######## design 1 ########
Design 1, port wiring:
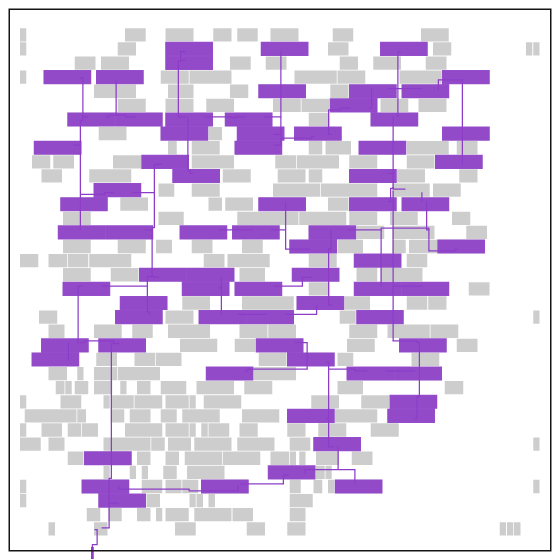

--- config.mk ---
export PLATFORM = sky130hd
export DESIGN_NAME = fir_decimator
export DESIGN_NICKNAME = d
export VERILOG_FILES = /design/src/rtl/fir_decimator.sv
export SDC_FILE = /design/constraint.sdc
export NUM_CORES = 1
export LEC_CHECK = 0
export CORE_MARGIN = 1.5
export CORE_UTILIZATION = 35
export CTS_CLUSTER_SIZE = 28
export DETAILED_ROUTE_END_ITERATION = 8
export PLACE_DENSITY_LB_ADDON = 0.2
export SETUP_SLACK_MARGIN = 0.5
export SLEW_MARGIN = 15
export SYNTH_ARGS = -nofsm -noshare
export SYNTH_HDL_FRONTEND = slang
export SYNTH_SLANG_ARGS = --single-unit
--- constraint.sdc ---
create_clock -name clk -period 2.75 [get_ports clk]
set_input_delay 0.825 -clock clk [delete_from_list [all_inputs] [get_ports clk]]
set_output_delay 0.825 -clock clk [all_outputs]
set_load 0.03 [all_outputs]
--- src/rtl/fir_decimator.sv ---
// Keep-every-DECIM-th-sample decimator feeding a registered output FIFO with overflow drop.
// Optional FIR_DECIMATOR_DROP_CNT_EN builds a saturating dropped-sample counter on o_drop_cnt.
module fir_decimator #(
  parameter int WIDTH = 16,
  parameter int DECIM = 4,
  parameter int DEPTH = 4
) (
  input  logic                       clk,
  input  logic                       rst,
  input  logic                       i_valid,
  input  logic [WIDTH-1:0]           i_data,
  input  logic                       i_sync,
  output logic                       o_valid,
  output logic [WIDTH-1:0]           o_data,
  input  logic                       i_ready,
  output logic [$clog2(DEPTH):0]     o_level,
  output logic                       o_overflow,
  output logic [15:0]                o_drop_cnt
);
  localparam int PW = (DECIM > 1) ? $clog2(DECIM) : 1;
  localparam int AW = $clog2(DEPTH);
  localparam int LW = AW + 1;

  logic [PW-1:0]    r_phase;
  logic [WIDTH-1:0] r_mem [DEPTH];
  logic [LW-1:0]    r_wptr, r_rptr;
  logic             r_ovf;
  logic [LW-1:0]    w_level;
  logic             w_keep, w_full, w_pop, w_push, w_drop;

  assign w_keep  = i_valid & (i_sync | (r_phase == '0));
  assign w_level = r_wptr - r_rptr;
  assign w_full  = (w_level == LW'(DEPTH));
  assign w_pop   = (w_level != '0) & i_ready;
  // A pop frees the slot in the same edge, so a full FIFO can still accept.
  assign w_push  = w_keep & (~w_full | w_pop);
  assign w_drop  = w_keep & w_full & ~w_pop;

  always_ff @(posedge clk or negedge rst) begin
    if (!rst) begin
      r_phase <= '0;
    end else if (i_valid) begin
      if (i_sync)
        r_phase <= (DECIM == 1) ? '0 : PW'(1);
      else if (r_phase == PW'(DECIM - 1))
        r_phase <= '0;
      else
        r_phase <= r_phase + 1'b1;
    end
  end

  always_ff @(posedge clk or negedge rst) begin
    if (!rst) begin
      for (int k = 0; k < DEPTH; k++) r_mem[k] <= '0;
    end else if (w_push) begin
      r_mem[r_wptr[AW-1:0]] <= i_data;
    end
  end

  always_ff @(posedge clk or negedge rst) begin
    if (!rst) begin
      r_wptr <= '0;
      r_rptr <= '0;
      r_ovf  <= 1'b0;
    end else begin
      if (w_push) r_wptr <= r_wptr + 1'b1;
      if (w_pop)  r_rptr <= r_rptr + 1'b1;
      r_ovf <= w_drop;
    end
  end

`ifdef FIR_DECIMATOR_DROP_CNT_EN
  logic [15:0] r_drop_cnt;
  // Counts at the same edge the overflow pulse is raised, saturating.
  always_ff @(posedge clk or negedge rst) begin
    if (!rst)
      r_drop_cnt <= '0;
    else if (w_drop && (r_drop_cnt != 16'hFFFF))
      r_drop_cnt <= r_drop_cnt + 16'd1;
  end
  assign o_drop_cnt = r_drop_cnt;
`else
  assign o_drop_cnt = '0;
`endif

  assign o_valid    = (w_level != '0);
  assign o_data     = r_mem[r_rptr[AW-1:0]];
  assign o_level    = w_level;
  assign o_overflow = r_ovf;
endmodule

######## design 2 ########
<file path="src/rtl/calc_pkg.sv">
// Shared definitions for the calculator display datapath.
//   state_e     : controller states of the sequential BCD converter
//   bcd_t       : one BCD digit (4 bits)
//   BLANK_DIGIT : code the seven-segment decoders render as an unlit digit
//   BCD_MAX     : largest value representable in three BCD digits
package calc_pkg;

  typedef enum logic [1:0] {
    IDLE,
    SHIFT,
    DONE
  } state_e;

  typedef logic [3:0] bcd_t;

  localparam bcd_t        BLANK_DIGIT = 4'hF;
  localparam int unsigned BCD_MAX     = 999;

endpackage

</file>
<file path="src/rtl/bcd_add3.sv">
// Double-dabble digit correction: adds 3 to a BCD digit of 5 or more so the
// following left shift carries correctly into the next decimal digit.
// Ports:
//   dig_i : BCD digit before correction
//   dig_o : corrected digit
module bcd_add3
  import calc_pkg::*;
(
  input  bcd_t dig_i,
  output bcd_t dig_o
);

  assign dig_o = (dig_i >= 4'd5) ? dig_i + 4'd3 : dig_i;

endmodule

</file>
<file path="src/rtl/bin2bcd_seq.sv">
// Sequential binary-to-BCD converter (shift-and-add-3, one bit per clock).
// Parameters:
//   WIDTH    : binary input width, 4..10
//   BLANK_LZ : 1 = show leading-zero hundreds/tens digits as BLANK_DIGIT
// Ports:
//   clk   : system clock, rising edge
//   rst_n : asynchronous active-low reset
//   start : conversion request, sampled only while idle
//   bin   : unsigned value, captured on the accepting edge
//   busy  : conversion in progress (start ignored)
//   done  : one-cycle pulse, digits valid in the same cycle
//   ovf   : last result exceeded 999
//   hun/ten/one : BCD digits or BLANK_DIGIT, held until the next result
module bin2bcd_seq
  import calc_pkg::*;
#(
  parameter int WIDTH    = 10,
  parameter bit BLANK_LZ = 1'b0
) (
  input  logic             clk,
  input  logic             rst_n,
  input  logic             start,
  input  logic [WIDTH-1:0] bin,
  output logic             busy,
  output logic             done,
  output logic             ovf,
  output logic [3:0]       hun,
  output logic [3:0]       ten,
  output logic [3:0]       one
);

  localparam int               CNT_W    = $clog2(WIDTH);
  localparam logic [CNT_W-1:0] CNT_LAST = CNT_W'(WIDTH - 1);

  state_e           state_q;
  logic [CNT_W-1:0] cnt_q;
  logic             ovf_pend_q;

  logic [WIDTH-1:0] shreg_q;
  logic [11:0]      scratch_q;
  logic [WIDTH-1:0] shreg_d;
  logic [11:0]      scratch_d;

  bcd_t adj_h, adj_t, adj_o;
  logic unused_carry;

  // Digit formatting for the display: overflow blanks everything; optional
  // leading-zero blanking never touches the ones digit, and an inner zero
  // (e.g. the tens of 305) is kept because hundreds is non-zero.
  function automatic logic [11:0] format_digits(input logic [11:0] s,
                                                input logic        of);
    bcd_t h, t, o;
    h = s[11:8];
    t = s[7:4];
    o = s[3:0];
    if (of) begin
      h = BLANK_DIGIT;
      t = BLANK_DIGIT;
      o = BLANK_DIGIT;
    end else if (BLANK_LZ) begin
      if (h == 4'd0) begin
        h = BLANK_DIGIT;
        if (t == 4'd0) t = BLANK_DIGIT;
      end
    end
    return {h, t, o};
  endfunction

  bcd_add3 u_add3_hun (.dig_i(scratch_q[11:8]), .dig_o(adj_h));
  bcd_add3 u_add3_ten (.dig_i(scratch_q[7:4]),  .dig_o(adj_t));
  bcd_add3 u_add3_one (.dig_i(scratch_q[3:0]),  .dig_o(adj_o));

  // The hundreds carry-out is only ever set for inputs above 999, whose
  // scratch contents are discarded in favour of ovf.
  assign unused_carry = adj_h[3];

  always_comb begin
    scratch_d = {adj_h[2:0], adj_t, adj_o, shreg_q[WIDTH-1]};
    shreg_d   = {shreg_q[WIDTH-2:0], 1'b0};
  end

  assign busy = (state_q != IDLE);

  // Datapath: shift register and BCD scratch carry no reset; they are
  // reloaded on every accepted request.
  always_ff @(posedge clk) begin
    if (state_q == IDLE && start) begin
      shreg_q   <= bin;
      scratch_q <= '0;
    end else if (state_q == SHIFT) begin
      shreg_q   <= shreg_d;
      scratch_q <= scratch_d;
    end
  end

  // Controller with registered outputs.
  always_ff @(posedge clk or negedge rst_n) begin
    if (!rst_n) begin
      state_q    <= IDLE;
      cnt_q      <= '0;
      ovf_pend_q <= 1'b0;
      done       <= 1'b0;
      ovf        <= 1'b0;
      hun        <= BLANK_DIGIT;
      ten        <= BLANK_DIGIT;
      one        <= BLANK_DIGIT;
    end else begin
      done <= 1'b0;
      case (state_q)
        IDLE: begin
          if (start) begin
            cnt_q      <= '0;
            ovf_pend_q <= (32'(bin) > BCD_MAX);
            state_q    <= SHIFT;
          end
        end
        SHIFT: begin
          cnt_q <= cnt_q + 1'b1;
          if (cnt_q == CNT_LAST) state_q <= DONE;
        end
        DONE: begin
          {hun, ten, one} <= format_digits(scratch_q, ovf_pend_q);
          ovf             <= ovf_pend_q;
          done            <= 1'b1;
          state_q         <= IDLE;
        end
        default: state_q <= IDLE;
      endcase
    end
  end

endmodule

</file>
<file path="config.mk">
export PLATFORM = sky130hd
export DESIGN_NAME = bin2bcd_seq
export DESIGN_NICKNAME = d
export VERILOG_FILES = /design/src/rtl/calc_pkg.sv /design/src/rtl/bcd_add3.sv /design/src/rtl/bin2bcd_seq.sv
export SDC_FILE = /design/constraint.sdc
export NUM_CORES = 1
export LEC_CHECK = 0
export ABC_AREA = 1
export CORE_ASPECT_RATIO = 0.5
export CORE_UTILIZATION = 40
export CTS_BUF_LIST = sky130_fd_sc_hd__clkbuf_16
export CTS_CLUSTER_DIAMETER = 120
export DETAILED_ROUTE_END_ITERATION = 6
export PLACE_DENSITY = 0.64
export SYNTH_ARGS = -nofsm -noshare
export SYNTH_HDL_FRONTEND = slang
export SYNTH_SLANG_ARGS = --single-unit
</file>
<file path="constraint.sdc">
create_clock -name clk -period 1.5 [get_ports clk]
set_input_delay 0.225 -clock clk [delete_from_list [all_inputs] [get_ports clk]]
set_output_delay 0.225 -clock clk [all_outputs]
set_load 0.02 [all_outputs]
</file>
######## design 3 ########
[src/rtl/uart_joypad_decoder_pkg.sv]
// -----------------------------------------------------------------------------
// uart_joypad_decoder_pkg
// Shared definitions for the UART joypad frame decoder:
//   - state_t           : frame parser states
//   - DEFAULT_SYNC_BYTE : frame start marker
//   - BTN_*             : bit positions of the NES buttons in a pad byte
//   - us_to_cycles / ms_to_cycles : convert time budgets to clock cycles
// -----------------------------------------------------------------------------
package uart_joypad_decoder_pkg;

  typedef enum logic [2:0] {
    ST_IDLE  = 3'd0,
    ST_PAD1  = 3'd1,
    ST_PAD2  = 3'd2,
    ST_CHECK = 3'd3,
    ST_APPLY = 3'd4
  } state_t;

  localparam logic [7:0] DEFAULT_SYNC_BYTE = 8'hA5;

  // Button bit positions inside a pad byte (1 = pressed)
  localparam int BTN_A      = 0;
  localparam int BTN_B      = 1;
  localparam int BTN_SELECT = 2;
  localparam int BTN_START  = 3;
  localparam int BTN_UP     = 4;
  localparam int BTN_DOWN   = 5;
  localparam int BTN_LEFT   = 6;
  localparam int BTN_RIGHT  = 7;

  // Division first keeps the intermediate product inside 32 bits for
  // realistic clock frequencies.
  function automatic int us_to_cycles(input int clk_hz, input int us);
    return (clk_hz / 1_000_000) * us;
  endfunction

  function automatic int ms_to_cycles(input int clk_hz, input int ms);
    return (clk_hz / 1000) * ms;
  endfunction

endpackage

[src/rtl/uart_joypad_decoder_timeout_counter.sv]
// -----------------------------------------------------------------------------
// timeout_counter
// Saturating up-counter with terminal-count flag.
//   clk_i     : clock
//   rst_n_i   : synchronous reset, active-low (count -> 0)
//   clear_i   : force count to 0 (has priority over enable_i)
//   enable_i  : advance count by one, holding at COUNT-1
//   tc_o      : high while count == COUNT-1
// -----------------------------------------------------------------------------
module timeout_counter #(
  parameter int COUNT = 16
) (
  input  logic clk_i,
  input  logic rst_n_i,
  input  logic clear_i,
  input  logic enable_i,
  output logic tc_o
);

  localparam int W = (COUNT > 1) ? $clog2(COUNT) : 1;
  localparam logic [W-1:0] LAST = W'(COUNT - 1);

  logic [W-1:0] r_count;

  always_ff @(posedge clk_i) begin
    if (!rst_n_i) begin
      r_count <= '0;
    end else if (clear_i) begin
      r_count <= '0;
    end else if (enable_i && (r_count != LAST)) begin
      r_count <= r_count + W'(1);
    end
  end

  assign tc_o = (r_count == LAST);

endmodule

[src/rtl/uart_joypad_decoder.sv]
// -----------------------------------------------------------------------------
// uart_joypad_decoder
// Parses 4-byte frames {SYNC, PAD1, PAD2, CHK} from the UART receiver into two
// registered NES joypad vectors. CHK must equal SYNC ^ PAD1 ^ PAD2.
//
// Handshake: a byte is transferred on a rising edge where data_valid_i and
// ready_o are both high. ready_o depends only on the parser state and is low
// solely during the single APPLY cycle; the source must hold data_i stable
// while data_valid_i is high and ready_o is low.
//
// Ports:
//   clk_i          : clock
//   rst_n_i        : synchronous reset, active-low
//   data_i         : received byte
//   data_valid_i   : data_i valid
//   ready_o        : decoder can accept a byte
//   joypad_1_o     : pad 1 buttons (1 = pressed)
//   joypad_2_o     : pad 2 buttons (1 = pressed)
//   joypad_valid_o : one-cycle pulse when pads are updated by a good frame
//   frame_error_o  : one-cycle pulse on checksum error or intra-frame timeout
//   dbg_state_o    : current parser state (observation only)
// -----------------------------------------------------------------------------
module uart_joypad_decoder
  import uart_joypad_decoder_pkg::*;
#(
  parameter int         CLK_FREQ_HZ = 115_200_000,
  parameter int         TIMEOUT_US  = 1000,
  parameter int         RELEASE_MS  = 100,
  parameter logic [7:0] SYNC_BYTE   = DEFAULT_SYNC_BYTE
) (
  input  logic       clk_i,
  input  logic       rst_n_i,
  input  logic [7:0] data_i,
  input  logic       data_valid_i,
  output logic       ready_o,
  output logic [7:0] joypad_1_o,
  output logic [7:0] joypad_2_o,
  output logic       joypad_valid_o,
  output logic       frame_error_o,
  output state_t     dbg_state_o
);

  localparam int TO_CYCLES  = us_to_cycles(CLK_FREQ_HZ, TIMEOUT_US);
  localparam int REL_CYCLES = ms_to_cycles(CLK_FREQ_HZ, RELEASE_MS);

  state_t     r_state;
  state_t     w_state_next;
  logic       w_accept;
  logic       w_latch_pad1;
  logic       w_latch_pad2;
  logic       w_error;
  logic       w_commit;
  logic       w_in_frame;
  logic       w_to_clear;
  logic       w_to_tc;
  logic       w_rel_tc;
  logic [7:0] r_pad1;
  logic [7:0] r_pad2;
  logic [7:0] r_joypad_1;
  logic [7:0] r_joypad_2;
  logic       r_joypad_valid;
  logic       r_frame_error;

  assign ready_o  = (r_state != ST_APPLY);
  assign w_accept = data_valid_i & ready_o;

  // ---------------------------------------------------------------------------
  // Parser FSM
  // ---------------------------------------------------------------------------
  always_ff @(posedge clk_i) begin
    if (!rst_n_i) begin
      r_state <= ST_IDLE;
    end else begin
      r_state <= w_state_next;
    end
  end

  // In PAD1/PAD2/CHECK an accepted byte takes precedence over the timeout
  // terminal count, so a byte arriving on the last allowed cycle is kept.
  always_comb begin
    w_state_next = r_state;
    w_latch_pad1 = 1'b0;
    w_latch_pad2 = 1'b0;
    w_error      = 1'b0;
    w_commit     = 1'b0;
    case (r_state)
      ST_IDLE: begin
        // Non-sync bytes are dropped silently while hunting for a frame start
        if (w_accept && (data_i == SYNC_BYTE)) begin
          w_state_next = ST_PAD1;
        end
      end
      ST_PAD1: begin
        if (w_accept) begin
          w_latch_pad1 = 1'b1;
          w_state_next = ST_PAD2;
        end else if (w_to_tc) begin
          w_error      = 1'b1;
          w_state_next = ST_IDLE;
        end
      end
      ST_PAD2: begin
        if (w_accept) begin
          w_latch_pad2 = 1'b1;
          w_state_next = ST_CHECK;
        end else if (w_to_tc) begin
          w_error      = 1'b1;
          w_state_next = ST_IDLE;
        end
      end
      ST_CHECK: begin
        if (w_accept) begin
          if (data_i == (SYNC_BYTE ^ r_pad1 ^ r_pad2)) begin
            w_state_next = ST_APPLY;
          end else begin
            w_error      = 1'b1;
            w_state_next = ST_IDLE;
          end
        end else if (w_to_tc) begin
          w_error      = 1'b1;
          w_state_next = ST_IDLE;
        end
      end
      ST_APPLY: begin
        w_commit     = 1'b1;
        w_state_next = ST_IDLE;
      end
      default: begin
        w_state_next = ST_IDLE;
      end
    endcase
  end

  // ---------------------------------------------------------------------------
  // Timers
  // ---------------------------------------------------------------------------
  assign w_in_frame = (r_state == ST_PAD1) || (r_state == ST_PAD2) ||
                      (r_state == ST_CHECK);
  assign w_to_clear = w_accept || !w_in_frame;

  timeout_counter #(
    .COUNT (TO_CYCLES)
  ) u_intra_frame_timeout (
    .clk_i    (clk_i),
    .rst_n_i  (rst_n_i),
    .clear_i  (w_to_clear),
    .enable_i (w_in_frame),
    .tc_o     (w_to_tc)
  );

  // Runs freely and saturates; only a committed frame restarts it.
  timeout_counter #(
    .COUNT (REL_CYCLES)
  ) u_release_watchdog (
    .clk_i    (clk_i),
    .rst_n_i  (rst_n_i),
    .clear_i  (w_commit),
    .enable_i (1'b1),
    .tc_o     (w_rel_tc)
  );

  // ---------------------------------------------------------------------------
  // Datapath and output registers
  // ---------------------------------------------------------------------------
  always_ff @(posedge clk_i) begin
    if (!rst_n_i) begin
      r_pad1         <= '0;
      r_pad2         <= '0;
      r_joypad_1     <= '0;
      r_joypad_2     <= '0;
      r_joypad_valid <= 1'b0;
      r_frame_error  <= 1'b0;
    end else begin
      r_joypad_valid <= w_commit;
      r_frame_error  <= w_error;
      if (w_latch_pad1) begin
        r_pad1 <= data_i;
      end
      if (w_latch_pad2) begin
        r_pad2 <= data_i;
      end
      // A commit beats a coincident release. While the watchdog sits
      // saturated the pads are re-cleared every cycle, which is invisible
      // outside and needs no extra "already released" flag.
      if (w_commit) begin
        r_joypad_1 <= r_pad1;
        r_joypad_2 <= r_pad2;
      end else if (w_rel_tc) begin
        r_joypad_1 <= '0;
        r_joypad_2 <= '0;
      end
    end
  end

  assign joypad_1_o     = r_joypad_1;
  assign joypad_2_o     = r_joypad_2;
  assign joypad_valid_o = r_joypad_valid;
  assign frame_error_o  = r_frame_error;
  assign dbg_state_o    = r_state;

endmodule
[config.mk]
export PLATFORM = sky130hd
export DESIGN_NAME = uart_joypad_decoder
export DESIGN_NICKNAME = d
export VERILOG_FILES = /design/src/rtl/uart_joypad_decoder_pkg.sv /design/src/rtl/uart_joypad_decoder_timeout_counter.sv /design/src/rtl/uart_joypad_decoder.sv
export SDC_FILE = /design/constraint.sdc
export NUM_CORES = 1
export LEC_CHECK = 0
export CAP_MARGIN = 15
export CORE_ASPECT_RATIO = 0.6
export CORE_MARGIN = 5
export CORE_UTILIZATION = 55
export DETAILED_ROUTE_END_ITERATION = 10
export HOLD_SLACK_MARGIN = 0.05
export PLACE_DENSITY_LB_ADDON = 0.15
export SLEW_MARGIN = 25
export SYNTH_ARGS = -nofsm -noshare
export SYNTH_HDL_FRONTEND = slang
export SYNTH_SLANG_ARGS = --single-unit
[constraint.sdc]
create_clock -name clk_i -period 4.3 [get_ports clk_i]
set_clock_uncertainty 0.05 [all_clocks]
set_input_delay 1.075 -clock clk_i [delete_from_list [all_inputs] [get_ports clk_i]]
set_output_delay 1.075 -clock clk_i [all_outputs]
set_load 0.005 [all_outputs]

==> gallery <==
Clock distribution.
Bar = 20 um.
Plate I
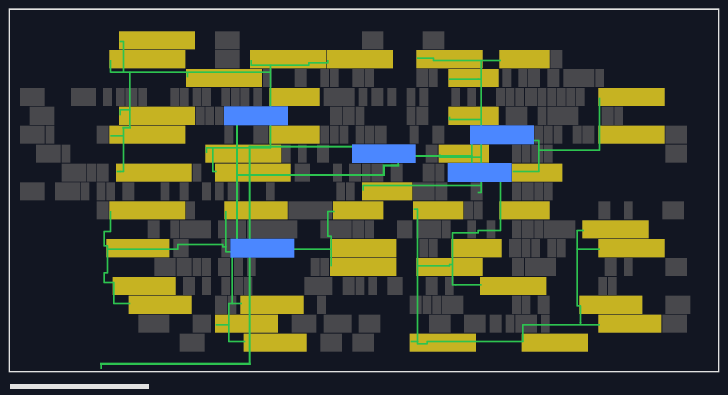
Plate II
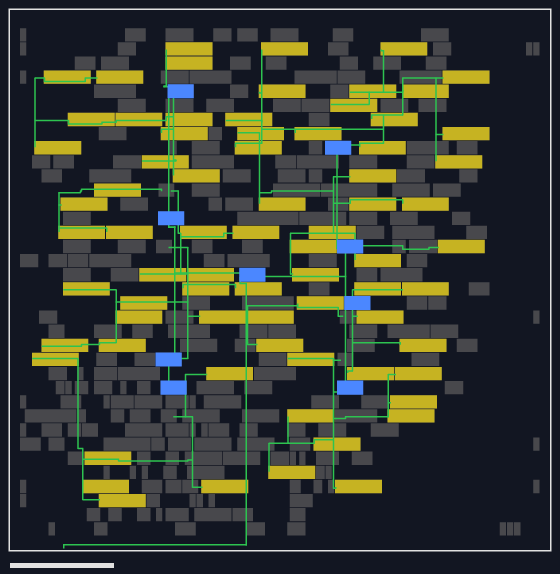
Plate III
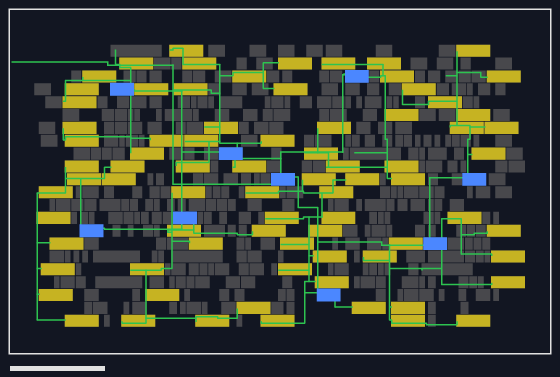
| picture | from |
|---|---|
| Plate III | design 3 |
| Plate I | design 2 |
| Plate II | design 1 |
Of these, smallest die: Plate I

Design 3, the clock network:
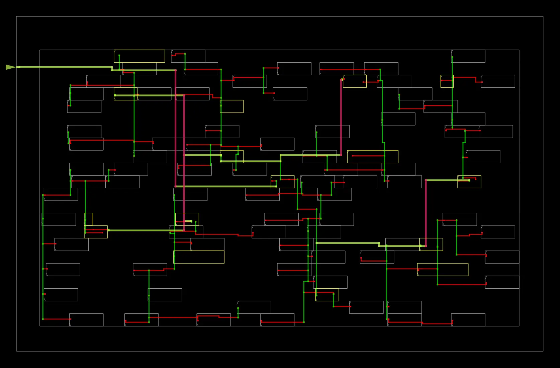
Clk. pwr: 728 uW
Clock Sink Count: 78
clkbuf count: 10
Latency at later pin: 360 ps
Num CTS Buffers: 9

==> flow_summary.yaml, design 3 <==
# yosys + openroad results
cells_and_area:
  final_cell_mix: "dfxtp_1 (78), nor2_1 (42), xnor2_1 (36)"
  final_util_pct: 67.88
  regMostFlops: "u_release_watchdog.r_count"
global_route:
  gr-usage-met3_pct: 5.750
  antenna_found_initial: 0
clock_network:
  root_buffer: "clkbuf_8"
  ctsResizeCount: 0
worst_hold_path:
  hold_end: "r_pad1[1]"
final_timing:
  max_freq_mhz: 296.8
  setup_tns_ps: 0
  min_period_ps: 3370
die:
  std_cell_rows: 22
pwr:
  comb_power_share_pct: 3.1
route:
  viasPerCell: 5.645
  drt-met1-wl_mm: 4.062
worst_setup_path:
  worstPathRequired_ps: 3170
  cp-startpoint: "dbg_state_o[0]"
  crit_path_end: "ready_o"
  path_max_fanout: 18
run_status:
  outcome: "completed"
## design 3: power by group through the flow
stage | clock network (mW) | logic (mW) | registers (mW)
detailed placement | 0 | 0.0454 | 0.744
global placement | 0 | 0.0446 | 0.744
finish | 0.728 | 0.0463 | 0.727
floorplan | 0 | 0.0255 | 0.743
global route | 0.776 | 0.0496 | 0.728
CTS | 0.743 | 0.0460 | 0.727
## design 3: worst max-delay path: cells and delay by family, from the launching register on
kind	cells	cell delay, ps
AND/OR/NAND/NOR	2	800
buffers and inverters	2	670
flip-flops	1	410
## design 3: kinds of logic after synthesis
group | count (synthesis) | share of synthesized area [%]
buf+inv | 27 | 3.072
xor+xnor | 46 | 11.24
compound gates | 58 | 11.66
flops | 78 | 43.56
fa+ha+maj | 2 | 0.6980
simple gates | 181 | 27.26
mux | 9 | 2.513
## design 3: area by class of cell
class	instances	area (sq um)
multi-input combinational	296	1913
timing repair buffer	34	335.3
sequential	78	1562
inverter	10	37.54
clock buffer	10	137.6
fill	512	1998
tap	84	105.1
clock inverter	6	132.6
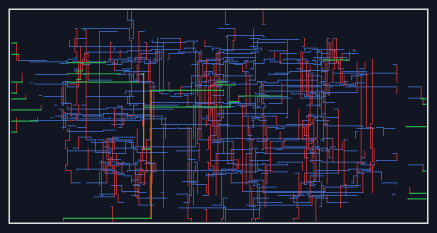
Design 2: routed metal, one color a layer
legend:
  met1:
    color: blue
    wire_length: 1820 um
  met2:
    color: red
    wire_length: 1660 um
  met3:
    color: green
    wire_length: 170 um
  met4:
    color: orange
    wire_length: 49.6 um
WL/cell: 11.26 um
vias: 1551
GR Util All Layers: 16.30%
Routed WL: 3.706 mm

==> flow_summary.yaml, design 2 <==
# yosys + openroad results
route:
  viasPerCell: 4.714
  drc: 0
  wl_met2_mm: 1.663
  wl_met3_um: 169
  dr.pass1.iters: 4
  top_layer_used: "met4"
pwr:
  irDropWorstVdd_v: 0.0006836
  p_total_mw: 5.369
  power_leader: "sequential cells"
  power_density_mw_per_mm2: 2175
  clock_power_mw: 1.00
  p_clk_share_pct: 18.7
  pg_comb_mw: 2.17
  intPower_mw: 3.309
die:
  initial_core_util_pct: 43.46
clock_network:
  cts_tree: "done"
  root_buffer: "clkbuf_16"
  post_cts_buffers: 0
  numCtsBuffers: 5
  ctsHoldBuffers: 0
synthesis:
  ff_type: "dfxtp_1"
  top_cell: "nand2_1"
  ys_seq_share_pct: 54.14
  ys_sh_mux_pct: 0
  async_flop_share_pct: 48.84
worst_setup_path:
  cpLargestDelayFamily: "buffers and inverters"
  cp_slowest_cell: "clkdlybuf4s50_1"
  worstPathRequired_ps: 1270
  endpoint_kind: "output pin"
  worst-path-stages: 1
  cp.buffers_inverters: 1
  r2r_start: "scratch_q[4]"
run:
  cap_violations: 0
place:
  place_ws_ps: 68.02
  place.detailed.hpwl_mm: 2.672
final_timing:
  skew_ps: 3.424
  rsz0062_at_grt: "false"
  final-max-slew-violation-count: 0
  fin_crit_sh_pct: 96.08
cells_and_area:
  fin_nets: 283
  final_cells: 329
  reg_top3: "scratch_q (12), shreg_q (10)"
run_status:
  outcome: "completed"
global_route:
  grt_max_degree: 22
worst_hold_path:
  holdCritPathClass: "in2async"
[design 2: per-layer routing]
layer,vias up,track usage [%]
met1,708,19.73
met2,37,28.60
met3,5,4.570
met4,0,5.000
li1,801,-
met5,-,0
[design 2: cells in the final DEF (no fill, tap or decap)]
cell and count:
buf_4 1, nand2_1 72, o21ai_0 9, o22ai_1 2, clkbuf_16 5, nor2_1 21
inv_4 3, xnor2_1 1, ha_1 8, o21ai_1 4, nand3_1 18, edfxtp_1 10
nand2_4 3, inv_1 23, dfstp_2 12, o21ai_2 1, nand3_2 1, a21oi_1 13
nor3_1 1, clkinv_2 1, nor2_2 1, buf_12 1, dfxtp_1 12, dlygate4sd2_1 13
inv_2 2, a21oi_2 1, dfrtp_1 9, nand3_4 1, clkdlybuf4s50_1 14
[design 2: kinds of logic after synthesis]
family / after synthesis
AND-OR/OR-AND: 30
XOR/XNOR: 1
adder cells (fa/ha/maj): 8
buffers and inverters: 29
flip-flops: 43
AND/OR/NAND/NOR: 118
[design 2: area by class of cell]
cell class                 instances  share of cell area [%]
sequential                        43                   43.79
multi-input combinational        157                   31.63
timing repair buffer              29                   11.40
clock buffer                       5                   5.068
inverter                          26                   4.257
tap                               66                   3.345
clock inverter                     3                  0.5068
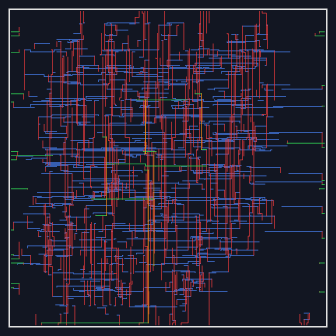
Design 1: routed metal, one color a layer
legend:
  met4:
    color: orange
    wire_length: 150 um
  met2:
    color: red
    wire_length: 3810 um
  met3:
    color: green
    wire_length: 192 um
  met1:
    color: blue
    wire_length: 3410 um
Routed WL: 7.562 mm
vias: 2045
GR Util All Layers: 14.67%
WL/cell: 17.11 um

## Picture notes: 'port wiring' of design 1
legend:
  rst:
    color: purple
    direction: input
    edge: south
    end_cells: 73
    buffers: 2
    wire: 587 um

==> flow_summary.yaml, design 1 <==
# yosys + openroad results
cells_and_area:
  comb_area_sq_mm: 0.001745
  inv_count: 11
  seqAreaFraction_pct: 37.42
  num-nonclk-buffers: 75
  lay_top_count: "dfrtp_1"
  final-clk-cell-share_pct: 4.152
  dominant_cells: "flip-flops and latches"
place:
  place.detailed.hpwl_mm: 4.332
  place.gp.congestion: 0.7095
  place_area_sq_mm: 0.004342
pwr:
  irDropWorstVdd_v: 0.001330
worst_setup_path:
  r2r_start: "r_rptr[0]"
  worstPathArrival_ps: 1990
  cp-startpoint: "r_rptr[0]"
  worstReg2RegEnd: "r_mem[2]"
die:
  std_cell_rows: 36
final_timing:
  max_freq_mhz: 355.6
  setup_ws_ps: -62.24
  min_period_ps: 2812
  hold_violations: 0
  setup_tns_ps: -87.74
  holdWs_ps: 443.2
  final-max-slew-violation-count: 0
  setup_viol: 2
global_route:
  antenna_found_initial: 0
  grt-ovfl-total: 0
synthesis:
  common_cells: "dfrtp_1 (73), mux2_2 (58), buf_4 (16), mux4_2 (16), inv_1 (11)"
  area_leaders: "dfrtp_1 (51%), mux2_2 (18%), mux4_2 (10%)"
  netlist.area_leader.share_pct: 51.10
  ys_sh_mux_pct: 32.13
  synth_xor_xnor_area_share_pct: 1.750
  yosys_cells: 228
route:
  drtIter0Drc: 74
  viasPerCell: 4.627
  dr.pass1.iters: 4
clock_network:
  cts_htree_levels: 3
  cts.path.max_buffers: 2
run:
  cap_violations: 0
run_status:
  outcome: "finished with violations"
  violations: "setup timing"
## design 1: flip-flops by register name, summed over array words and instances (netlist names)
register,count
o_overflow,1
r_mem,64
r_phase,2
r_rptr,3
r_wptr,3
## design 1: power by group through the flow
stage	clock network (mW)	logic, mW	registers, mW
2_1_floorplan	0	2.72	1.84
3_5_place_dp	0	3.74	1.91
4_1_cts	0.889	4.15	1.90
5_1_grt	0.938	4.49	1.97
3_3_place_gp	0	3.70	1.91
6_report	0.860	4.23	1.90
## design 1: what timing repair did
item | in CTS | in global routing
gates cloned | 2 | 2
resized | 117 | 4
buffers inserted | 11 | 5
setup endpoints to repair | 85 | 85
pin swaps | 3 | 0
## design 1: routing by layer
layer / GRT usage, % / up-vias / routed length, um
met2: 24.31 / 44 / 3805
met1: 18.60 / 1057 / 3414
li1: - / 932 / -
met4: 7.341 / 0 / 149
met5: 0 / - / 0
met3: 2.381 / 12 / 192
## design 1: worst max-delay path, cell delays in order, from the launching register on
cell and delay (ps):
dfrtp_1 420, ha_4 170, fa_2 350, xor3_4 330, or2_4 250, buf_6 140

######## design 4 ########
Design 4, port wiring:
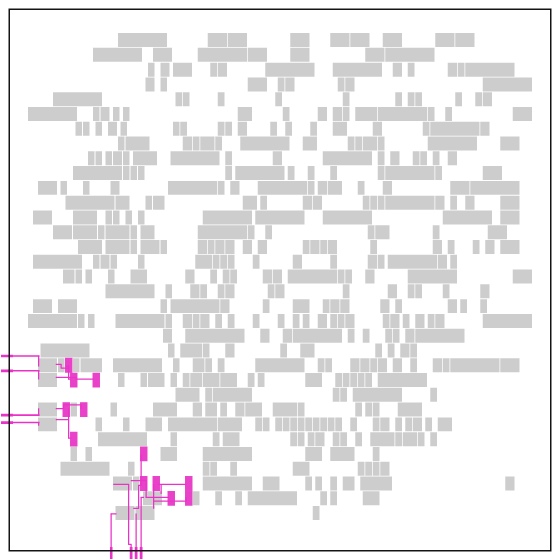

<file path="src/rtl/div_pkg.sv">
// Shared types and constants for the radix-2 non-restoring divider.
package div_pkg;

  typedef enum logic [1:0] {
    IDLE = 2'd0,
    CALC = 2'd1,
    FIX  = 2'd2,
    DONE = 2'd3
  } state_t;

  localparam int DIV_WIDTH = 8;
  localparam int CNT_W     = $clog2(DIV_WIDTH);
  localparam logic [DIV_WIDTH-1:0] DZ_QUOTIENT = '1;

  // Iteration counter width for an arbitrary operand width (WIDTH >= 2).
  function automatic int cnt_width(input int w);
    return (w < 2) ? 1 : $clog2(w);
  endfunction

endpackage

</file>
<file path="src/rtl/div_addsub.sv">
// Shared add/sub for the divider: sub inverts b and doubles as the carry-in.
module div_addsub #(
  parameter int N = 9
) (
  input  logic [N-1:0] a,
  input  logic [N-1:0] b,
  input  logic         sub,
  output logic [N-1:0] sum
);

  assign sum = a + (b ^ {N{sub}}) + N'(sub);

endmodule

</file>
<file path="src/rtl/nonrestoring_divider.sv">
// Sequential radix-2 non-restoring divider with valid/ready handshakes.
// Define SIGNED_DIV_EN for two's-complement operands (sign/magnitude wrapper around the core).
//
// state | meaning
// IDLE  | waiting for operands, in_ready=1
// CALC  | one quotient bit per cycle, WIDTH cycles
// FIX   | final remainder correction and result load
// DONE  | result presented until out_ready
module nonrestoring_divider
  import div_pkg::*;
#(
  parameter int WIDTH = 8
) (
  input  logic             clk,
  input  logic             rst_n,
  input  logic             in_valid,
  output logic             in_ready,
  input  logic [WIDTH-1:0] dividend,
  input  logic [WIDTH-1:0] divisor,
  output logic             out_valid,
  input  logic             out_ready,
  output logic [WIDTH-1:0] quotient,
  output logic [WIDTH-1:0] remainder,
  output logic             div_by_zero
);

  localparam int CW = cnt_width(WIDTH);

  state_t           state;
  logic [CW-1:0]    cnt;
  logic [WIDTH:0]   p;
  logic [WIDTH-1:0] q_sr;
  logic [WIDTH-1:0] d_reg;
  logic [WIDTH-1:0] a_mag;
  logic [WIDTH-1:0] b_mag;
  logic [WIDTH:0]   add_a;
  logic [WIDTH:0]   add_b;
  logic             add_sub;
  logic [WIDTH:0]   add_sum;
  logic [WIDTH:0]   p_fix;
  logic             accept;

`ifdef SIGNED_DIV_EN
  logic neg_q;
  logic neg_r;
  assign a_mag = dividend[WIDTH-1] ? (~dividend + 1'b1) : dividend;
  assign b_mag = divisor[WIDTH-1]  ? (~divisor + 1'b1)  : divisor;
`else
  assign a_mag = dividend;
  assign b_mag = divisor;
`endif

  assign in_ready  = (state == IDLE);
  assign out_valid = (state == DONE);
  assign accept    = in_valid && in_ready;

  // CALC shifts the next dividend bit into P; FIX adds D back when P ended negative.
  always_comb begin
    add_a   = p;
    add_sub = 1'b0;
    if (state == CALC) begin
      add_a   = {p[WIDTH-1:0], q_sr[WIDTH-1]};
      add_sub = ~p[WIDTH];
    end
  end

  assign add_b = {1'b0, d_reg};
  assign p_fix = p[WIDTH] ? add_sum : p;

  div_addsub #(.N(WIDTH + 1)) u_addsub (
    .a   (add_a),
    .b   (add_b),
    .sub (add_sub),
    .sum (add_sum)
  );

  always_ff @(posedge clk or negedge rst_n) begin
    if (!rst_n) begin
      state       <= IDLE;
      cnt         <= '0;
      p           <= '0;
      q_sr        <= '0;
      d_reg       <= '0;
      quotient    <= '0;
      remainder   <= '0;
      div_by_zero <= 1'b0;
`ifdef SIGNED_DIV_EN
      neg_q       <= 1'b0;
      neg_r       <= 1'b0;
`endif
    end else begin
      case (state)
        IDLE: begin
          if (accept) begin
            p     <= '0;
            q_sr  <= a_mag;
            d_reg <= b_mag;
`ifdef SIGNED_DIV_EN
            neg_q <= dividend[WIDTH-1] ^ divisor[WIDTH-1];
            neg_r <= dividend[WIDTH-1];
`endif
            if (divisor == '0) begin
              quotient    <= '1;
              remainder   <= dividend;
              div_by_zero <= 1'b1;
              state       <= DONE;
            end else begin
              div_by_zero <= 1'b0;
              cnt         <= CW'(WIDTH - 1);
              state       <= CALC;
            end
          end
        end
        CALC: begin
          p    <= add_sum;
          q_sr <= {q_sr[WIDTH-2:0], ~add_sum[WIDTH]};
          cnt  <= cnt - 1'b1;
          if (cnt == '0) state <= FIX;
        end
        FIX: begin
          p <= p_fix;
`ifdef SIGNED_DIV_EN
          quotient  <= neg_q ? (~q_sr + 1'b1) : q_sr;
          remainder <= neg_r ? (~p_fix[WIDTH-1:0] + 1'b1) : p_fix[WIDTH-1:0];
`else
          quotient  <= q_sr;
          remainder <= p_fix[WIDTH-1:0];
`endif
          state <= DONE;
        end
        DONE: begin
          if (out_ready) state <= IDLE;
        end
        default: state <= IDLE;
      endcase
    end
  end

endmodule
</file>
<file path="config.mk">
export PLATFORM = sky130hd
export DESIGN_NAME = nonrestoring_divider
export DESIGN_NICKNAME = d
export VERILOG_FILES = /design/src/rtl/div_pkg.sv /design/src/rtl/div_addsub.sv /design/src/rtl/nonrestoring_divider.sv
export SDC_FILE = /design/constraint.sdc
export NUM_CORES = 1
export LEC_CHECK = 0
export ABC_AREA = 1
export CAP_MARGIN = 20
export CORE_MARGIN = 3
export CORE_UTILIZATION = 35
export CTS_BUF_LIST = sky130_fd_sc_hd__clkbuf_16
export DETAILED_ROUTE_END_ITERATION = 8
export GPL_ROUTABILITY_DRIVEN = 0
export PLACE_DENSITY_LB_ADDON = 0.05
export SYNTH_ARGS = -nofsm -noshare
export SYNTH_HDL_FRONTEND = slang
export SYNTH_HIERARCHICAL = 1
export SYNTH_SLANG_ARGS = --single-unit
export TNS_END_PERCENT = 5
</file>
<file path="constraint.sdc">
create_clock -name clk -period 4.95 [get_ports clk]
set_input_delay 1.485 -clock clk [delete_from_list [all_inputs] [get_ports clk]]
set_output_delay 1.485 -clock clk [all_outputs]
set_load 0.02 [all_outputs]
</file>
######## design 5 ########
===== src/rtl/bcd_disp_pkg.sv =====
// bcd_disp_pkg
// Shared constants and types for the BCD display multiplexer:
//   slot_t      2-bit digit slot index (0 = least-significant digit)
//   SEG_TABLE   active-low {g,f,e,d,c,b,a} patterns for BCD 0..9
//   SEG_DASH    pattern shown for invalid digits 10..15
//   SEG_BLANK   all segments off
//   AN_OFF      all digit enables off
//   an_for_slot active-low one-cold digit enable for a slot
package bcd_disp_pkg;

  typedef logic [1:0] slot_t;

  // Index 9 is the leftmost element, index 0 the rightmost.
  localparam logic [9:0][6:0] SEG_TABLE = {
    7'b0010000,  // 9
    7'b0000000,  // 8
    7'b1111000,  // 7
    7'b0000010,  // 6
    7'b0010010,  // 5
    7'b0011001,  // 4
    7'b0110000,  // 3
    7'b0100100,  // 2
    7'b1111001,  // 1
    7'b1000000   // 0
  };

  localparam logic [6:0] SEG_DASH  = 7'b0111111;
  localparam logic [6:0] SEG_BLANK = 7'b1111111;
  localparam logic [3:0] AN_OFF    = 4'b1111;

  function automatic logic [3:0] an_for_slot(input slot_t s);
    return ~(4'b0001 << s);
  endfunction

endpackage


===== src/rtl/bcd_display_mux_if.sv =====
// bcd_display_mux_if
// Bundles the data-side signals of the display multiplexer.
//   load         one-cycle strobe capturing BCD_0..BCD_3
//   BCD_0..BCD_3 BCD digits, BCD_0 least significant
//   seg          active-low segment drive {g,f,e,d,c,b,a}
//   an           active-low digit enables, an[i] selects digit i
// master: the side supplying digits; slave: the multiplexer itself.
interface bcd_display_mux_if;

  logic       load;
  logic [3:0] BCD_0;
  logic [3:0] BCD_1;
  logic [3:0] BCD_2;
  logic [3:0] BCD_3;
  logic [6:0] seg;
  logic [3:0] an;

  modport master (
    output load, BCD_0, BCD_1, BCD_2, BCD_3,
    input  seg, an
  );

  modport slave (
    input  load, BCD_0, BCD_1, BCD_2, BCD_3,
    output seg, an
  );

endinterface


===== src/rtl/bcd_to_7seg.sv =====
// bcd_to_7seg
// Purely combinational 4-bit BCD to active-low 7-segment decoder.
//   digit  input  4  BCD value
//   seg    output 7  {g,f,e,d,c,b,a}, active-low; values 10..15 give a dash
module bcd_to_7seg
  import bcd_disp_pkg::*;
(
  input  logic [3:0] digit,
  output logic [6:0] seg
);

  always_comb begin
    seg = SEG_DASH;
    if (digit <= 4'd9) begin
      seg = SEG_TABLE[digit];
    end
  end

endmodule


===== src/rtl/bcd_display_mux.sv =====
// bcd_display_mux
// Time-multiplexed driver for a four-digit common-anode 7-segment display.
// Four BCD digits are captured on a load strobe; a prescaler steps a slot
// index through digits 0..3, and the registered seg/an outputs show one
// digit per slot, with optional leading-zero blanking.
//   clk    input   system clock
//   rst_n  input   asynchronous active-low reset
//   bus    slave   load, BCD_0..BCD_3 in; seg, an out (see bcd_display_mux_if)
// Parameters:
//   PRESCALE  clock cycles per digit slot (2..65535)
//   BLANK_EN  1 = blank leading zeros in digits 3..1
module bcd_display_mux
  import bcd_disp_pkg::*;
#(
  parameter int PRESCALE = 50000,
  parameter bit BLANK_EN = 1'b1
) (
  input  logic               clk,
  input  logic               rst_n,
  bcd_display_mux_if.slave   bus
);

  localparam logic [15:0] LAST_COUNT = 16'(PRESCALE - 1);

  logic [3:0][3:0] digits;
  logic [15:0]     count;
  logic            tick;
  slot_t           slot;
  logic [3:0]      zero;
  logic [3:0]      blank_mask;
  logic            slot_blank;
  logic [3:0]      cur_digit;
  logic [6:0]      dec_seg;
  logic [6:0]      seg_q;
  logic [3:0]      an_q;

  // Digit storage; a load coinciding with a tick is still captured, so the
  // slot entered on that edge is displayed with the new digits.
  always_ff @(posedge clk or negedge rst_n) begin
    if (!rst_n) begin
      digits <= '0;
    end else if (bus.load) begin
      digits <= {bus.BCD_3, bus.BCD_2, bus.BCD_1, bus.BCD_0};
    end
  end

  assign tick = (count == LAST_COUNT);

  always_ff @(posedge clk or negedge rst_n) begin
    if (!rst_n) begin
      count <= '0;
    end else if (tick) begin
      count <= '0;
    end else begin
      count <= count + 16'd1;
    end
  end

  // Slot index wraps naturally at 3 -> 0.
  always_ff @(posedge clk or negedge rst_n) begin
    if (!rst_n) begin
      slot <= '0;
    end else if (tick) begin
      slot <= slot + 2'd1;
    end
  end

  // Leading-zero blanking: a digit is blank only if it and every more
  // significant digit are exactly zero. Codes 10..15 are not zero, so
  // they stop blanking and show a dash.
  always_comb begin
    for (int i = 0; i < 4; i++) begin
      zero[i] = (digits[i] == 4'd0);
    end
    blank_mask    = '0;
    blank_mask[3] = zero[3];
    blank_mask[2] = zero[3] & zero[2];
    blank_mask[1] = zero[3] & zero[2] & zero[1];
  end

  assign slot_blank = BLANK_EN & blank_mask[slot];
  assign cur_digit  = digits[slot];

  bcd_to_7seg u_decode (
    .digit (cur_digit),
    .seg   (dec_seg)
  );

  always_ff @(posedge clk or negedge rst_n) begin
    if (!rst_n) begin
      seg_q <= SEG_BLANK;
      an_q  <= AN_OFF;
    end else if (slot_blank) begin
      seg_q <= SEG_BLANK;
      an_q  <= AN_OFF;
    end else begin
      seg_q <= dec_seg;
      an_q  <= an_for_slot(slot);
    end
  end

  assign bus.seg = seg_q;
  assign bus.an  = an_q;

endmodule


===== src/flat_wrapper.sv =====
// flat-port wrapper written by rule: the top's interface ports become plain ports
module bcd_display_mux_flat import bcd_disp_pkg::*;
#(
  parameter int PRESCALE = 50000,
  parameter bit BLANK_EN = 1'b1
)
  (clk, rst_n, bus_load, bus_BCD_0, bus_BCD_1, bus_BCD_2, bus_BCD_3, bus_seg, bus_an);
  bcd_display_mux_if bus_i ();
  input  logic clk;
  input  logic rst_n;
  input wire logic [$bits(bus_i.load)-1:0] bus_load;
  input wire logic [$bits(bus_i.BCD_0)-1:0] bus_BCD_0;
  input wire logic [$bits(bus_i.BCD_1)-1:0] bus_BCD_1;
  input wire logic [$bits(bus_i.BCD_2)-1:0] bus_BCD_2;
  input wire logic [$bits(bus_i.BCD_3)-1:0] bus_BCD_3;
  output wire logic [$bits(bus_i.seg)-1:0] bus_seg;
  output wire logic [$bits(bus_i.an)-1:0] bus_an;
  assign bus_i.load = bus_load;
  assign bus_i.BCD_0 = bus_BCD_0;
  assign bus_i.BCD_1 = bus_BCD_1;
  assign bus_i.BCD_2 = bus_BCD_2;
  assign bus_i.BCD_3 = bus_BCD_3;
  assign bus_seg = bus_i.seg;
  assign bus_an = bus_i.an;
  bcd_display_mux #(.PRESCALE(PRESCALE), .BLANK_EN(BLANK_EN)) u_core (.clk(clk), .rst_n(rst_n), .bus(bus_i));
endmodule

===== config.mk =====
export PLATFORM = sky130hd
export DESIGN_NAME = bcd_display_mux_flat
export DESIGN_NICKNAME = d
export VERILOG_FILES = /design/src/rtl/bcd_disp_pkg.sv /design/src/rtl/bcd_display_mux_if.sv /design/src/rtl/bcd_to_7seg.sv /design/src/rtl/bcd_display_mux.sv /design/src/flat_wrapper.sv
export SDC_FILE = /design/constraint.sdc
export NUM_CORES = 1
export LEC_CHECK = 0
export CAP_MARGIN = 0
export CORE_UTILIZATION = 40
export CTS_CLUSTER_SIZE = 8
export DETAILED_ROUTE_END_ITERATION = 8
export HOLD_SLACK_MARGIN = 0.02
export SLEW_MARGIN = 30
export SYNTH_ARGS = -nofsm -noshare
export SYNTH_HDL_FRONTEND = slang
export SYNTH_SLANG_ARGS = --single-unit

===== constraint.sdc =====
create_clock -name clk -period 1.8 [get_ports clk]
set_input_delay 0.54 -clock clk [delete_from_list [all_inputs] [get_ports clk]]
set_output_delay 0.54 -clock clk [all_outputs]
set_load 0.02 [all_outputs]

######## design 6 ########
===== src/rtl/uart_rx_monitor.sv =====
// UART receive monitor: oversampled start/parity/stop checking into a ready/valid character FIFO.
// m_tvalid rises one clock after PUSH; a full FIFO without a same-cycle pop drops the frame and flags overrun.
module uart_rx_monitor #(
   parameter int CLK_DIV    = 4,
   parameter int OVERSAMPLE = 16,
   parameter int DATA_BITS  = 8,
   parameter int PARITY     = 0,
   parameter int STOP_BITS  = 1,
   parameter int FIFO_DEPTH = 16
) (
   input  logic                          clock,
   input  logic                          resetn,
   input  logic                          uart_sin,
   input  logic                          msg_on,
   output logic [DATA_BITS-1:0]          m_tdata,
   output logic [2:0]                    m_tuser,
   output logic                          m_tvalid,
   input  logic                          m_tready,
   output logic [$clog2(FIFO_DEPTH):0]   fifo_level,
   output logic                          overrun,
   output logic [7:0]                    overrun_count
);
   localparam int   DIV_W   = (CLK_DIV > 1) ? $clog2(CLK_DIV) : 1;
   localparam int   OS_W    = $clog2(OVERSAMPLE);
   localparam int   BIT_W   = $clog2(DATA_BITS);
   localparam int   PTR_W   = $clog2(FIFO_DEPTH);
   localparam int   ENTRY_W = DATA_BITS + 3;
   localparam logic ODD     = (PARITY == 1);

   typedef enum logic [2:0] {
      S_WAIT_IDLE, S_IDLE, S_START, S_DATA, S_PARITY, S_STOP, S_PUSH
   } state_t;

   state_t               state, state_nxt;
   logic                 sin_meta, sin_sync, sin_prev;
   logic [DIV_W-1:0]     div_cnt;
   logic                 tick;
   logic [OS_W-1:0]      tick_cnt;
   logic [BIT_W-1:0]     bit_cnt;
   logic                 stop_cnt;
   logic [DATA_BITS-1:0] shift;
   logic                 par_bit, parity_err, frame_err, brk;
   logic                 samp_mid, samp_full, sample_now, start_det;
   logic                 push_req, wr_en, pop, full, empty, drop;
   logic [ENTRY_W-1:0]   entry;
   logic [ENTRY_W-1:0]   fifo_mem [FIFO_DEPTH];
   logic [PTR_W-1:0]     wr_ptr, rd_ptr;

   // Synchroniser idles high so reset never looks like a start edge.
   always_ff @(posedge clock or negedge resetn) begin
      if (!resetn) begin
         sin_meta <= 1'b1;
         sin_sync <= 1'b1;
         sin_prev <= 1'b1;
      end else begin
         sin_meta <= uart_sin;
         sin_sync <= sin_meta;
         sin_prev <= sin_sync;
      end
   end

   assign tick = (div_cnt == DIV_W'(CLK_DIV - 1));

   always_ff @(posedge clock or negedge resetn) begin
      if (!resetn)   div_cnt <= '0;
      else if (tick) div_cnt <= '0;
      else           div_cnt <= div_cnt + 1'b1;
   end

   assign samp_mid   = tick && (tick_cnt == OS_W'(OVERSAMPLE / 2 - 1));
   assign samp_full  = tick && (tick_cnt == OS_W'(OVERSAMPLE - 1));
   assign start_det  = (state == S_IDLE) && sin_prev && !sin_sync;
   assign sample_now = ((state == S_START) && samp_mid) ||
                       (((state == S_DATA) || (state == S_PARITY) || (state == S_STOP)) && samp_full);

   always_ff @(posedge clock or negedge resetn) begin
      if (!resetn) state <= S_WAIT_IDLE;
      else         state <= state_nxt;
   end

   always_comb begin
      state_nxt = state;
      case (state)
         S_WAIT_IDLE: if (tick && sin_sync) state_nxt = S_IDLE;
         S_IDLE:      if (start_det) state_nxt = S_START;
         S_START:     if (samp_mid) state_nxt = sin_sync ? S_IDLE : S_DATA;
         S_DATA:      if (samp_full && (bit_cnt == BIT_W'(DATA_BITS - 1)))
                         state_nxt = (PARITY != 0) ? S_PARITY : S_STOP;
         S_PARITY:    if (samp_full) state_nxt = S_STOP;
         S_STOP:      if (samp_full && (stop_cnt == 1'(STOP_BITS - 1))) state_nxt = S_PUSH;
         S_PUSH:      state_nxt = frame_err ? S_WAIT_IDLE : S_IDLE;
         default:     state_nxt = S_WAIT_IDLE;
      endcase
   end

   always_ff @(posedge clock or negedge resetn) begin
      if (!resetn) begin
         tick_cnt   <= '0;
         bit_cnt    <= '0;
         stop_cnt   <= 1'b0;
         shift      <= '0;
         par_bit    <= 1'b0;
         parity_err <= 1'b0;
         frame_err  <= 1'b0;
      end else if (start_det) begin
         tick_cnt   <= '0;
         bit_cnt    <= '0;
         stop_cnt   <= 1'b0;
         par_bit    <= 1'b0;
         parity_err <= 1'b0;
         frame_err  <= 1'b0;
      end else begin
         if (sample_now)  tick_cnt <= '0;
         else if (tick)   tick_cnt <= tick_cnt + 1'b1;
         if (sample_now) begin
            case (state)
               S_DATA: begin
                  shift   <= {sin_sync, shift[DATA_BITS-1:1]};
                  bit_cnt <= bit_cnt + 1'b1;
               end
               S_PARITY: begin
                  par_bit    <= sin_sync;
                  parity_err <= sin_sync != ((^shift) ^ ODD);
               end
               S_STOP: begin
                  stop_cnt <= stop_cnt + 1'b1;
                  if (!sin_sync) frame_err <= 1'b1;
               end
               default: ;
            endcase
         end
      end
   end

   assign brk   = (shift == '0) && !par_bit && frame_err;
   assign entry = {brk, frame_err, parity_err, shift};

   // Character FIFO: level tracks occupancy so full and empty never alias.
   assign push_req = (state == S_PUSH) && msg_on;
   assign empty    = (fifo_level == '0);
   assign full     = (fifo_level == (PTR_W + 1)'(FIFO_DEPTH));
   assign pop      = m_tready && !empty;
   assign wr_en    = push_req && (!full || pop);
   assign drop     = push_req && full && !pop;
   assign m_tvalid = !empty;
   assign {m_tuser, m_tdata} = empty ? '0 : fifo_mem[rd_ptr];

   always_ff @(posedge clock) begin
      if (wr_en) fifo_mem[wr_ptr] <= entry;
   end

   always_ff @(posedge clock or negedge resetn) begin
      if (!resetn) begin
         wr_ptr        <= '0;
         rd_ptr        <= '0;
         fifo_level    <= '0;
         overrun       <= 1'b0;
         overrun_count <= '0;
      end else begin
         if (wr_en) wr_ptr <= wr_ptr + 1'b1;
         if (pop)   rd_ptr <= rd_ptr + 1'b1;
         case ({wr_en, pop})
            2'b10:   fifo_level <= fifo_level + 1'b1;
            2'b01:   fifo_level <= fifo_level - 1'b1;
            default: ;
         endcase
         if (drop) begin
            overrun <= 1'b1;
            if (overrun_count != 8'hFF) overrun_count <= overrun_count + 1'b1;
         end
      end
   end
endmodule


===== config.mk =====
export PLATFORM = sky130hd
export DESIGN_NAME = uart_rx_monitor
export DESIGN_NICKNAME = d
export VERILOG_FILES = /design/src/rtl/uart_rx_monitor.sv
export SDC_FILE = /design/constraint.sdc
export NUM_CORES = 1
export LEC_CHECK = 0
export CAP_MARGIN = 30
export CORE_MARGIN = 5
export CORE_UTILIZATION = 58
export DETAILED_ROUTE_END_ITERATION = 10
export GPL_ROUTABILITY_DRIVEN = 1
export PLACE_DENSITY = 0.88
export SETUP_SLACK_MARGIN = 0.05
export SYNTH_ARGS = -nofsm -noshare
export SYNTH_HDL_FRONTEND = slang
export SYNTH_SLANG_ARGS = --single-unit
export TNS_END_PERCENT = 1

===== constraint.sdc =====
create_clock -name clock -period 6.71 [get_ports clock]
set_clock_uncertainty 0.05 [all_clocks]
set_input_delay 1.6775 -clock clock [delete_from_list [all_inputs] [get_ports clock]]
set_output_delay 1.6775 -clock clock [all_outputs]
set_load 0.02 [all_outputs]

Design 5, routed metal, one color a layer:
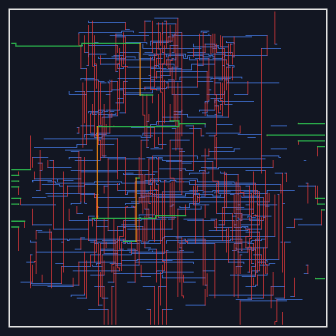
legend:
  met2:
    color: red
    wire_length: 2090 um
  met1:
    color: blue
    wire_length: 1980 um
  met4:
    color: orange
    wire_length: 49.0 um
  met3:
    color: green
    wire_length: 141 um
Routed WL: 4.267 mm
GR Util All Layers: 16.23%
WL/cell: 15.19 um

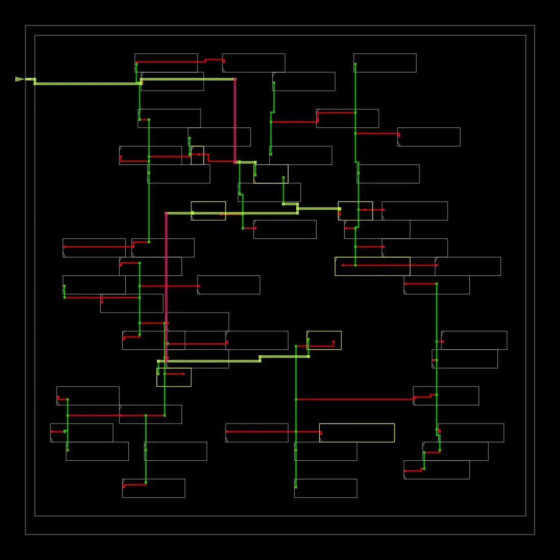
Design 5: the clock network
Latency at later pin: 300 ps
Setup Skew: 5.428 ps
Num CTS Buffers: 5

==> flow_summary.yaml, design 5 <==
# yosys + openroad results
synthesis:
  ys_seq_share_pct: 53.65
  synth_warnings: 0
  yosys.area.top_type: "dfrtp_1"
  ys_ff: 45
  synth_adder_area_share_pct: 5.889
final_timing:
  hold_violations: 0
  setup_viol: 0
  worst_slew_pin_slew_ps: 453.4
  rsz0062_at_grt: "true"
  max_freq_mhz: 570.3
clock_network:
  cts.clk_slew.worst_paths_ps: 80
  post_cts_buffers: 0
  cts.path.max_buffers: 2
  root_buffer: "clkbuf_8"
route:
  drc: 0
  viasPerCell: 5.039
  drtIter0Drc: 48
  ant_nets: 0
global_route:
  antenna_found_initial: 0
cells_and_area:
  final_area_sq_mm: 0.002706
  final_cells: 281
worst_setup_path:
  worstReg2RegEnd: "u_core.bus.seg[4]"
  crit_chain: "mux4_2 -> inv_2 -> ha_4 -> nor2_2 -> o21ai_2 -> o21a_4 -> o211ai_2"
  start_kind: "register"
  ff2ff_setup_slack_ps: 50
die:
  die_area_sq_mm: 0.005607
  fp.dieW_um: 74.88
  placeableCoreArea_sq_mm: 0.005107
  std_cell_rows: 26
  die.size.y_um: 74.88
pwr:
  irDropWorstVdd_v: 0.0003953
  power_density_mw_per_mm2: 863.2
  pwr-share-seq_pct: 48.6
run_status:
  outcome: "completed"
place:
  place.detailed.hpwl_mm: 3.039
  port_buffers: 29
  dp_cells: 272
## design 5: layer usage
metal  global-route usage [%]  up-vias
met5                        0        -
met4                    6.080        0
met3                    3.614        6
met2                    25.73       24
met1                    21.89      715
li1                         -      671
## design 5: final cells by class
cell class              instances  area (sq um)
flip-flops and latches         45          1140
clock inverters                 3         65.06
clock buffers                   5         68.82
multi-input cells             115         967.2
fillers                       478          2401
inverters                       7         28.78
repair buffers                 36         349.1
well taps                      70         87.58
## design 5: registers in the layout, indices dropped and copies added, names as in the netlist
signal	flops
u_core.bus.an	4
u_core.bus.seg	7
u_core.count	16
u_core.digits	16
u_core.slot	2
## design 5: synthesized netlist by cell type (all sizes together) (2+ instances only)
cell type	instances
or2	2
nor4	2
buf	5
inv	7
nand2	16
nand3	6
xor2	8
mux2i	2
xnor2	5
nand4	3
o31ai	2
o21a	2
mux4	4
ha	10
nor2	14
dfstp	11
a21oi	3
and3	2
o21ai	6
dfrtp	34
clkbuf	2
mux2	16
and4	2
or4	2
## design 5: worst max-delay path: cells and delay by family (launching register included)
family                     cells  cell delay [ps]
muxes                          1              600
DFF                            1              410
AOI/OAI and AO/OA              3              360
adders and majority gates      1              140
buffers and inverters          1              130
and+or+nand+nor                1               40
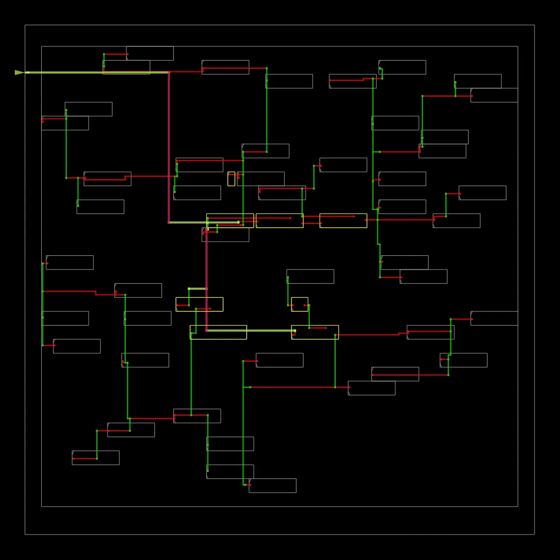
Design 4: the clock network
Clk. pwr: 390 uW
Clock Sink Count: 47

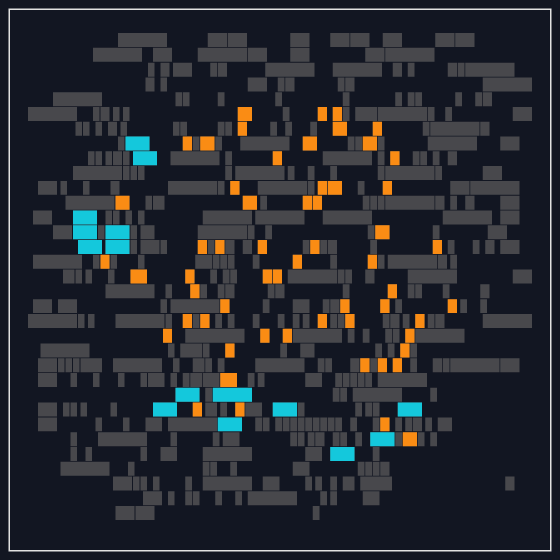
Design 4: gate-type map
legend:
  inverting AOI/OAI gates:
    color: orange
    cells: 58
  adder and majority cells:
    color: cyan
    cells: 15

About 'port wiring' of design 4:
legend:
  divisor:
    color: magenta
    direction: input
    edge: 4 west, 4 south
    end_cells: 12
    buffers: 8
    wire: 129 um
PortBufs: 38
count of boundary I/O pins: 39

==> flow_summary.yaml, design 4 <==
# yosys + openroad results
pwr:
  irDropWorstVdd_v: 0.0003924
  pg_comb_mw: 1.58
  comb_power_share_pct: 60.0
  intPower_mw: 1.383
  p_sw_mw: 1.254
clock_network:
  root_buffer: "clkbuf_16"
  clk_latency_ps: 290
  cts.path.max_buffers: 2
  cts_tree: "done"
die:
  std_cell_rows: 33
  die_area_sq_mm: 0.009875
  placeableCoreArea_sq_mm: 0.008341
route:
  dr.pass1.iters: 4
  viasPerCell: 4.616
synthesis:
  avgSynthCellArea_sq_um: 7.130
  area_leaders: "dfrtp_1 (39%), nand2_1 (19%), inv_1 (7.6%)"
  synth.distinct_cells: 28
  netlist.area_leader.share_pct: 38.54
  ff_type: "dfrtp_1"
  ys_ff: 47
final_timing:
  fin_crit_sh_pct: 66.73
  setup_tns_ps: 0
  worst_slew_pin_slew_ps: 961.5
  relSlewSlack_pct: 35.90
  min_period_ps: 3303
run:
  cap_violations: 0
worst_setup_path:
  cpLargestDelayFamily: "buffers and inverters"
  crit_type: "reg2out"
  crit_path_end: "in_ready"
  reg2reg_depth: 22
  worstPathRequired_ps: 3460
  worstPathArrival_ps: 1820
cells_and_area:
  num_antenna_cells: 0
  nFillCells: 908
  layout-drive-gt1-share_pct: 5.400
  largest_reg_flops: 9
  final_area_sq_mm: 0.003652
global_route:
  top_usage_layer: "met2"
  gr-usage-met3_pct: 2.735
  grt_max_degree: 39
run_status:
  outcome: "completed"
worst_hold_path:
  worstHoldPathCells: 2
-- design 4: layout make-up --
type                       count  area, sq um  share of cell area (%)
timing repair buffer          41        397.9                   10.89
clock buffer                   5        125.1                   3.426
inverter                      64        240.2                   6.578
clock inverter                 3        42.54                   1.165
multi-input combinational    303         1539                   42.14
sequential                    47         1176                   32.20
tap                          105        131.4                   3.597
-- design 4: stage by stage --
step / setup slack [ps] / util [%] / total power [mW]
global placement: 1903 / 41.78 / 2.275
floorplan: 2170 / - / 1.863
detailed placement: 1878 / 41.78 / 2.280
global route: 1569 / 43.79 / 2.932
CTS: 1623 / 43.79 / 2.682
finish: 1647 / 43.79 / 2.638
-- design 4: logic make-up after synthesis --
logic type | synth area share, %
and+or+nand+nor | 29.23
xor gates and xnor gates | 3.977
other | 0.1229
DFF | 38.54
adders and majority gates | 6.396
AOI/OAI and AO/OA | 10.58
buffers and inverters | 11.15
-- design 4: worst min-delay path: cells and delay by family, from the launching register on --
kind | cells | cell delay [ps]
AND/OR/NAND/NOR | 2 | 100
flip-flops | 1 | 350
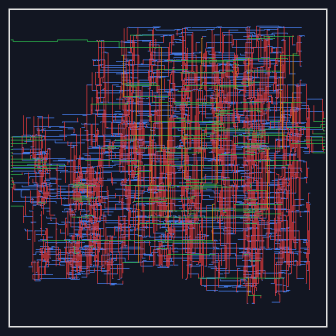
Design 6: routed metal, one color a layer
legend:
  met4:
    color: orange
    wire_length: 499 um
  met3:
    color: green
    wire_length: 1720 um
  met1:
    color: blue
    wire_length: 7110 um
  met2:
    color: red
    wire_length: 10500 um

==> flow_summary.yaml, design 6 <==
# yosys + openroad results
route:
  drc: 0
  drtIter0Drc: 457
  vias: 5086
cells_and_area:
  comb_share_pct: 25.19
  reg_top3: "fifo_mem (176), overrun_count (8), shift (8)"
  seq_cells: 225
  layout.nonclk_buf_share_pct: 3.873
clock_network:
  clk_latency_ps: 500
  root_buffer: "clkbuf_16"
  ctsResizeCount: 0
worst_setup_path:
  crit_path_end: "m_tuser[2]"
  crit_chain: "buf_4 -> mux4_2 -> mux2_2 -> o21ai_0 -> a21oi_1 -> clkdlybuf4s50_1"
final_timing:
  fin_crit_sh_pct: 78.11
  rsz0062_at_grt: "false"
place:
  dp_cells: 767
global_route:
  grt_usage_pct: 22.40
synthesis:
  ys_top_logic_family: "multiplexers"
run_status:
  outcome: "completed"
run:
  cap_violations: 0
==> design 6: per-stage QoR <==
stage          util [%]  worst slack, ps
6_report          66.71             1469
3_5_place_dp      62.44             2075
2_1_floorplan         -             2917
4_1_cts           66.71             1488
5_1_grt           66.71             1355
3_3_place_gp      62.15             2143
==> design 6: power groups by stage <==
stage               clock network, mW  registers [mW]  logic, mW
floorplan                           0            1.63      0.508
global placement                    0            1.76      0.551
detailed placement                  0            1.74      0.619
CTS                              1.17            1.71      0.622
global route                     1.23            1.73      0.669
finish                           1.16            1.71      0.616
==> design 6: Yosys cell counts (2+ instances only) <==
library cell  number
a211oi_1           2
a21oi_1           16
a22o_1             3
a32oi_1            2
and2_1             4
and3_1             2
and4_1             5
and4bb_2           3
buf_2              9
buf_4              2
buf_6              2
clkbuf_1          11
dfrtp_1           46
dfstp_2            3
edfxtp_1         176
ha_1              15
inv_1             14
mux2_2            15
mux2i_1           14
mux4_2            44
nand2_1           23
nand2b_1           7
nand3_1            6
nand4_1            4
nand4b_1           2
nor2_1            15
nor2b_1            3
nor3_1             8
nor3b_1            6
nor4_1             4
nor4b_1            2
o21ai_0           25
xnor2_1           12
xor2_1            11

######## design 7 ########
===== config.mk =====
export PLATFORM = sky130hd
export DESIGN_NAME = pc_seq
export DESIGN_NICKNAME = d
export VERILOG_FILES = /design/src/rtl/pc_seq.sv
export SDC_FILE = /design/constraint.sdc
export NUM_CORES = 1
export LEC_CHECK = 0
export CORE_MARGIN = 5
export CORE_UTILIZATION = 38
export DETAILED_ROUTE_END_ITERATION = 12
export PLACE_DENSITY = 0.81
export SYNTH_ARGS = -nofsm -noshare
export SYNTH_HDL_FRONTEND = slang
export SYNTH_SLANG_ARGS = --single-unit

===== constraint.sdc =====
create_clock -name clk -period 1.8 [get_ports clk]
set_input_delay 0.36 -clock clk [delete_from_list [all_inputs] [get_ports clk]]
set_output_delay 0.36 -clock clk [all_outputs]
set_load 0.01 [all_outputs]

===== src/rtl/pc_seq.sv =====
// pc_seq: program-counter sequencer; define PC_RAS_EN to build the return-address stack.
module pc_seq #(
    parameter int          WIDTH     = 32,
    parameter logic [31:0] RESET_PC  = 32'h0040_0000,
    parameter int          STEP      = 4,
    parameter logic [31:0] EXC_VEC   = 32'h0000_0004,
    parameter int          RAS_DEPTH = 4
) (
    input  logic             clk,
    input  logic             rst,
    input  logic             ena,
    input  logic             exc,
    input  logic             br_taken,
    input  logic [WIDTH-1:0] br_target,
    input  logic             jmp,
    input  logic             call,
    input  logic             ret,
    input  logic [WIDTH-1:0] jmp_target,
    output logic [WIDTH-1:0] pc,
    output logic             ras_empty,
    output logic             ras_full,
    output logic             ras_ovf,
    output logic             ras_unf
);
    localparam logic [WIDTH-1:0] RST = WIDTH'(RESET_PC);
    localparam logic [WIDTH-1:0] EXC = WIDTH'(EXC_VEC);

    if (RAS_DEPTH < 2 || RAS_DEPTH > 16) begin : g_bad_depth
        $error("pc_seq: RAS_DEPTH must be 2..16");
    end

    logic [WIDTH-1:0] seq, pc_next;

    assign seq = pc + WIDTH'(STEP);

`ifdef PC_RAS_EN
    localparam int PW = $clog2(RAS_DEPTH);
    localparam int CW = $clog2(RAS_DEPTH + 1);

    logic [WIDTH-1:0] stack [RAS_DEPTH];
    logic [PW-1:0]    wp, wp_inc, wp_dec;
    logic [CW-1:0]    cnt;
    logic             empty, full, push, pop, ovf, unf;

    assign empty  = cnt == '0;
    assign full   = cnt == CW'(RAS_DEPTH);
    assign wp_inc = wp == PW'(RAS_DEPTH - 1) ? '0 : wp + 1'b1;
    assign wp_dec = wp == '0 ? PW'(RAS_DEPTH - 1) : wp - 1'b1;
    // ret outranks call, so a simultaneous call never pushes
    assign pop  = ena && !exc && ret && !empty;
    assign push = ena && !exc && !ret && call;

    assign pc_next = exc ? EXC :
                     ret ? (empty ? seq : stack[wp_dec]) :
                     (call || jmp) ? jmp_target :
                     br_taken ? br_target : seq;

    always_ff @(posedge clk) begin
        if (!rst) begin
            cnt <= '0;
            wp  <= '0;
            ovf <= 1'b0;
            unf <= 1'b0;
        end else begin
            ovf <= push && full;
            unf <= ena && !exc && ret && empty;
            wp  <= push ? wp_inc : pop ? wp_dec : wp;
            cnt <= (push && !full) ? cnt + 1'b1 : pop ? cnt - 1'b1 : cnt;
        end
    end

    always_ff @(posedge clk) begin
        if (rst && push)
            stack[wp] <= seq;
    end

    assign ras_empty = empty;
    assign ras_full  = full;
    assign ras_ovf   = ovf;
    assign ras_unf   = unf;
`else
    assign pc_next = exc ? EXC :
                     (ret || call || jmp) ? jmp_target :
                     br_taken ? br_target : seq;

    assign ras_empty = 1'b1;
    assign ras_full  = 1'b0;
    assign ras_ovf   = 1'b0;
    assign ras_unf   = 1'b0;
`endif

    always_ff @(posedge clk) begin
        if (!rst)
            pc <= RST;
        else if (ena)
            pc <= pc_next;
    end
endmodule

######## design 8 ########
===== config.mk =====
export PLATFORM = sky130hd
export DESIGN_NAME = match_run_detector
export DESIGN_NICKNAME = d
export VERILOG_FILES = /design/src/rtl/match_run_detector.sv
export SDC_FILE = /design/constraint.sdc
export NUM_CORES = 1
export LEC_CHECK = 0
export ABC_AREA = 1
export CAP_MARGIN = 10
export CORE_ASPECT_RATIO = 0.75
export CORE_MARGIN = 3
export CORE_UTILIZATION = 50
export CTS_CLUSTER_DIAMETER = 40
export DETAILED_ROUTE_END_ITERATION = 7
export GPL_TIMING_DRIVEN = 0
export HOLD_SLACK_MARGIN = 0.02
export PLACE_DENSITY = 0.86
export REMOVE_ABC_BUFFERS = 1
export SLEW_MARGIN = 20
export SYNTH_ARGS = -nofsm -noshare
export SYNTH_HDL_FRONTEND = slang
export SYNTH_SLANG_ARGS = --single-unit

===== constraint.sdc =====
create_clock -name clk -period 5.1 [get_ports clk]
set_clock_uncertainty 0.15 [all_clocks]
set_input_delay 0.51 -clock clk [delete_from_list [all_inputs] [get_ports clk]]
set_output_delay 0.51 -clock clk [all_outputs]
set_load 0.03 [all_outputs]

===== src/rtl/match_run_detector.sv =====
// match_run_detector
//   Compares two WIDTH-bit operands on every enabled cycle under a selectable
//   compare mode, counts consecutive matches and raises a registered detect
//   level once the run reaches a programmable threshold. It also produces a
//   one-cycle pulse on each new detection and keeps a saturating count of
//   detections.
//
// Ports
//   clk       system clock, rising edge
//   reset_n   synchronous active-low reset
//   en        sample enable; when low, all state holds
//   clr       synchronous run clear; takes priority over en, keeps hit_cnt
//   mode      00 A==B, 01 A!=B, 10 A>B (unsigned), 11 (A&mask)==(B&mask)
//   A, B      operands
//   mask      bit mask, used only in mode 11
//   thresh    required run length; 0 is treated as 1
//   det       level detect (registered)
//   det_pulse one-cycle pulse on entry to DETECTED
//   run_cnt   current consecutive-match count, saturating
//   hit_cnt   number of DETECTED entries, saturating
module match_run_detector #(
    parameter int WIDTH = 8,
    parameter int CNT_W = 4,
    parameter int HIT_W = 8
) (
    input  logic             clk,
    input  logic             reset_n,
    input  logic             en,
    input  logic             clr,
    input  logic [1:0]       mode,
    input  logic [WIDTH-1:0] A,
    input  logic [WIDTH-1:0] B,
    input  logic [WIDTH-1:0] mask,
    input  logic [CNT_W-1:0] thresh,
    output logic             det,
    output logic             det_pulse,
    output logic [CNT_W-1:0] run_cnt,
    output logic [HIT_W-1:0] hit_cnt
);

    typedef enum logic [2:0] {
        IDLE     = 3'b001,
        COUNTING = 3'b010,
        DETECTED = 3'b100
    } state_t;

    state_t state;

    logic             match;
    logic [CNT_W-1:0] t_eff;
    logic [CNT_W-1:0] nrun;

    always_comb begin
        match = 1'b0;
        unique case (mode)
            2'b00: match = (A == B);
            2'b01: match = (A != B);
            2'b10: match = (A > B);
            2'b11: match = ((A & mask) == (B & mask));
            default: match = 1'b0;
        endcase
    end

    assign t_eff = (thresh == '0) ? {{(CNT_W-1){1'b0}}, 1'b1} : thresh;

    // run length after this sample; saturates at all-ones
    always_comb begin
        nrun = '0;
        if (match)
            nrun = (run_cnt == '1) ? run_cnt : run_cnt + 1'b1;
    end

    always_ff @(posedge clk) begin
        if (!reset_n) begin
            state     <= IDLE;
            run_cnt   <= '0;
            hit_cnt   <= '0;
            det       <= 1'b0;
            det_pulse <= 1'b0;
        end else if (clr) begin
            state     <= IDLE;
            run_cnt   <= '0;
            det       <= 1'b0;
            det_pulse <= 1'b0;
        end else if (en) begin
            det_pulse <= 1'b0;
            run_cnt   <= nrun;
            case (state)
                IDLE, COUNTING: begin
                    if (!match) begin
                        state <= IDLE;
                        det   <= 1'b0;
                    end else if (nrun >= t_eff) begin
                        state     <= DETECTED;
                        det       <= 1'b1;
                        det_pulse <= 1'b1;
                        if (hit_cnt != '1)
                            hit_cnt <= hit_cnt + 1'b1;
                    end else begin
                        state <= COUNTING;
                        det   <= 1'b0;
                    end
                end
                // once detected, only a mismatch leaves; thresh is ignored here
                DETECTED: begin
                    if (match) begin
                        state <= DETECTED;
                        det   <= 1'b1;
                    end else begin
                        state <= IDLE;
                        det   <= 1'b0;
                    end
                end
                default: begin
                    state   <= IDLE;
                    run_cnt <= '0;
                    det     <= 1'b0;
                end
            endcase
        end else begin
            det_pulse <= 1'b0;
        end
    end

endmodule


######## design 9 ########
===== src/rtl/ahbl_arb_pkg.sv =====
// ahbl_arb_pkg: shared types and helpers for the AHB-Lite slave port arbiter.
package ahbl_arb_pkg;

    typedef enum logic [1:0] {
        ST_IDLE,
        ST_GRANTED,
        ST_LOCKED
    } arb_state_t;

    localparam int MIN_MASTERS = 2;
    localparam int MAX_MASTERS = 16;

    function automatic logic [3:0] onehot_to_idx(input logic [15:0] oh);
        logic [3:0] idx;
        idx = '0;
        for (int i = 0; i < 16; i++)
            if (oh[i]) idx |= 4'(i);
        return idx;
    endfunction

endpackage


===== src/rtl/ahbl_rr_pick.sv =====
// ahbl_rr_pick: combinational round-robin picker; scans from pointer+1 with wrap,
// skipping masked requesters, and returns a one-hot winner plus its index.
module ahbl_rr_pick #(
    parameter int N    = 4,
    parameter int IDXW = $clog2(N)
) (
    input  logic [N-1:0]    i_req,
    input  logic [IDXW-1:0] i_ptr,
    input  logic [N-1:0]    i_mask,
    output logic [N-1:0]    o_win,
    output logic [IDXW-1:0] o_win_idx
);

    logic [N-1:0] w_cand;

    assign w_cand = i_req & ~i_mask;

    // Walk farthest-first so the nearest candidate after the pointer overwrites last.
    always_comb begin
        o_win     = '0;
        o_win_idx = '0;
        for (int k = N; k >= 1; k--) begin
            if (w_cand[IDXW'((int'(i_ptr) + k) % N)]) begin
                o_win = '0;
                o_win[IDXW'((int'(i_ptr) + k) % N)] = 1'b1;
                o_win_idx = IDXW'((int'(i_ptr) + k) % N);
            end
        end
    end

endmodule


===== src/rtl/ahbl_slave_port_arbiter.sv =====
// ahbl_slave_port_arbiter: round-robin owner of one AHB-Lite slave port with
// HMASTLOCK support; tracks address-phase (GRANT) and data-phase (DSEL) owners.
module ahbl_slave_port_arbiter
    import ahbl_arb_pkg::*;
#(
    parameter  int NUM_MASTERS = 4,
    localparam int IDXW        = $clog2(NUM_MASTERS)
) (
    input  logic                   i_hclk,
    input  logic                   i_hreset,
    input  logic [NUM_MASTERS-1:0] i_mreq,
    input  logic [NUM_MASTERS-1:0] i_mlock,
    input  logic                   i_hready_s,
    output logic [NUM_MASTERS-1:0] o_grant,
    output logic [IDXW-1:0]        o_grant_idx,
    output logic                   o_svalid,
    output logic                   o_slock,
    output logic [NUM_MASTERS-1:0] o_mack,
    output logic [NUM_MASTERS-1:0] o_dsel,
    output logic [IDXW-1:0]        o_dsel_idx,
    output logic                   o_dvalid
);

    if (NUM_MASTERS < MIN_MASTERS || NUM_MASTERS > MAX_MASTERS) begin : g_bad_num_masters
        $error("ahbl_slave_port_arbiter: NUM_MASTERS out of range");
    end

    arb_state_t             r_state, w_state_nxt;
    logic [NUM_MASTERS-1:0] r_grant, r_dsel, w_grant_nxt, w_win;
    logic [IDXW-1:0]        r_ptr, w_ptr_nxt, w_win_idx;
    logic                   w_arb, w_hold_lock;

    assign o_grant     = r_grant;
    assign o_dsel      = r_dsel;
    assign o_dvalid    = |r_dsel;
    assign o_grant_idx = IDXW'(onehot_to_idx(16'(r_grant)));
    assign o_dsel_idx  = IDXW'(onehot_to_idx(16'(r_dsel)));
    assign o_mack      = r_grant & i_mreq & {NUM_MASTERS{i_hready_s}};
    assign o_svalid    = |(r_grant & i_mreq);
    assign o_slock     = |(r_grant & i_mreq & i_mlock);
    assign w_hold_lock = |(o_mack & i_mlock);
    assign w_arb       = (r_state == ST_IDLE) || (|o_mack);

    // The acknowledged master is masked so a waiting competitor always gets the next slot.
    ahbl_rr_pick #(.N(NUM_MASTERS)) u_pick (
        .i_req     (i_mreq),
        .i_ptr     (r_ptr),
        .i_mask    (o_mack),
        .o_win     (w_win),
        .o_win_idx (w_win_idx)
    );

    always_comb begin
        w_state_nxt = r_state;
        w_grant_nxt = r_grant;
        w_ptr_nxt   = r_ptr;
        if (w_hold_lock) begin
            w_state_nxt = ST_LOCKED;
        end else if (w_arb) begin
            w_state_nxt = !(|w_win) ? ST_IDLE : (|(w_win & i_mlock)) ? ST_LOCKED : ST_GRANTED;
            w_grant_nxt = w_win;
            w_ptr_nxt   = (|w_win) ? w_win_idx : r_ptr;
        end
    end

    always_ff @(posedge i_hclk or posedge i_hreset) begin
        if (i_hreset) begin
            r_state <= ST_IDLE;
            r_grant <= '0;
            r_dsel  <= '0;
            r_ptr   <= IDXW'(NUM_MASTERS - 1);
        end else begin
            r_state <= w_state_nxt;
            r_grant <= w_grant_nxt;
            r_ptr   <= w_ptr_nxt;
            if (i_hready_s) r_dsel <= r_grant & i_mreq;
        end
    end

endmodule


===== config.mk =====
export PLATFORM = sky130hd
export DESIGN_NAME = ahbl_slave_port_arbiter
export DESIGN_NICKNAME = d
export VERILOG_FILES = /design/src/rtl/ahbl_arb_pkg.sv /design/src/rtl/ahbl_rr_pick.sv /design/src/rtl/ahbl_slave_port_arbiter.sv
export SDC_FILE = /design/constraint.sdc
export NUM_CORES = 1
export LEC_CHECK = 0
export CAP_MARGIN = 20
export CELL_PAD_IN_SITES_DETAIL_PLACEMENT = 1
export CELL_PAD_IN_SITES_GLOBAL_PLACEMENT = 1
export CORE_MARGIN = 2
export CORE_UTILIZATION = 38
export CTS_BUF_LIST = sky130_fd_sc_hd__clkbuf_8
export CTS_CLUSTER_SIZE = 16
export DETAILED_ROUTE_END_ITERATION = 8
export GPL_ROUTABILITY_DRIVEN = 0
export PLACE_DENSITY = 0.83
export RECOVER_POWER = 50
export SYNTH_ARGS = -nofsm -noshare
export SYNTH_HDL_FRONTEND = slang
export SYNTH_SLANG_ARGS = --single-unit
export TNS_END_PERCENT = 5

===== constraint.sdc =====
create_clock -name i_hclk -period 3.2 [get_ports i_hclk]
set_clock_uncertainty 0.15 [all_clocks]
set_input_delay 0.64 -clock i_hclk [delete_from_list [all_inputs] [get_ports i_hclk]]
set_output_delay 0.64 -clock i_hclk [all_outputs]
set_load 0.03 [all_outputs]

######## design 10 ########
<file path="src/rtl/alu_result_monitor.sv">
// alu_result_monitor: response-side companion for the 16-bit ALU.
// Samples W/neg/zer over a run of N_SAMPLES steps, folds every sample into a
// 16-bit MISR signature (x^16+x^15+x^13+x^4+1) and checks the status flags
// against the result word on each sample.
// Optional feature macro: ALU_MON_FLAG_CHECK_EN. When it is defined, the flag
// check drives err/err_count/err_opc. When it is undefined, those outputs are
// tied to 0 and the check logic is not built.
module alu_result_monitor #(
  parameter int          N_SAMPLES = 8,
  parameter logic [15:0] SEED      = 16'hFFFF
) (
  input  logic        clk,
  input  logic        rst,
  input  logic        start,
  input  logic        sample,
  input  logic [15:0] W,
  input  logic        neg,
  input  logic        zer,
  input  logic [2:0]  opc,
  output logic        busy,
  output logic        done,
  output logic [15:0] signature,
  output logic        err,
  output logic [3:0]  err_count,
  output logic [2:0]  err_opc
);

  localparam logic [1:0] S_IDLE = 2'd0;
  localparam logic [1:0] S_RUN  = 2'd1;
  localparam logic [1:0] S_DONE = 2'd2;

  // Counter value on the final sampling edge of a run.
  localparam logic [7:0] LAST_IDX = 8'(N_SAMPLES - 1);

  logic [1:0]  state_q, state_d;
  logic [7:0]  cnt_q, cnt_d;
  logic [15:0] sig_q, sig_d;
  logic        busy_q, busy_d;
  logic        done_q, done_d;

  logic        run_start;
  logic        sample_take;
  logic [15:0] misr_word;
  logic        misr_fb;

  // A start is only honoured in IDLE; a sample only counts in RUN.
  assign run_start   = (state_q == S_IDLE) && start;
  assign sample_take = (state_q == S_RUN) && sample;

  // The flags ride in the two low bits of the word folded into the MISR.
  assign misr_word = W ^ {14'b0, neg, zer};
  assign misr_fb   = sig_q[15] ^ sig_q[14] ^ sig_q[12] ^ sig_q[3];

  // Next-state logic for the FSM, the sample counter and the MISR.
  always_comb begin
    // NOTE: every variable gets a default first so no path leaves it unassigned (no latch).
    state_d = state_q;
    cnt_d   = cnt_q;
    sig_d   = sig_q;

    case (state_q)
      S_IDLE: begin
        if (start) begin
          state_d = S_RUN;
          sig_d   = SEED;
          cnt_d   = 8'd0;
        end
      end
      S_RUN: begin
        if (sample) begin
          sig_d = {sig_q[14:0], misr_fb} ^ misr_word;
          cnt_d = cnt_q + 8'd1;
          if (cnt_q == LAST_IDX) begin
            state_d = S_DONE;
          end
        end
      end
      S_DONE: begin
        state_d = S_IDLE;
      end
      default: begin
        state_d = S_IDLE;
      end
    endcase

    // Status outputs are registered copies of the state being entered.
    busy_d = (state_d == S_RUN);
    done_d = (state_d == S_DONE);
  end

  // State registers; synchronous reset has priority over everything else.
  always_ff @(posedge clk) begin
    // NOTE: sequential state uses non-blocking assignments so all flops update together.
    if (rst) begin
      state_q <= S_IDLE;
      cnt_q   <= 8'd0;
      sig_q   <= 16'h0000;
      busy_q  <= 1'b0;
      done_q  <= 1'b0;
    end else begin
      state_q <= state_d;
      cnt_q   <= cnt_d;
      sig_q   <= sig_d;
      busy_q  <= busy_d;
      done_q  <= done_d;
    end
  end

  assign busy      = busy_q;
  assign done      = done_q;
  assign signature = sig_q;

`ifdef ALU_MON_FLAG_CHECK_EN
  logic       err_q, err_d;
  logic [3:0] err_count_q, err_count_d;
  logic [2:0] err_opc_q, err_opc_d;
  logic       flag_bad;

  // neg must mirror the sign bit and zer must mirror an all-zero word.
  assign flag_bad = (neg != W[15]) || (zer != (W == 16'h0000));

  // Error bookkeeping: cleared on an accepted start, updated on bad samples.
  always_comb begin
    err_d       = err_q;
    err_count_d = err_count_q;
    err_opc_d   = err_opc_q;

    if (run_start) begin
      err_d       = 1'b0;
      err_count_d = 4'd0;
      err_opc_d   = 3'd0;
    end else if (sample_take && flag_bad) begin
      err_d = 1'b1;
      if (err_count_q != 4'hF) begin
        err_count_d = err_count_q + 4'd1;
      end
      // Only the first mismatch of a run records its opcode.
      if (!err_q) begin
        err_opc_d = opc;
      end
    end
  end

  // Error registers.
  always_ff @(posedge clk) begin
    if (rst) begin
      err_q       <= 1'b0;
      err_count_q <= 4'd0;
      err_opc_q   <= 3'd0;
    end else begin
      err_q       <= err_d;
      err_count_q <= err_count_d;
      err_opc_q   <= err_opc_d;
    end
  end

  assign err       = err_q;
  assign err_count = err_count_q;
  assign err_opc   = err_opc_q;
`else
  // Without the flag check the opcode has no consumer.
  logic unused_opc;
  assign unused_opc = ^opc;

  assign err       = 1'b0;
  assign err_count = 4'd0;
  assign err_opc   = 3'd0;
`endif

endmodule

</file>
<file path="config.mk">
export PLATFORM = sky130hd
export DESIGN_NAME = alu_result_monitor
export DESIGN_NICKNAME = d
export VERILOG_FILES = /design/src/rtl/alu_result_monitor.sv
export SDC_FILE = /design/constraint.sdc
export NUM_CORES = 1
export LEC_CHECK = 0
export CAP_MARGIN = 40
export CORE_MARGIN = 3
export CORE_UTILIZATION = 39
export DETAILED_ROUTE_END_ITERATION = 8
export GPL_ROUTABILITY_DRIVEN = 0
export PLACE_DENSITY = 0.76
export SYNTH_ARGS = -nofsm -noshare
export SYNTH_HDL_FRONTEND = slang
export SYNTH_SLANG_ARGS = --single-unit
</file>
<file path="constraint.sdc">
create_clock -name clk -period 1.5 [get_ports clk]
set_input_delay 0.225 -clock clk [delete_from_list [all_inputs] [get_ports clk]]
set_output_delay 0.225 -clock clk [all_outputs]
set_load 0.02 [all_outputs]
</file>
######## design 11 ########
**src/rtl/alu_seq_pkg.sv**
```systemverilog
// Shared definitions for the accumulator command sequencer: command layout,
// accumulator mode codes and the sequencer FSM encoding.
package alu_seq_pkg;

  // Command word layout {m, a, b, cin}
  localparam int unsigned OPND_W  = 4;
  localparam int unsigned CMD_W   = 13;
  localparam int unsigned M_LSB   = 9;
  localparam int unsigned A_LSB   = 5;
  localparam int unsigned B_LSB   = 1;
  localparam int unsigned CIN_LSB = 0;

  typedef struct packed {
    logic [OPND_W-1:0] m;
    logic [OPND_W-1:0] a;
    logic [OPND_W-1:0] b;
    logic              cin;
  } alu_cmd_t;

  // Accumulator mode codes, passed through untouched by the sequencer
  localparam logic [3:0] MODE_ADD  = 4'h0;
  localparam logic [3:0] MODE_SUB  = 4'h1;
  localparam logic [3:0] MODE_CMP  = 4'h2;
  localparam logic [3:0] MODE_AND  = 4'h3;
  localparam logic [3:0] MODE_OR   = 4'h4;
  localparam logic [3:0] MODE_NOT  = 4'h5;
  localparam logic [3:0] MODE_INC  = 4'h6;
  localparam logic [3:0] MODE_DEC  = 4'h7;
  localparam logic [3:0] MODE_SHL0 = 4'h8;
  localparam logic [3:0] MODE_SHL1 = 4'h9;
  localparam logic [3:0] MODE_SHR0 = 4'hA;
  localparam logic [3:0] MODE_SHR1 = 4'hB;
  localparam logic [3:0] MODE_ASL  = 4'hC;
  localparam logic [3:0] MODE_ASR  = 4'hD;
  localparam logic [3:0] MODE_ROL  = 4'hE;
  localparam logic [3:0] MODE_ROR  = 4'hF;

  typedef enum logic [1:0] {
    StIdle  = 2'd0,
    StIssue = 2'd1,
    StWait  = 2'd2
  } seq_state_e;

endpackage

```
**src/rtl/alu_cmd_fifo.sv**
```systemverilog
// Circular command FIFO with registered status flags. A push into a full
// FIFO is dropped and flagged, even when a pop happens in the same cycle.
module alu_cmd_fifo
  import alu_seq_pkg::*;
#(
  parameter int unsigned DEPTH = 8,
  parameter int unsigned WIDTH = CMD_W
) (
  input  logic                     Clk,
  input  logic                     nReset,
  input  logic                     flush,
  input  logic                     push,
  input  logic [WIDTH-1:0]         push_data,
  input  logic                     pop,
  output logic [WIDTH-1:0]         head,
  output logic                     full,
  output logic                     empty,
  output logic [$clog2(DEPTH):0]   count,
  output logic                     push_err
);

  localparam int unsigned AW = $clog2(DEPTH);
  localparam int unsigned CW = AW + 1;

  logic [WIDTH-1:0] mem [DEPTH];
  logic [AW-1:0]    rd_ptr_q, wr_ptr_q;
  logic [CW-1:0]    count_d;
  logic             do_push, do_pop;

  assign do_push = push & ~full;
  assign do_pop  = pop & ~empty;
  assign head    = mem[rd_ptr_q];

  // Next occupancy; simultaneous push and pop cancel out
  always_comb begin
    count_d = count;
    unique case ({do_push, do_pop})
      2'b10:   count_d = count + CW'(1);
      2'b01:   count_d = count - CW'(1);
      default: count_d = count;
    endcase
  end

  // Pointers, occupancy and status flags; flush wins over push/pop
  always_ff @(posedge Clk or negedge nReset) begin
    if (!nReset) begin
      rd_ptr_q <= '0;
      wr_ptr_q <= '0;
      count    <= '0;
      full     <= 1'b0;
      empty    <= 1'b1;
      push_err <= 1'b0;
    end else if (flush) begin
      rd_ptr_q <= '0;
      wr_ptr_q <= '0;
      count    <= '0;
      full     <= 1'b0;
      empty    <= 1'b1;
      push_err <= 1'b0;
    end else begin
      push_err <= push & full;
      if (do_push) wr_ptr_q <= wr_ptr_q + AW'(1);
      if (do_pop)  rd_ptr_q <= rd_ptr_q + AW'(1);
      count <= count_d;
      full  <= (count_d == CW'(DEPTH));
      empty <= (count_d == '0);
    end
  end

  // Storage array, no reset needed
  always_ff @(posedge Clk) begin
    if (do_push && !flush) mem[wr_ptr_q] <= push_data;
  end

endmodule

```
**src/rtl/alu_cmd_sequencer.sv**
```systemverilog
// Issue stage for the accumulator ALU: queues commands, issues them one at a
// time, holds each for the result latency and captures r/of with a sticky
// overflow flag.
module alu_cmd_sequencer
  import alu_seq_pkg::*;
#(
  parameter int unsigned DEPTH      = 8,
  parameter int unsigned RESULT_LAT = 1
) (
  input  logic                   Clk,
  input  logic                   nReset,
  input  logic                   wr_en,
  input  logic [CMD_W-1:0]       wr_cmd,
  input  logic                   start,
  input  logic                   abort,
  output logic                   full,
  output logic                   empty,
  output logic [$clog2(DEPTH):0] count,
  output logic                   push_err,
  output logic [3:0]             a,
  output logic [3:0]             b,
  output logic [3:0]             m,
  output logic                   cin,
  output logic                   issue,
  input  logic [3:0]             r,
  input  logic                   of,
  output logic [3:0]             res_r,
  output logic                   res_valid,
  output logic                   of_seen,
  output logic                   busy,
  output logic                   done
);

  localparam int unsigned LW = $clog2(RESULT_LAT + 1);

  seq_state_e       state_q;
  logic [LW-1:0]    wait_cnt_q;
  logic [CMD_W-1:0] fifo_head;
  alu_cmd_t         head_cmd;
  logic             fifo_pop;

  assign head_cmd = alu_cmd_t'(fifo_head);
  assign fifo_pop = (state_q == StIssue) && !abort;

  alu_cmd_fifo #(
    .DEPTH (DEPTH),
    .WIDTH (CMD_W)
  ) u_fifo (
    .Clk       (Clk),
    .nReset    (nReset),
    .flush     (abort),
    .push      (wr_en),
    .push_data (wr_cmd),
    .pop       (fifo_pop),
    .head      (fifo_head),
    .full      (full),
    .empty     (empty),
    .count     (count),
    .push_err  (push_err)
  );

  // Sequencer FSM with registered operand, capture and status outputs
  always_ff @(posedge Clk or negedge nReset) begin
    if (!nReset) begin
      state_q    <= StIdle;
      wait_cnt_q <= '0;
      a          <= '0;
      b          <= '0;
      m          <= '0;
      cin        <= 1'b0;
      issue      <= 1'b0;
      res_r      <= '0;
      res_valid  <= 1'b0;
      of_seen    <= 1'b0;
      busy       <= 1'b0;
      done       <= 1'b0;
    end else begin
      issue     <= 1'b0;
      res_valid <= 1'b0;
      done      <= 1'b0;
      if (abort) begin
        // Operands and of_seen deliberately keep their values
        state_q <= StIdle;
        busy    <= 1'b0;
      end else begin
        unique case (state_q)
          StIdle: begin
            if (start && !empty) begin
              of_seen <= 1'b0;
              busy    <= 1'b1;
              state_q <= StIssue;
            end
          end
          StIssue: begin
            m          <= head_cmd.m;
            a          <= head_cmd.a;
            b          <= head_cmd.b;
            cin        <= head_cmd.cin;
            issue      <= 1'b1;
            wait_cnt_q <= LW'(RESULT_LAT);
            state_q    <= StWait;
          end
          StWait: begin
            wait_cnt_q <= wait_cnt_q - LW'(1);
            if (wait_cnt_q == LW'(1)) begin
              res_r     <= r;
              res_valid <= 1'b1;
              if (of) of_seen <= 1'b1;
              if (!empty) begin
                state_q <= StIssue;
              end else begin
                done    <= 1'b1;
                busy    <= 1'b0;
                state_q <= StIdle;
              end
            end
          end
          default: begin
            busy    <= 1'b0;
            state_q <= StIdle;
          end
        endcase
      end
    end
  end

endmodule
```
**config.mk**
```make
export PLATFORM = sky130hd
export DESIGN_NAME = alu_cmd_sequencer
export DESIGN_NICKNAME = d
export VERILOG_FILES = /design/src/rtl/alu_seq_pkg.sv /design/src/rtl/alu_cmd_fifo.sv /design/src/rtl/alu_cmd_sequencer.sv
export SDC_FILE = /design/constraint.sdc
export NUM_CORES = 1
export LEC_CHECK = 0
export CAP_MARGIN = 20
export CORE_ASPECT_RATIO = 1.25
export CORE_MARGIN = 2
export CORE_UTILIZATION = 35
export CTS_CLUSTER_SIZE = 10
export DETAILED_ROUTE_END_ITERATION = 10
export SETUP_SLACK_MARGIN = 0.4
export SYNTH_ARGS = -nofsm -noshare
export SYNTH_HDL_FRONTEND = slang
export SYNTH_HIERARCHICAL = 1
export SYNTH_SLANG_ARGS = --single-unit
```
**constraint.sdc**
```tcl
create_clock -name Clk -period 4.9 [get_ports Clk]
set_clock_uncertainty 0.1 [all_clocks]
set_input_delay 0.98 -clock Clk [delete_from_list [all_inputs] [get_ports Clk]]
set_output_delay 0.98 -clock Clk [all_outputs]
set_load 0.02 [all_outputs]
```

==> layout pictures side by side <==
Routed metal, one color a layer.
shot_01.png
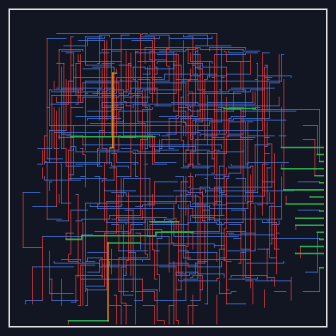
shot_02.png
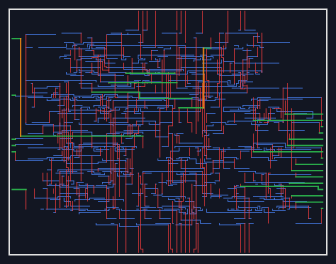
shot_03.png
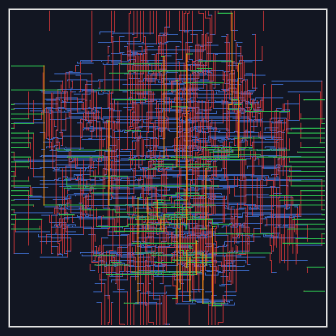
shot_04.png
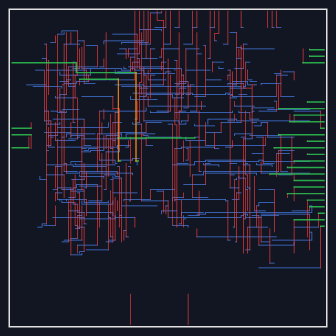
shot_05.png
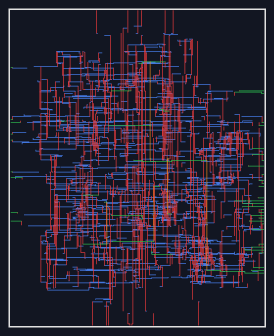
- shot_04.png = design 10
- shot_05.png = design 11
- shot_03.png = design 7
- shot_02.png = design 8
- shot_01.png = design 9

Key to shot_03.png:
legend:
  met4:
    color: orange
    wire_length: 396 um
  met3:
    color: green
    wire_length: 1150 um
  met1:
    color: blue
    wire_length: 4150 um
  met2:
    color: red
    wire_length: 5020 um

Design 9, clock distribution:
Bar = 20 um.
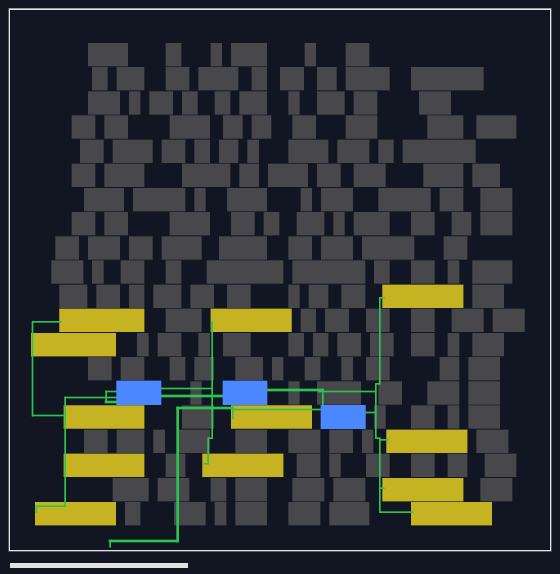
legend:
  flip-flops:
    color: yellow
    count: 12
  clock wires:
    color: green
    length: 186 um
  cells driving clock nets:
    color: blue
    count: 3
routed clock nets: 4
clock share of power: 7.8%
Clk. pwr: 167 uW
Latency at later pin: 240 ps

==> flow_summary.yaml, design 9 <==
# yosys + openroad results
cells_and_area:
  dominant_cells: "combinational gates"
  lay_top_count: "buf_4"
  layout.nonclk_buf_share_pct: 27.09
  seq_cells: 12
  fin_nets: 206
  final_util_pct: 60.20
  layout-drive-gt1-share_pct: 34.95
final_timing:
  holdWs_ps: 343.6
  setup_viol: 0
  final-max-slew-violation-count: 0
  setup_tns_ps: 0
  worst_slew_pin_slew_ps: 466.7
  max_freq_mhz: 327.0
pwr:
  p_leak_nw: 0.8909
  pwr-share-seq_pct: 14.3
  p_sw_share_pct: 47.21
route:
  viasPerCell: 5.600
  routed_wirelength_mm: 4.148
  drc: 0
global_route:
  grt_usage_pct: 24.41
  antenna_found_initial: 0
  grt_pass1_vias: 1352
die:
  die.size.y_um: 60.78
  io_pins: 30
  placeableCoreArea_sq_mm: 0.003053
synthesis:
  edf_count: 0
  synth_warnings: 0
  avgSynthCellArea_sq_um: 9.570
  yosys.area.top_type: "dfrtp_1"
  netlist.area_leader.share_pct: 20.43
  ff_type: "dfrtp_1"
  synth.net_count: 147
  async_flop_share_pct: 100.0
worst_setup_path:
  path_max_fanout: 9
  crit_type: "in2reg"
clock_network:
  cts.clk_slew.worst_paths_ps: 50
  numCtsBuffers: 3
  ctsResizeCount: 4
  cts_htree_levels: 1
run_status:
  outcome: "completed"
run:
  warning_count: 33
design 9: cell families after synthesis:
| kind of cell | synth area share, % |
|---|---|
| flip-flops | 24.72 |
| multiplexers | 12.56 |
| XOR/XNOR | 0.7151 |
| adder cells (fa/ha/maj) | 8.172 |
| AND/OR/NAND/NOR | 24.00 |
| buffers and inverters | 4.698 |
| AND-OR/OR-AND | 25.13 |
design 9: per-layer routing:
metal  track usage [%]  vias up  share of wire (%)
met5                 0        -                  0
met4             2.795        0               0.70
met3             3.838        4                3.1
met2             45.47       30                 51
met1             30.42      644                 45
li1                  -      610                  -
design 9: critical path: stages:
cell and delay [ps]:
dlygate4sd2_1 360, a21bo_4 280, mux4_2 550, and4_4 230, a22oi_2 200, nand4_2 130, nor4b_4 410, buf_4 180
o31ai_1 80
design 9: path summary, 6_finish.rpt:
kind,from,to,slack [ps],depth (start not counted)
min in group asynchronous,i_hreset,r_state[0],700,2
worst min-delay path,o_dsel[2],o_dsel[2],340,1
worst max register to register,r_ptr[0],r_ptr[1],180,9
worst min register to register,o_dsel[2],o_dsel[2],340,1
max in group asynchronous,i_hreset,r_ptr[1],1860,2
worst max-delay path,i_hready_s,r_ptr[1],140,9
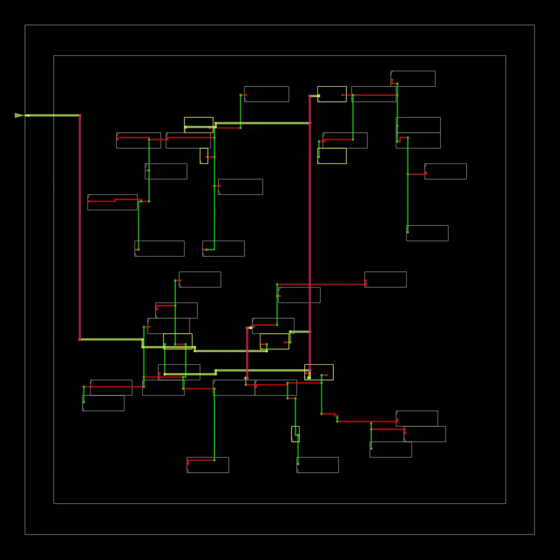
Design 7: the clock network
Clk. pwr: 599 uW
clkbuf count: 8
Clock Sink Count: 32

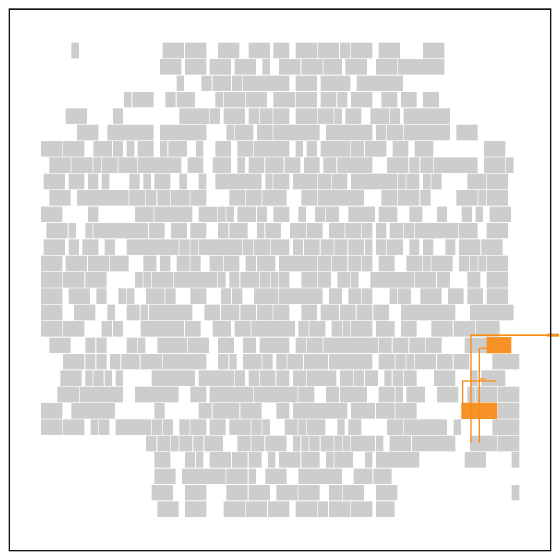
Design 7: port wiring
legend:
  jmp:
    color: orange
    direction: input
    edge: east
    end_cells: 2
    buffers: 2
    wire: 59.5 um

==> flow_summary.yaml, design 7 <==
# yosys + openroad results
worst_setup_path:
  cp_slowest_cell: "clkdlybuf4s50_1"
  worst-path-stages: 7
  worstPathArrival_ps: 2110
  r2r_start: "pc[2]"
  crit_type: "in2reg"
synthesis:
  synth-simple-area-share_pct: 31.26
  synth_cells: 338
  ys_ff: 32
  ys_seq_share_pct: 26.54
  area_leaders: "dfxtp_1 (27%), o21ai_0 (7.5%), a21oi_1 (5.8%)"
final_timing:
  max_freq_mhz: 538.7
  setup_viol: 3
  setup_ws_ps: -56.24
  worst_slew_pin_slew_ps: 565.2
  hold_violations: 0
clock_network:
  numCtsBuffers: 5
  cts.path.max_buffers: 2
  cts_htree_levels: 2
cells_and_area:
  final_cell_mix: "clkdlybuf4s50_1 (100), buf_4 (65), nand2_1 (35)"
  syn_to_final_growth_pct: 82.94
run_status:
  violations: "setup timing"
  outcome: "finished with violations"
route:
  vias: 3400
  routed_wirelength_mm: 10.71
  drc: 0
place:
  place_area_sq_mm: 0.004049
pwr:
  intPower_mw: 1.406
  p_sw_uw: 587.0
  p_clk_share_pct: 30.0
  p_sw_share_pct: 29.45
die:
  placeableCoreArea_sq_mm: 0.006277
global_route:
  grt_max_degree: 25
-- design 7: worst reg2reg max path, stage by stage, from the launching register on --
cell and delay [ps]:
dfxtp_4 360, ha_4 140, nand3_4 80, or4_4 490, o221ai_1 270, a21boi_1 110
o31a_1 300
-- design 7: cell type report --
cell class	count	area, sq um
clock buffer	8	90.09
fill	478	1862
inverter	10	37.54
multi-input combinational	276	1851
sequential	32	659.4
tap	77	96.34
timing repair buffer	177	1682
-- design 7: per-layer routing --
metal,track usage [%],share of wire (%),vias up,wire (um)
met4,10.15,3.7,0,396
met2,41.22,47,222,5015
met1,33.28,39,1575,4151
li1,-,-,1559,-
met5,0,0,-,0
met3,5.748,11,44,1147
-- design 7: stage by stage --
stage,hold slack (ps),power [mW],TNS (ps),util (%)
after floorplan,490.9,0.9966,-121.1,-
after global placement,483.6,1.356,-6254,64.50
after detailed placement,482.1,1.369,-7647,64.50
after CTS,502.4,1.962,-40.55,66.87
after global routing,535.4,2.067,-578.3,70.34
final,501.6,1.993,-110.2,70.34
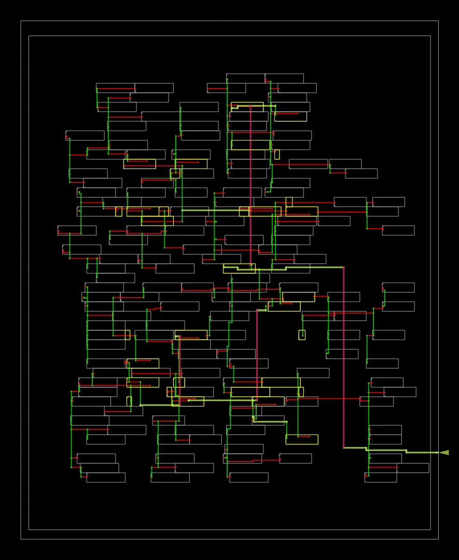
Design 11: the clock network
Seq cells: 142
Clock Sink Count: 142
Latency at later pin: 410 ps
Num CTS Buffers: 17

==> flow_summary.yaml, design 11 <==
# yosys + openroad results
run_status:
  outcome: "completed"
synthesis:
  ys_sh_mux_pct: 17.75
  synth_warnings: 6
  ys_ff: 142
  yosys.area.top_type: "edfxtp_1"
  synth.net_count: 343
  ff_type: "edfxtp_1"
  synthesis.area_sq_mm: 0.005843
  async_flop_share_pct: 26.76
final_timing:
  final-max-slew-violation-count: 0
  min_period_ps: 3328
route:
  wl_per_cell_um: 17.56
  vias: 2974
  dr.pass1.iters: 5
  viasPerCell: 4.875
clock_network:
  ctsResizeCount: 0
  root_buffer: "clkbuf_16"
  cts_tree: "done"
  cts.path.max_buffers: 2
global_route:
  grt_pass1_vias: 3149
  gr-usage-met3_pct: 3.336
  grt-ovfl-total: 0
  grt_usage_pct: 12.93
  top_usage_layer: "met2"
  grt_pass1_wl_mm: 17.09
die:
  placeableCoreArea_sq_mm: 0.01627
  die.size.y_um: 148.5
pwr:
  p_sw_share_pct: 25.20
  power_density_mw_per_mm2: 473.6
  p_total_mw: 3.413
  intPower_mw: 2.553
  pwr-share-seq_pct: 43.7
worst_setup_path:
  path_max_fanout: 24
  slowest_delay_ps: 410
cells_and_area:
  final_area_sq_mm: 0.007206
  layout-drive-gt1-share_pct: 22.84
place:
  place.detailed.hpwl_mm: 6.606
  port_buffers: 51
  place.gp.congestion: 0.7110
worst_hold_path:
  holdCritPathClass: "reg2reg"
run:
  warning_count: 30
==> design 11: cell type report <==
type | count | area [sq um] | share of cell area [%]
flip-flops and latches | 142 | 4075 | 56.55
multi-input cells | 150 | 1652 | 22.92
repair buffers | 64 | 603.1 | 8.370
clock buffers | 19 | 432.9 | 6.008
well taps | 216 | 270.3 | 3.751
clock inverters | 13 | 147.6 | 2.049
inverters | 6 | 25.02 | 0.3473
==> design 11: critical path, delay by kind of cell <==
family / cells / cell delay (ps)
buffers and inverters: 4 / 1030
and+or+nand+nor: 5 / 600
AOI/OAI and AO/OA: 2 / 390
xor gates and xnor gates: 2 / 340
adders and majority gates: 1 / 180
==> design 11: state kept, by name (all words and copies together), names as in the netlist, 2 cells and up <==
signal / flops
a: 4
u_fifo/mem: 104
b: 4
u_fifo/count: 4
state_q: 2
u_fifo/wr_ptr_q: 3
m: 4
u_fifo/rd_ptr_q: 3
res_r: 4
==> design 11: final timing paths <==
path / start / to / cells after the start
worst max-delay path: abort / u_fifo/full / 14
worst min-delay path: of_seen / of_seen / 1
worst max register to register: state_q[1] / u_fifo/full / 14
worst min register to register: of_seen / of_seen / 1
max in group asynchronous: nReset / m[0] / 1
min in group asynchronous: nReset / u_fifo/full / 1
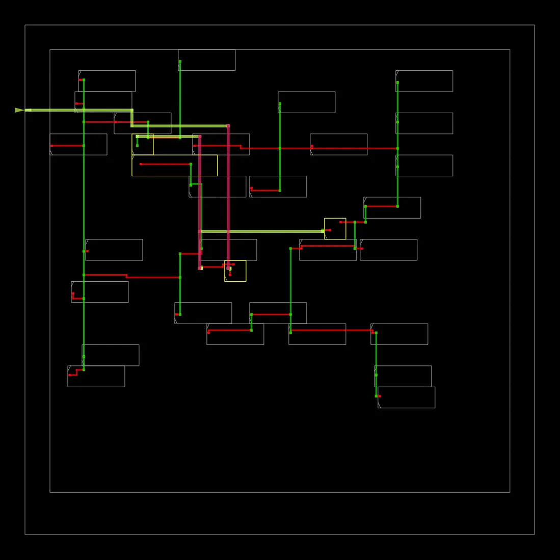
Design 10: the clock network
clkbuf count: 3
Num CTS Buffers: 3

==> flow_summary.yaml, design 10 <==
# yosys + openroad results
clock_network:
  cts_htree_levels: 1
  cts_tree: "done"
  ctsHoldBuffers: 0
  clkSinkCount: 28
die:
  std_cell_rows: 21
  die_area_sq_mm: 0.004320
  fp.dieW_um: 65.73
pwr:
  power_density_mw_per_mm2: 956.3
  comb_power_share_pct: 24.8
  p_sw_uw: 503.2
global_route:
  antenna_found_initial: 0
worst_setup_path:
  cp_slowest_cell: "dfxtp_1"
  crit_type: "reg2out"
  worstPathArrival_ps: 1140
  ff2ff_setup_slack_ps: 140
  worstReg2RegEnd: "cnt_q[5]"
  start_kind: "register"
  r2r_start: "state_q[0]"
  worstPathRequired_ps: 1270
  endpoint_kind: "output pin"
synthesis:
  synthesis.area_sq_mm: 0.001391
  ys_seq_share_pct: 40.29
  synth_adder_area_share_pct: 0.8993
  ys_top_logic_family: "simple AND/OR/NAND/NOR gates"
route:
  drtIter0Drc: 45
  dr.pass1.iters: 4
  drc: 0
cells_and_area:
  inv_count: 0
  comb_share_pct: 40.92
  lay_top_count: "dfxtp_1"
  seqAreaFraction_pct: 30.01
  fin_nets: 208
  final_area_sq_mm: 0.001868
  multiInputCombCellCount: 103
final_timing:
  min_period_ps: 1364
  setup_tns_ps: 0
  setup_ws_ps: 136.0
  relSlewSlack_pct: 67.21
run_status:
  outcome: "completed"
place:
  place_area_sq_mm: 0.001838
  place_ws_ps: -114.8
worst_hold_path:
  worst_hold_startpoint: "W[4]"
[design 10: registers in the layout (all words and copies together), names as in the netlist]
| signal | cells |
|---|---|
| busy | 1 |
| done | 1 |
| state_q | 2 |
| cnt_q | 8 |
| signature | 16 |
[design 10: layer usage]
metal  vias to the layer above  part of all wire (%)  GRT usage [%]
li1                        540                     -              -
met1                       498                    43          16.02
met2                        30                    50          24.78
met3                         5                   6.6          3.419
met4                         0                   1.2          4.663
met5                         -                     0              0
[design 10: synthesized netlist by cell type (all sizes together)]
library cell / instances / area, sq um
nand3: 1 / 5.000
nor4: 2 / 18.77
ha: 1 / 12.51
nor2: 26 / 113.9
nor3: 5 / 25.02
dfxtp: 28 / 560.5
clkbuf: 3 / 11.26
o21ai: 1 / 5.000
conb: 1 / 3.750
nor3b: 2 / 20.02
nand2: 4 / 15.01
mux2i: 1 / 22.52
buf: 11 / 81.33
nor4b: 2 / 38.78
or2: 1 / 6.260
o211a: 2 / 20.02
xnor2: 27 / 236.5
xor2: 1 / 8.760
nand3b: 1 / 7.510
a21oi: 1 / 5.000
a211oi: 16 / 165.2
nand4b: 1 / 8.760
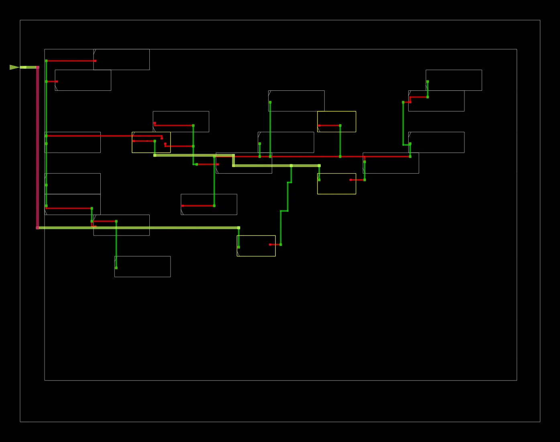
Design 8: the clock network
clkbuf count: 4
Clock Sink Count: 16
Num CTS Buffers: 3

==> flow_summary.yaml, design 8 <==
# yosys + openroad results
run_status:
  outcome: "completed"
synthesis:
  synth-simple-area-share_pct: 40.14
  yosys.area.top_type: "dfxtp_1"
  synth.distinct_cells: 30
  synth_warnings: 0
  synth_adder_area_share_pct: 12.01
  ff_type: "dfxtp_1"
  avgSynthCellArea_sq_um: 6.723
  yosysChipArea_sq_mm: 0.001459
  yosys_cells: 217
  ys_seq_share_pct: 21.96
worst_setup_path:
  crit_chain: "clkdlybuf4s50_1 -> inv_1 -> ha_1 -> nand2_2 -> nor2_4 -> nand4_4 -> o21ai_2 -> nand3_4 -> nand2_4 -> nor2_2 -> ha_1 -> inv_1 -> o21bai_1 -> nand3_1 -> nand3_1 -> nand2_2 -> nor2_4 -> nand4_4 -> o21ai_1 -> nor2_1"
  reg2reg_depth: 17
  r2r_start: "run_cnt[0]"
route:
  viasPerCell: 4.740
  wl_per_cell_um: 10.54
pwr:
  irDropWorstVdd_v: 0.0001720
  intPower_uw: 239.4
place:
  place_ws_ps: 1344
  dp_cells: 300
  place.detailed.hpwl_mm: 2.611
worst_hold_path:
  worstHoldPathCells: 2
  holdCritPathClass: "reg2reg"
cells_and_area:
  fin_nets: 317
  num_antenna_cells: 0
  nFillCells: 205
  layout-drive-gt1-share_pct: 12.69
  final_area_sq_mm: 0.002029
  layout.nonclk_buf_share_pct: 23.18
  final_cell_mix: "nand2_1 (61), clkdlybuf4s50_1 (47), inv_1 (28)"
  seqAreaFraction_pct: 15.78
  final_util_pct: 75.09
final_timing:
  fin_crit_sh_pct: 68.41
  relSlewSlack_pct: 79.06
  rsz0062_at_grt: "false"
clock_network:
  ctsResizeCount: 0
  clk_latency_ps: 250
global_route:
  gr-usage-met3_pct: 5.365
  grt-ovfl-total: 0
design 8: power by group through the flow:
| stage | clock network, mW | logic [mW] | registers (mW) |
|---|---|---|---|
| 2_1_floorplan | 0 | 0.0511 | 0.131 |
| 3_3_place_gp | 0 | 0.0895 | 0.130 |
| 3_5_place_dp | 0 | 0.0908 | 0.130 |
| 4_1_cts | 0.116 | 0.0915 | 0.127 |
| 5_1_grt | 0.119 | 0.102 | 0.128 |
| 6_report | 0.114 | 0.0907 | 0.127 |
design 8: sequential cells by signal (all words and copies together) (netlist names):
register,cells
det_pulse,1
det,1
hit_cnt,8
run_cnt,4
state,2
design 8: how the worst max path moves through the flow:
stage          from          to  slack (ps)  depth (start not counted)
5_1_grt        B[7]  hit_cnt[3]        1340                         20
3_5_place_dp   B[7]  hit_cnt[3]        1340                         20
6_report       B[7]  hit_cnt[3]        1610                         20
4_1_cts        B[7]  hit_cnt[3]        1600                         20
3_3_place_gp   B[7]  hit_cnt[3]        1360                         20
2_1_floorplan  B[7]  hit_cnt[3]        2130                         19

######## design 12 ########
Design 12, clock distribution:
Bar = 100 um.
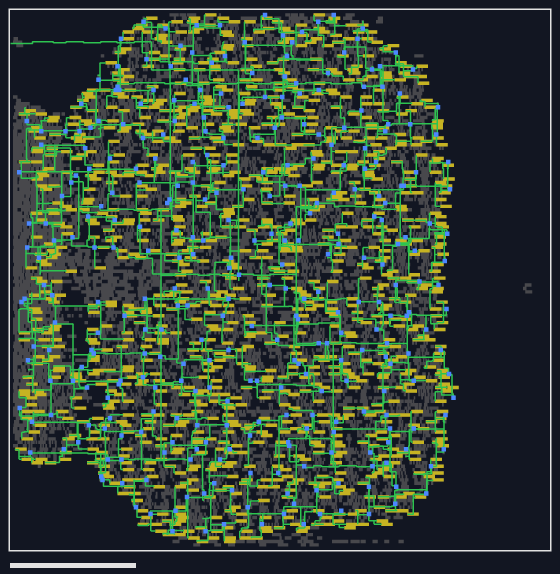
Design 12, port wiring:
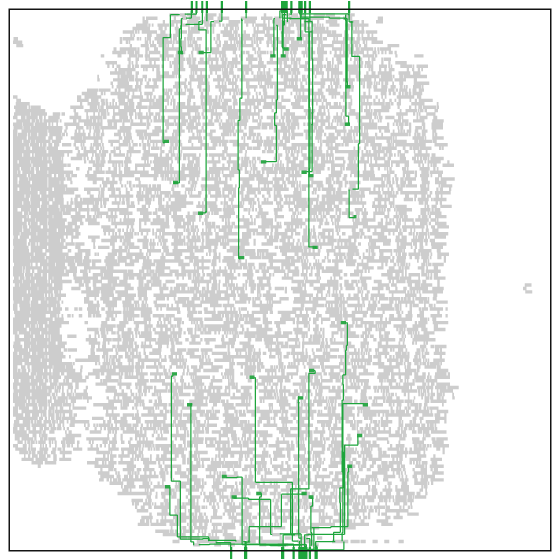
### src/rtl/wb_stage.sv
// MIPS write-back stage: MEM/WB register, MemtoReg mux, 32-entry register file, retire counter.
// Optional macro WB_BYPASS_EN forwards the pending commit value onto the read ports.
module wb_stage #(
  parameter int DATA_W = 32,
  parameter int REG_AW = 5,
  parameter int CNT_W  = 32
) (
  input  logic              Clk,
  input  logic              Rst_n,
  input  logic [1:0]        WB,
  input  logic [DATA_W-1:0] ReadData,
  input  logic [DATA_W-1:0] AluResult,
  input  logic [REG_AW-1:0] WriteReg,
  input  logic              Stall,
  input  logic              Flush,
  input  logic [REG_AW-1:0] ReadReg1,
  input  logic [REG_AW-1:0] ReadReg2,
  output logic [DATA_W-1:0] ReadData1,
  output logic [DATA_W-1:0] ReadData2,
  output logic              WB_RegWrite,
  output logic [REG_AW-1:0] WB_WriteReg,
  output logic [DATA_W-1:0] WB_WriteData,
  output logic [CNT_W-1:0]  RetireCount
);
  localparam int NREG = 1 << REG_AW;

  logic [1:0]        wb_q, wb_d;
  logic [DATA_W-1:0] rd_q, rd_d;
  logic [DATA_W-1:0] alu_q, alu_d;
  logic [REG_AW-1:0] wreg_q, wreg_d;
  logic              pending_q, pending_d;
  logic [CNT_W-1:0]  cnt_q, cnt_d;
  logic [DATA_W-1:0] regs_q [NREG];
  logic              commit;
  logic [DATA_W-1:0] wdata;

  // pending marks an entry that has not yet been committed; it stops a stalled entry writing twice
  assign commit       = pending_q & wb_q[1] & (wreg_q != '0);
  assign wdata        = wb_q[0] ? rd_q : alu_q;
  assign WB_RegWrite  = commit;
  assign WB_WriteReg  = wreg_q;
  assign WB_WriteData = wdata;
  assign RetireCount  = cnt_q;

  always_comb begin
    wb_d      = wb_q;
    rd_d      = rd_q;
    alu_d     = alu_q;
    wreg_d    = wreg_q;
    pending_d = pending_q & ~commit;
    cnt_d     = commit ? cnt_q + CNT_W'(1) : cnt_q;
    if (Flush) begin
      wb_d      = '0;
      rd_d      = '0;
      alu_d     = '0;
      wreg_d    = '0;
      pending_d = 1'b0;
    end else if (!Stall) begin
      wb_d      = WB;
      rd_d      = ReadData;
      alu_d     = AluResult;
      wreg_d    = WriteReg;
      pending_d = 1'b1;
    end
  end

  always_ff @(posedge Clk or negedge Rst_n) begin
    if (!Rst_n) begin
      wb_q      <= '0;
      rd_q      <= '0;
      alu_q     <= '0;
      wreg_q    <= '0;
      pending_q <= 1'b0;
      cnt_q     <= '0;
    end else begin
      wb_q      <= wb_d;
      rd_q      <= rd_d;
      alu_q     <= alu_d;
      wreg_q    <= wreg_d;
      pending_q <= pending_d;
      cnt_q     <= cnt_d;
    end
  end

  always_ff @(posedge Clk or negedge Rst_n) begin
    if (!Rst_n) begin
      for (int i = 0; i < NREG; i++) regs_q[i] <= '0;
    end else if (commit) begin
      regs_q[wreg_q] <= wdata;
    end
  end

  always_comb begin
    ReadData1 = (ReadReg1 == '0) ? '0 : regs_q[ReadReg1];
    ReadData2 = (ReadReg2 == '0) ? '0 : regs_q[ReadReg2];
`ifdef WB_BYPASS_EN
    if (commit && ReadReg1 == wreg_q) ReadData1 = wdata;
    if (commit && ReadReg2 == wreg_q) ReadData2 = wdata;
`else
    // no bypass: readers see the old value until the commit edge
`endif
  end
endmodule

### config.mk
export PLATFORM = sky130hd
export DESIGN_NAME = wb_stage
export DESIGN_NICKNAME = d
export VERILOG_FILES = /design/src/rtl/wb_stage.sv
export SDC_FILE = /design/constraint.sdc
export NUM_CORES = 2
export LEC_CHECK = 0
export ABC_AREA = 1
export CAP_MARGIN = 20
export CORE_MARGIN = 2
export CORE_UTILIZATION = 34
export CTS_BUF_LIST = sky130_fd_sc_hd__clkbuf_2
export CTS_CLUSTER_DIAMETER = 200
export DETAILED_ROUTE_END_ITERATION = 16
export SYNTH_ARGS = -nofsm -noshare
export SYNTH_HDL_FRONTEND = slang
export SYNTH_SLANG_ARGS = --single-unit
### constraint.sdc
create_clock -name Clk -period 2.1 [get_ports Clk]
set_input_delay 0.42 -clock Clk [delete_from_list [all_inputs] [get_ports Clk]]
set_output_delay 0.42 -clock Clk [all_outputs]
set_load 0.05 [all_outputs]
==> flow_summary.yaml <==
# yosys + openroad results
pwr:
  pwr-share-seq_pct: 45.7
  intPower_mw: 32.52
  p_clk_share_pct: 32.8
worst_setup_path:
  slowest_delay_ps: 420
  cp-startpoint: "regs_q[176]"
  endpoint_kind: "output pin"
  crit_path_end: "ReadData2[16]"
  crit_top_cell: "nand2_1"
clock_network:
  clk_latency_ps: 1890
  ctsResizeCount: 713
synthesis:
  synth-simple-area-share_pct: 33.82
  yosys.area.top_type: "dfrtp_1"
  ys_top_logic_family: "simple AND/OR/NAND/NOR gates"
  synth.distinct_cells: 24
  synthesis.area_sq_mm: 0.06157
cells_and_area:
  final_util_pct: 45.93
  nFillCells: 17769
  largest_reg_flops: 1024
  num_antenna_cells: 8
  seq_cells: 1128
run_status:
  violations: "setup timing"
  outcome: "finished with violations"
route:
  dr.pass1.iters: 7
  wl_met2_mm: 123.4
  drt-met1-wl_mm: 108.2
run:
  cap_violations: 0
final_timing:
  setup_ws_ps: -1605
  setup_tns_ps: -336330
  worst_slew_pin_slew_ps: 1330
  setup_viol: 1024
  final-max-slew-violation-count: 0
global_route:
  top_usage_layer: "met2"
die:
  taps: 2370
About 'clock distribution' of design 12:
legend:
  clock wires:
    color: green
    length: 18900 um
  cells driving clock nets:
    color: blue
    count: 323
  flip-flops:
    color: yellow
    count: 1128
routed clock nets: 324

About 'port wiring' of design 12:
legend:
  ReadData1:
    color: green
    direction: output
    edge: 17 north, 15 south
    end_cells: 32
    buffers: 33
    wire: 3940 um
count of boundary I/O pins: 219
PortBufs: 218

[Yosys cell counts]
cell / n
buf_2: 100
nor4_1: 2
ha_1: 1
nand3b_1: 3
clkbuf_1: 600
inv_1: 208
o21ai_1: 31
nor3_4: 3
nand2_2: 32
xnor2_1: 7
inv_2: 3
a21oi_1: 130
nand4_1: 7
dfrtp_1: 1128
nor2_1: 834
buf_1: 82
nand2_1: 3163
nand3_1: 1069
nor3_2: 8
o21ai_0: 1497
clkinv_1: 3
o211ai_1: 24
xor2_1: 12
nor3_1: 13
[metrics by stage]
step                instances  area, sq um  total power [mW]
floorplan                8960        62460             27.71
global placement        11362        72270             32.15
CTS                     12230        79780             49.44
finish                  12396        82830             49.85
global route            12394        82830             51.92
detailed placement      11362        72270             32.23
[power by group through the flow]
stage / Combinational, mW / Clock (mW) / Sequential [mW]
final: 10.7 / 16.3 / 22.8
after global routing: 11.4 / 17.7 / 22.8
after CTS: 10.2 / 16.5 / 22.7
after detailed placement: 9.08 / 0 / 23.2
after global placement: 9.01 / 0 / 23.1
after floorplan: 4.56 / 0 / 23.2


==> screenshots <==
Port wiring.
image #1
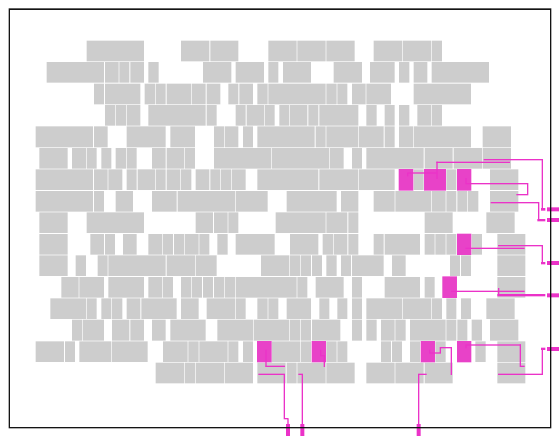
image #2
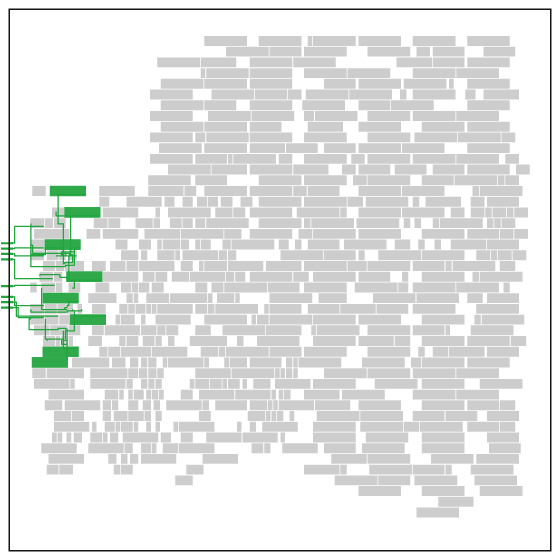
image #3
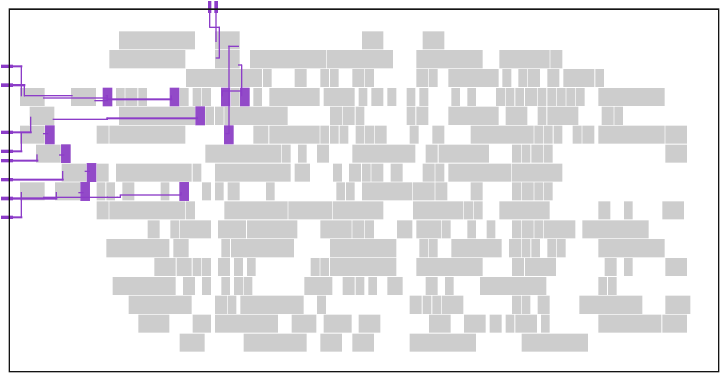
image #4
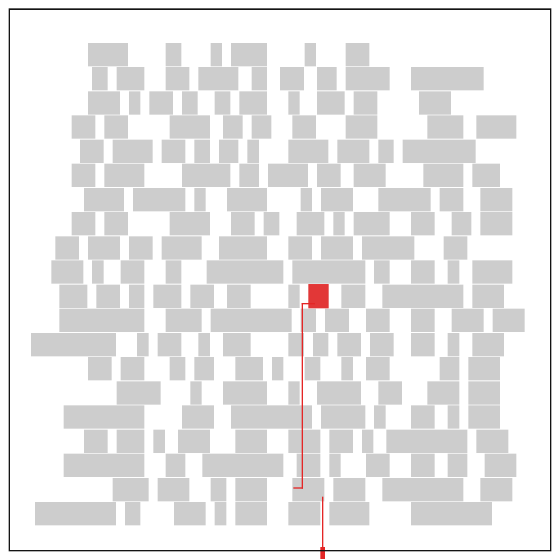
image #5
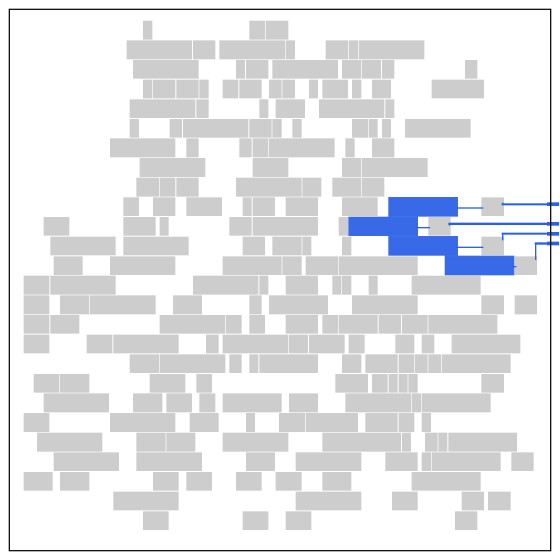
image #6
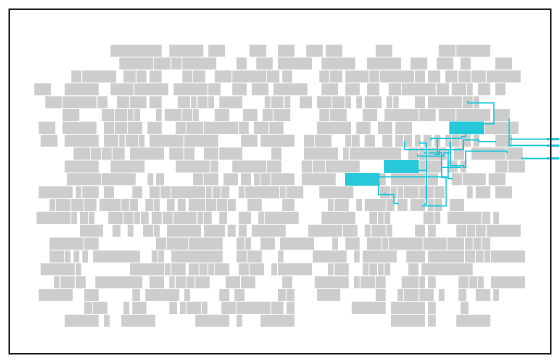
- design 8 = image #1
- design 9 = image #4
- design 2 = image #3
- design 6 = image #2
- design 5 = image #5
- design 3 = image #6
The one with the fewest cells is image #4.
The one with the most cells is image #2.

Key to image #4:
legend:
  o_slock:
    color: red
    direction: output
    edge: south
    end_cells: 1
    buffers: 1
    wire: 28.6 um


==> gallery <==
Gate-type map.
picture 1
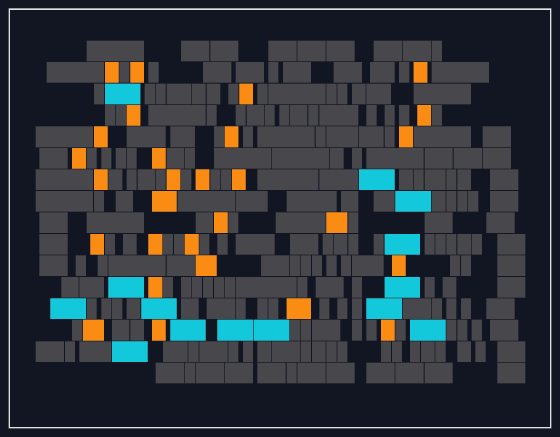
picture 2
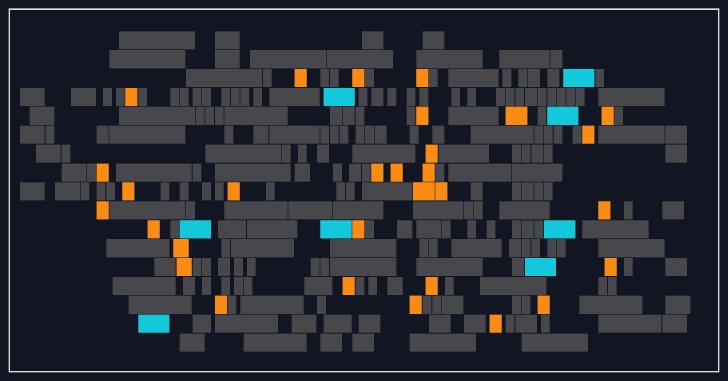
picture 3
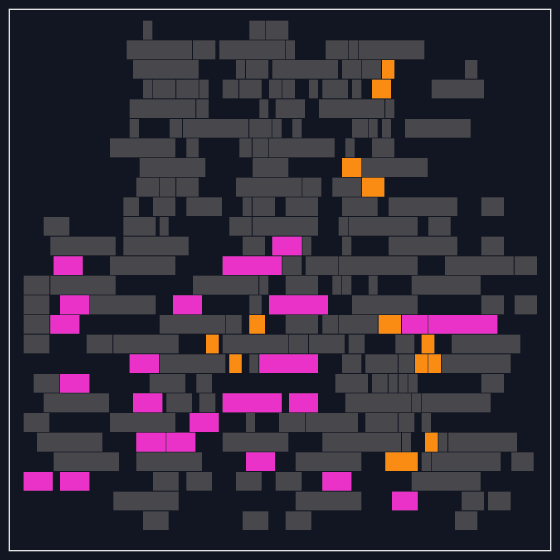
picture 4
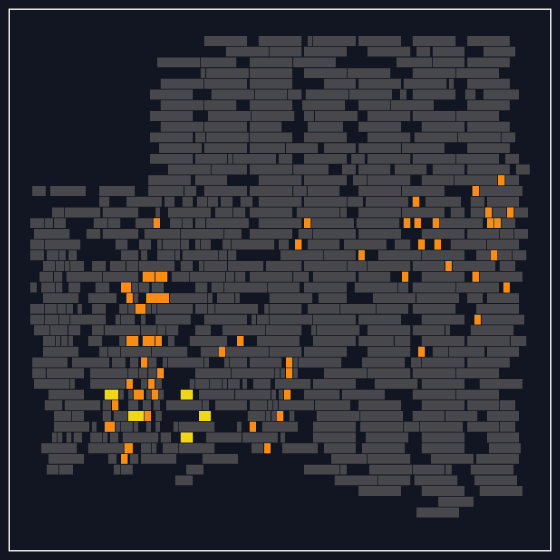
picture 5
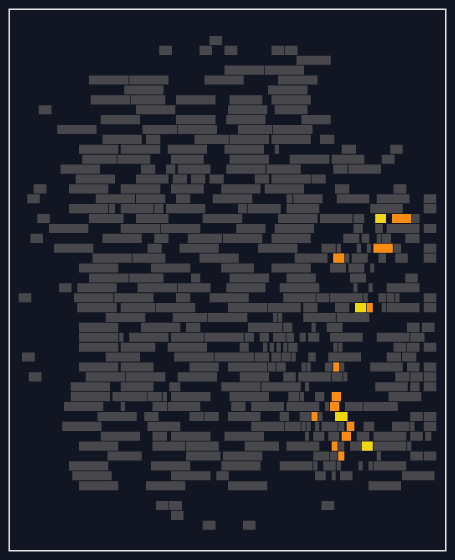
picture 6
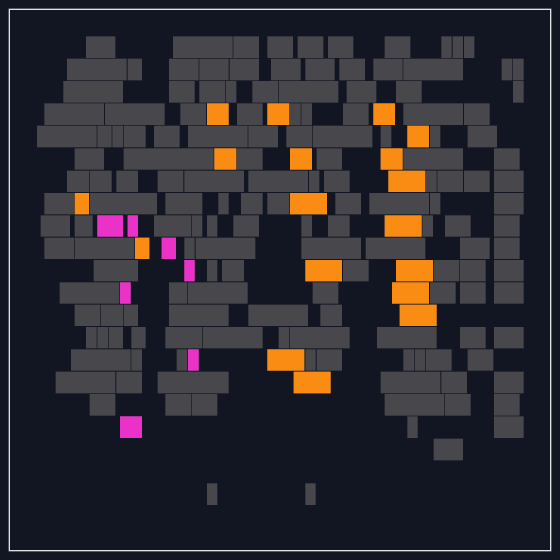
- most cells: picture 4
- fewest cells: picture 6
design 2 -> picture 2
design 6 -> picture 4
design 11 -> picture 5
design 5 -> picture 3
design 10 -> picture 6
design 8 -> picture 1

Power figures rest on the tool's default switching activity, not on a simulated workload.
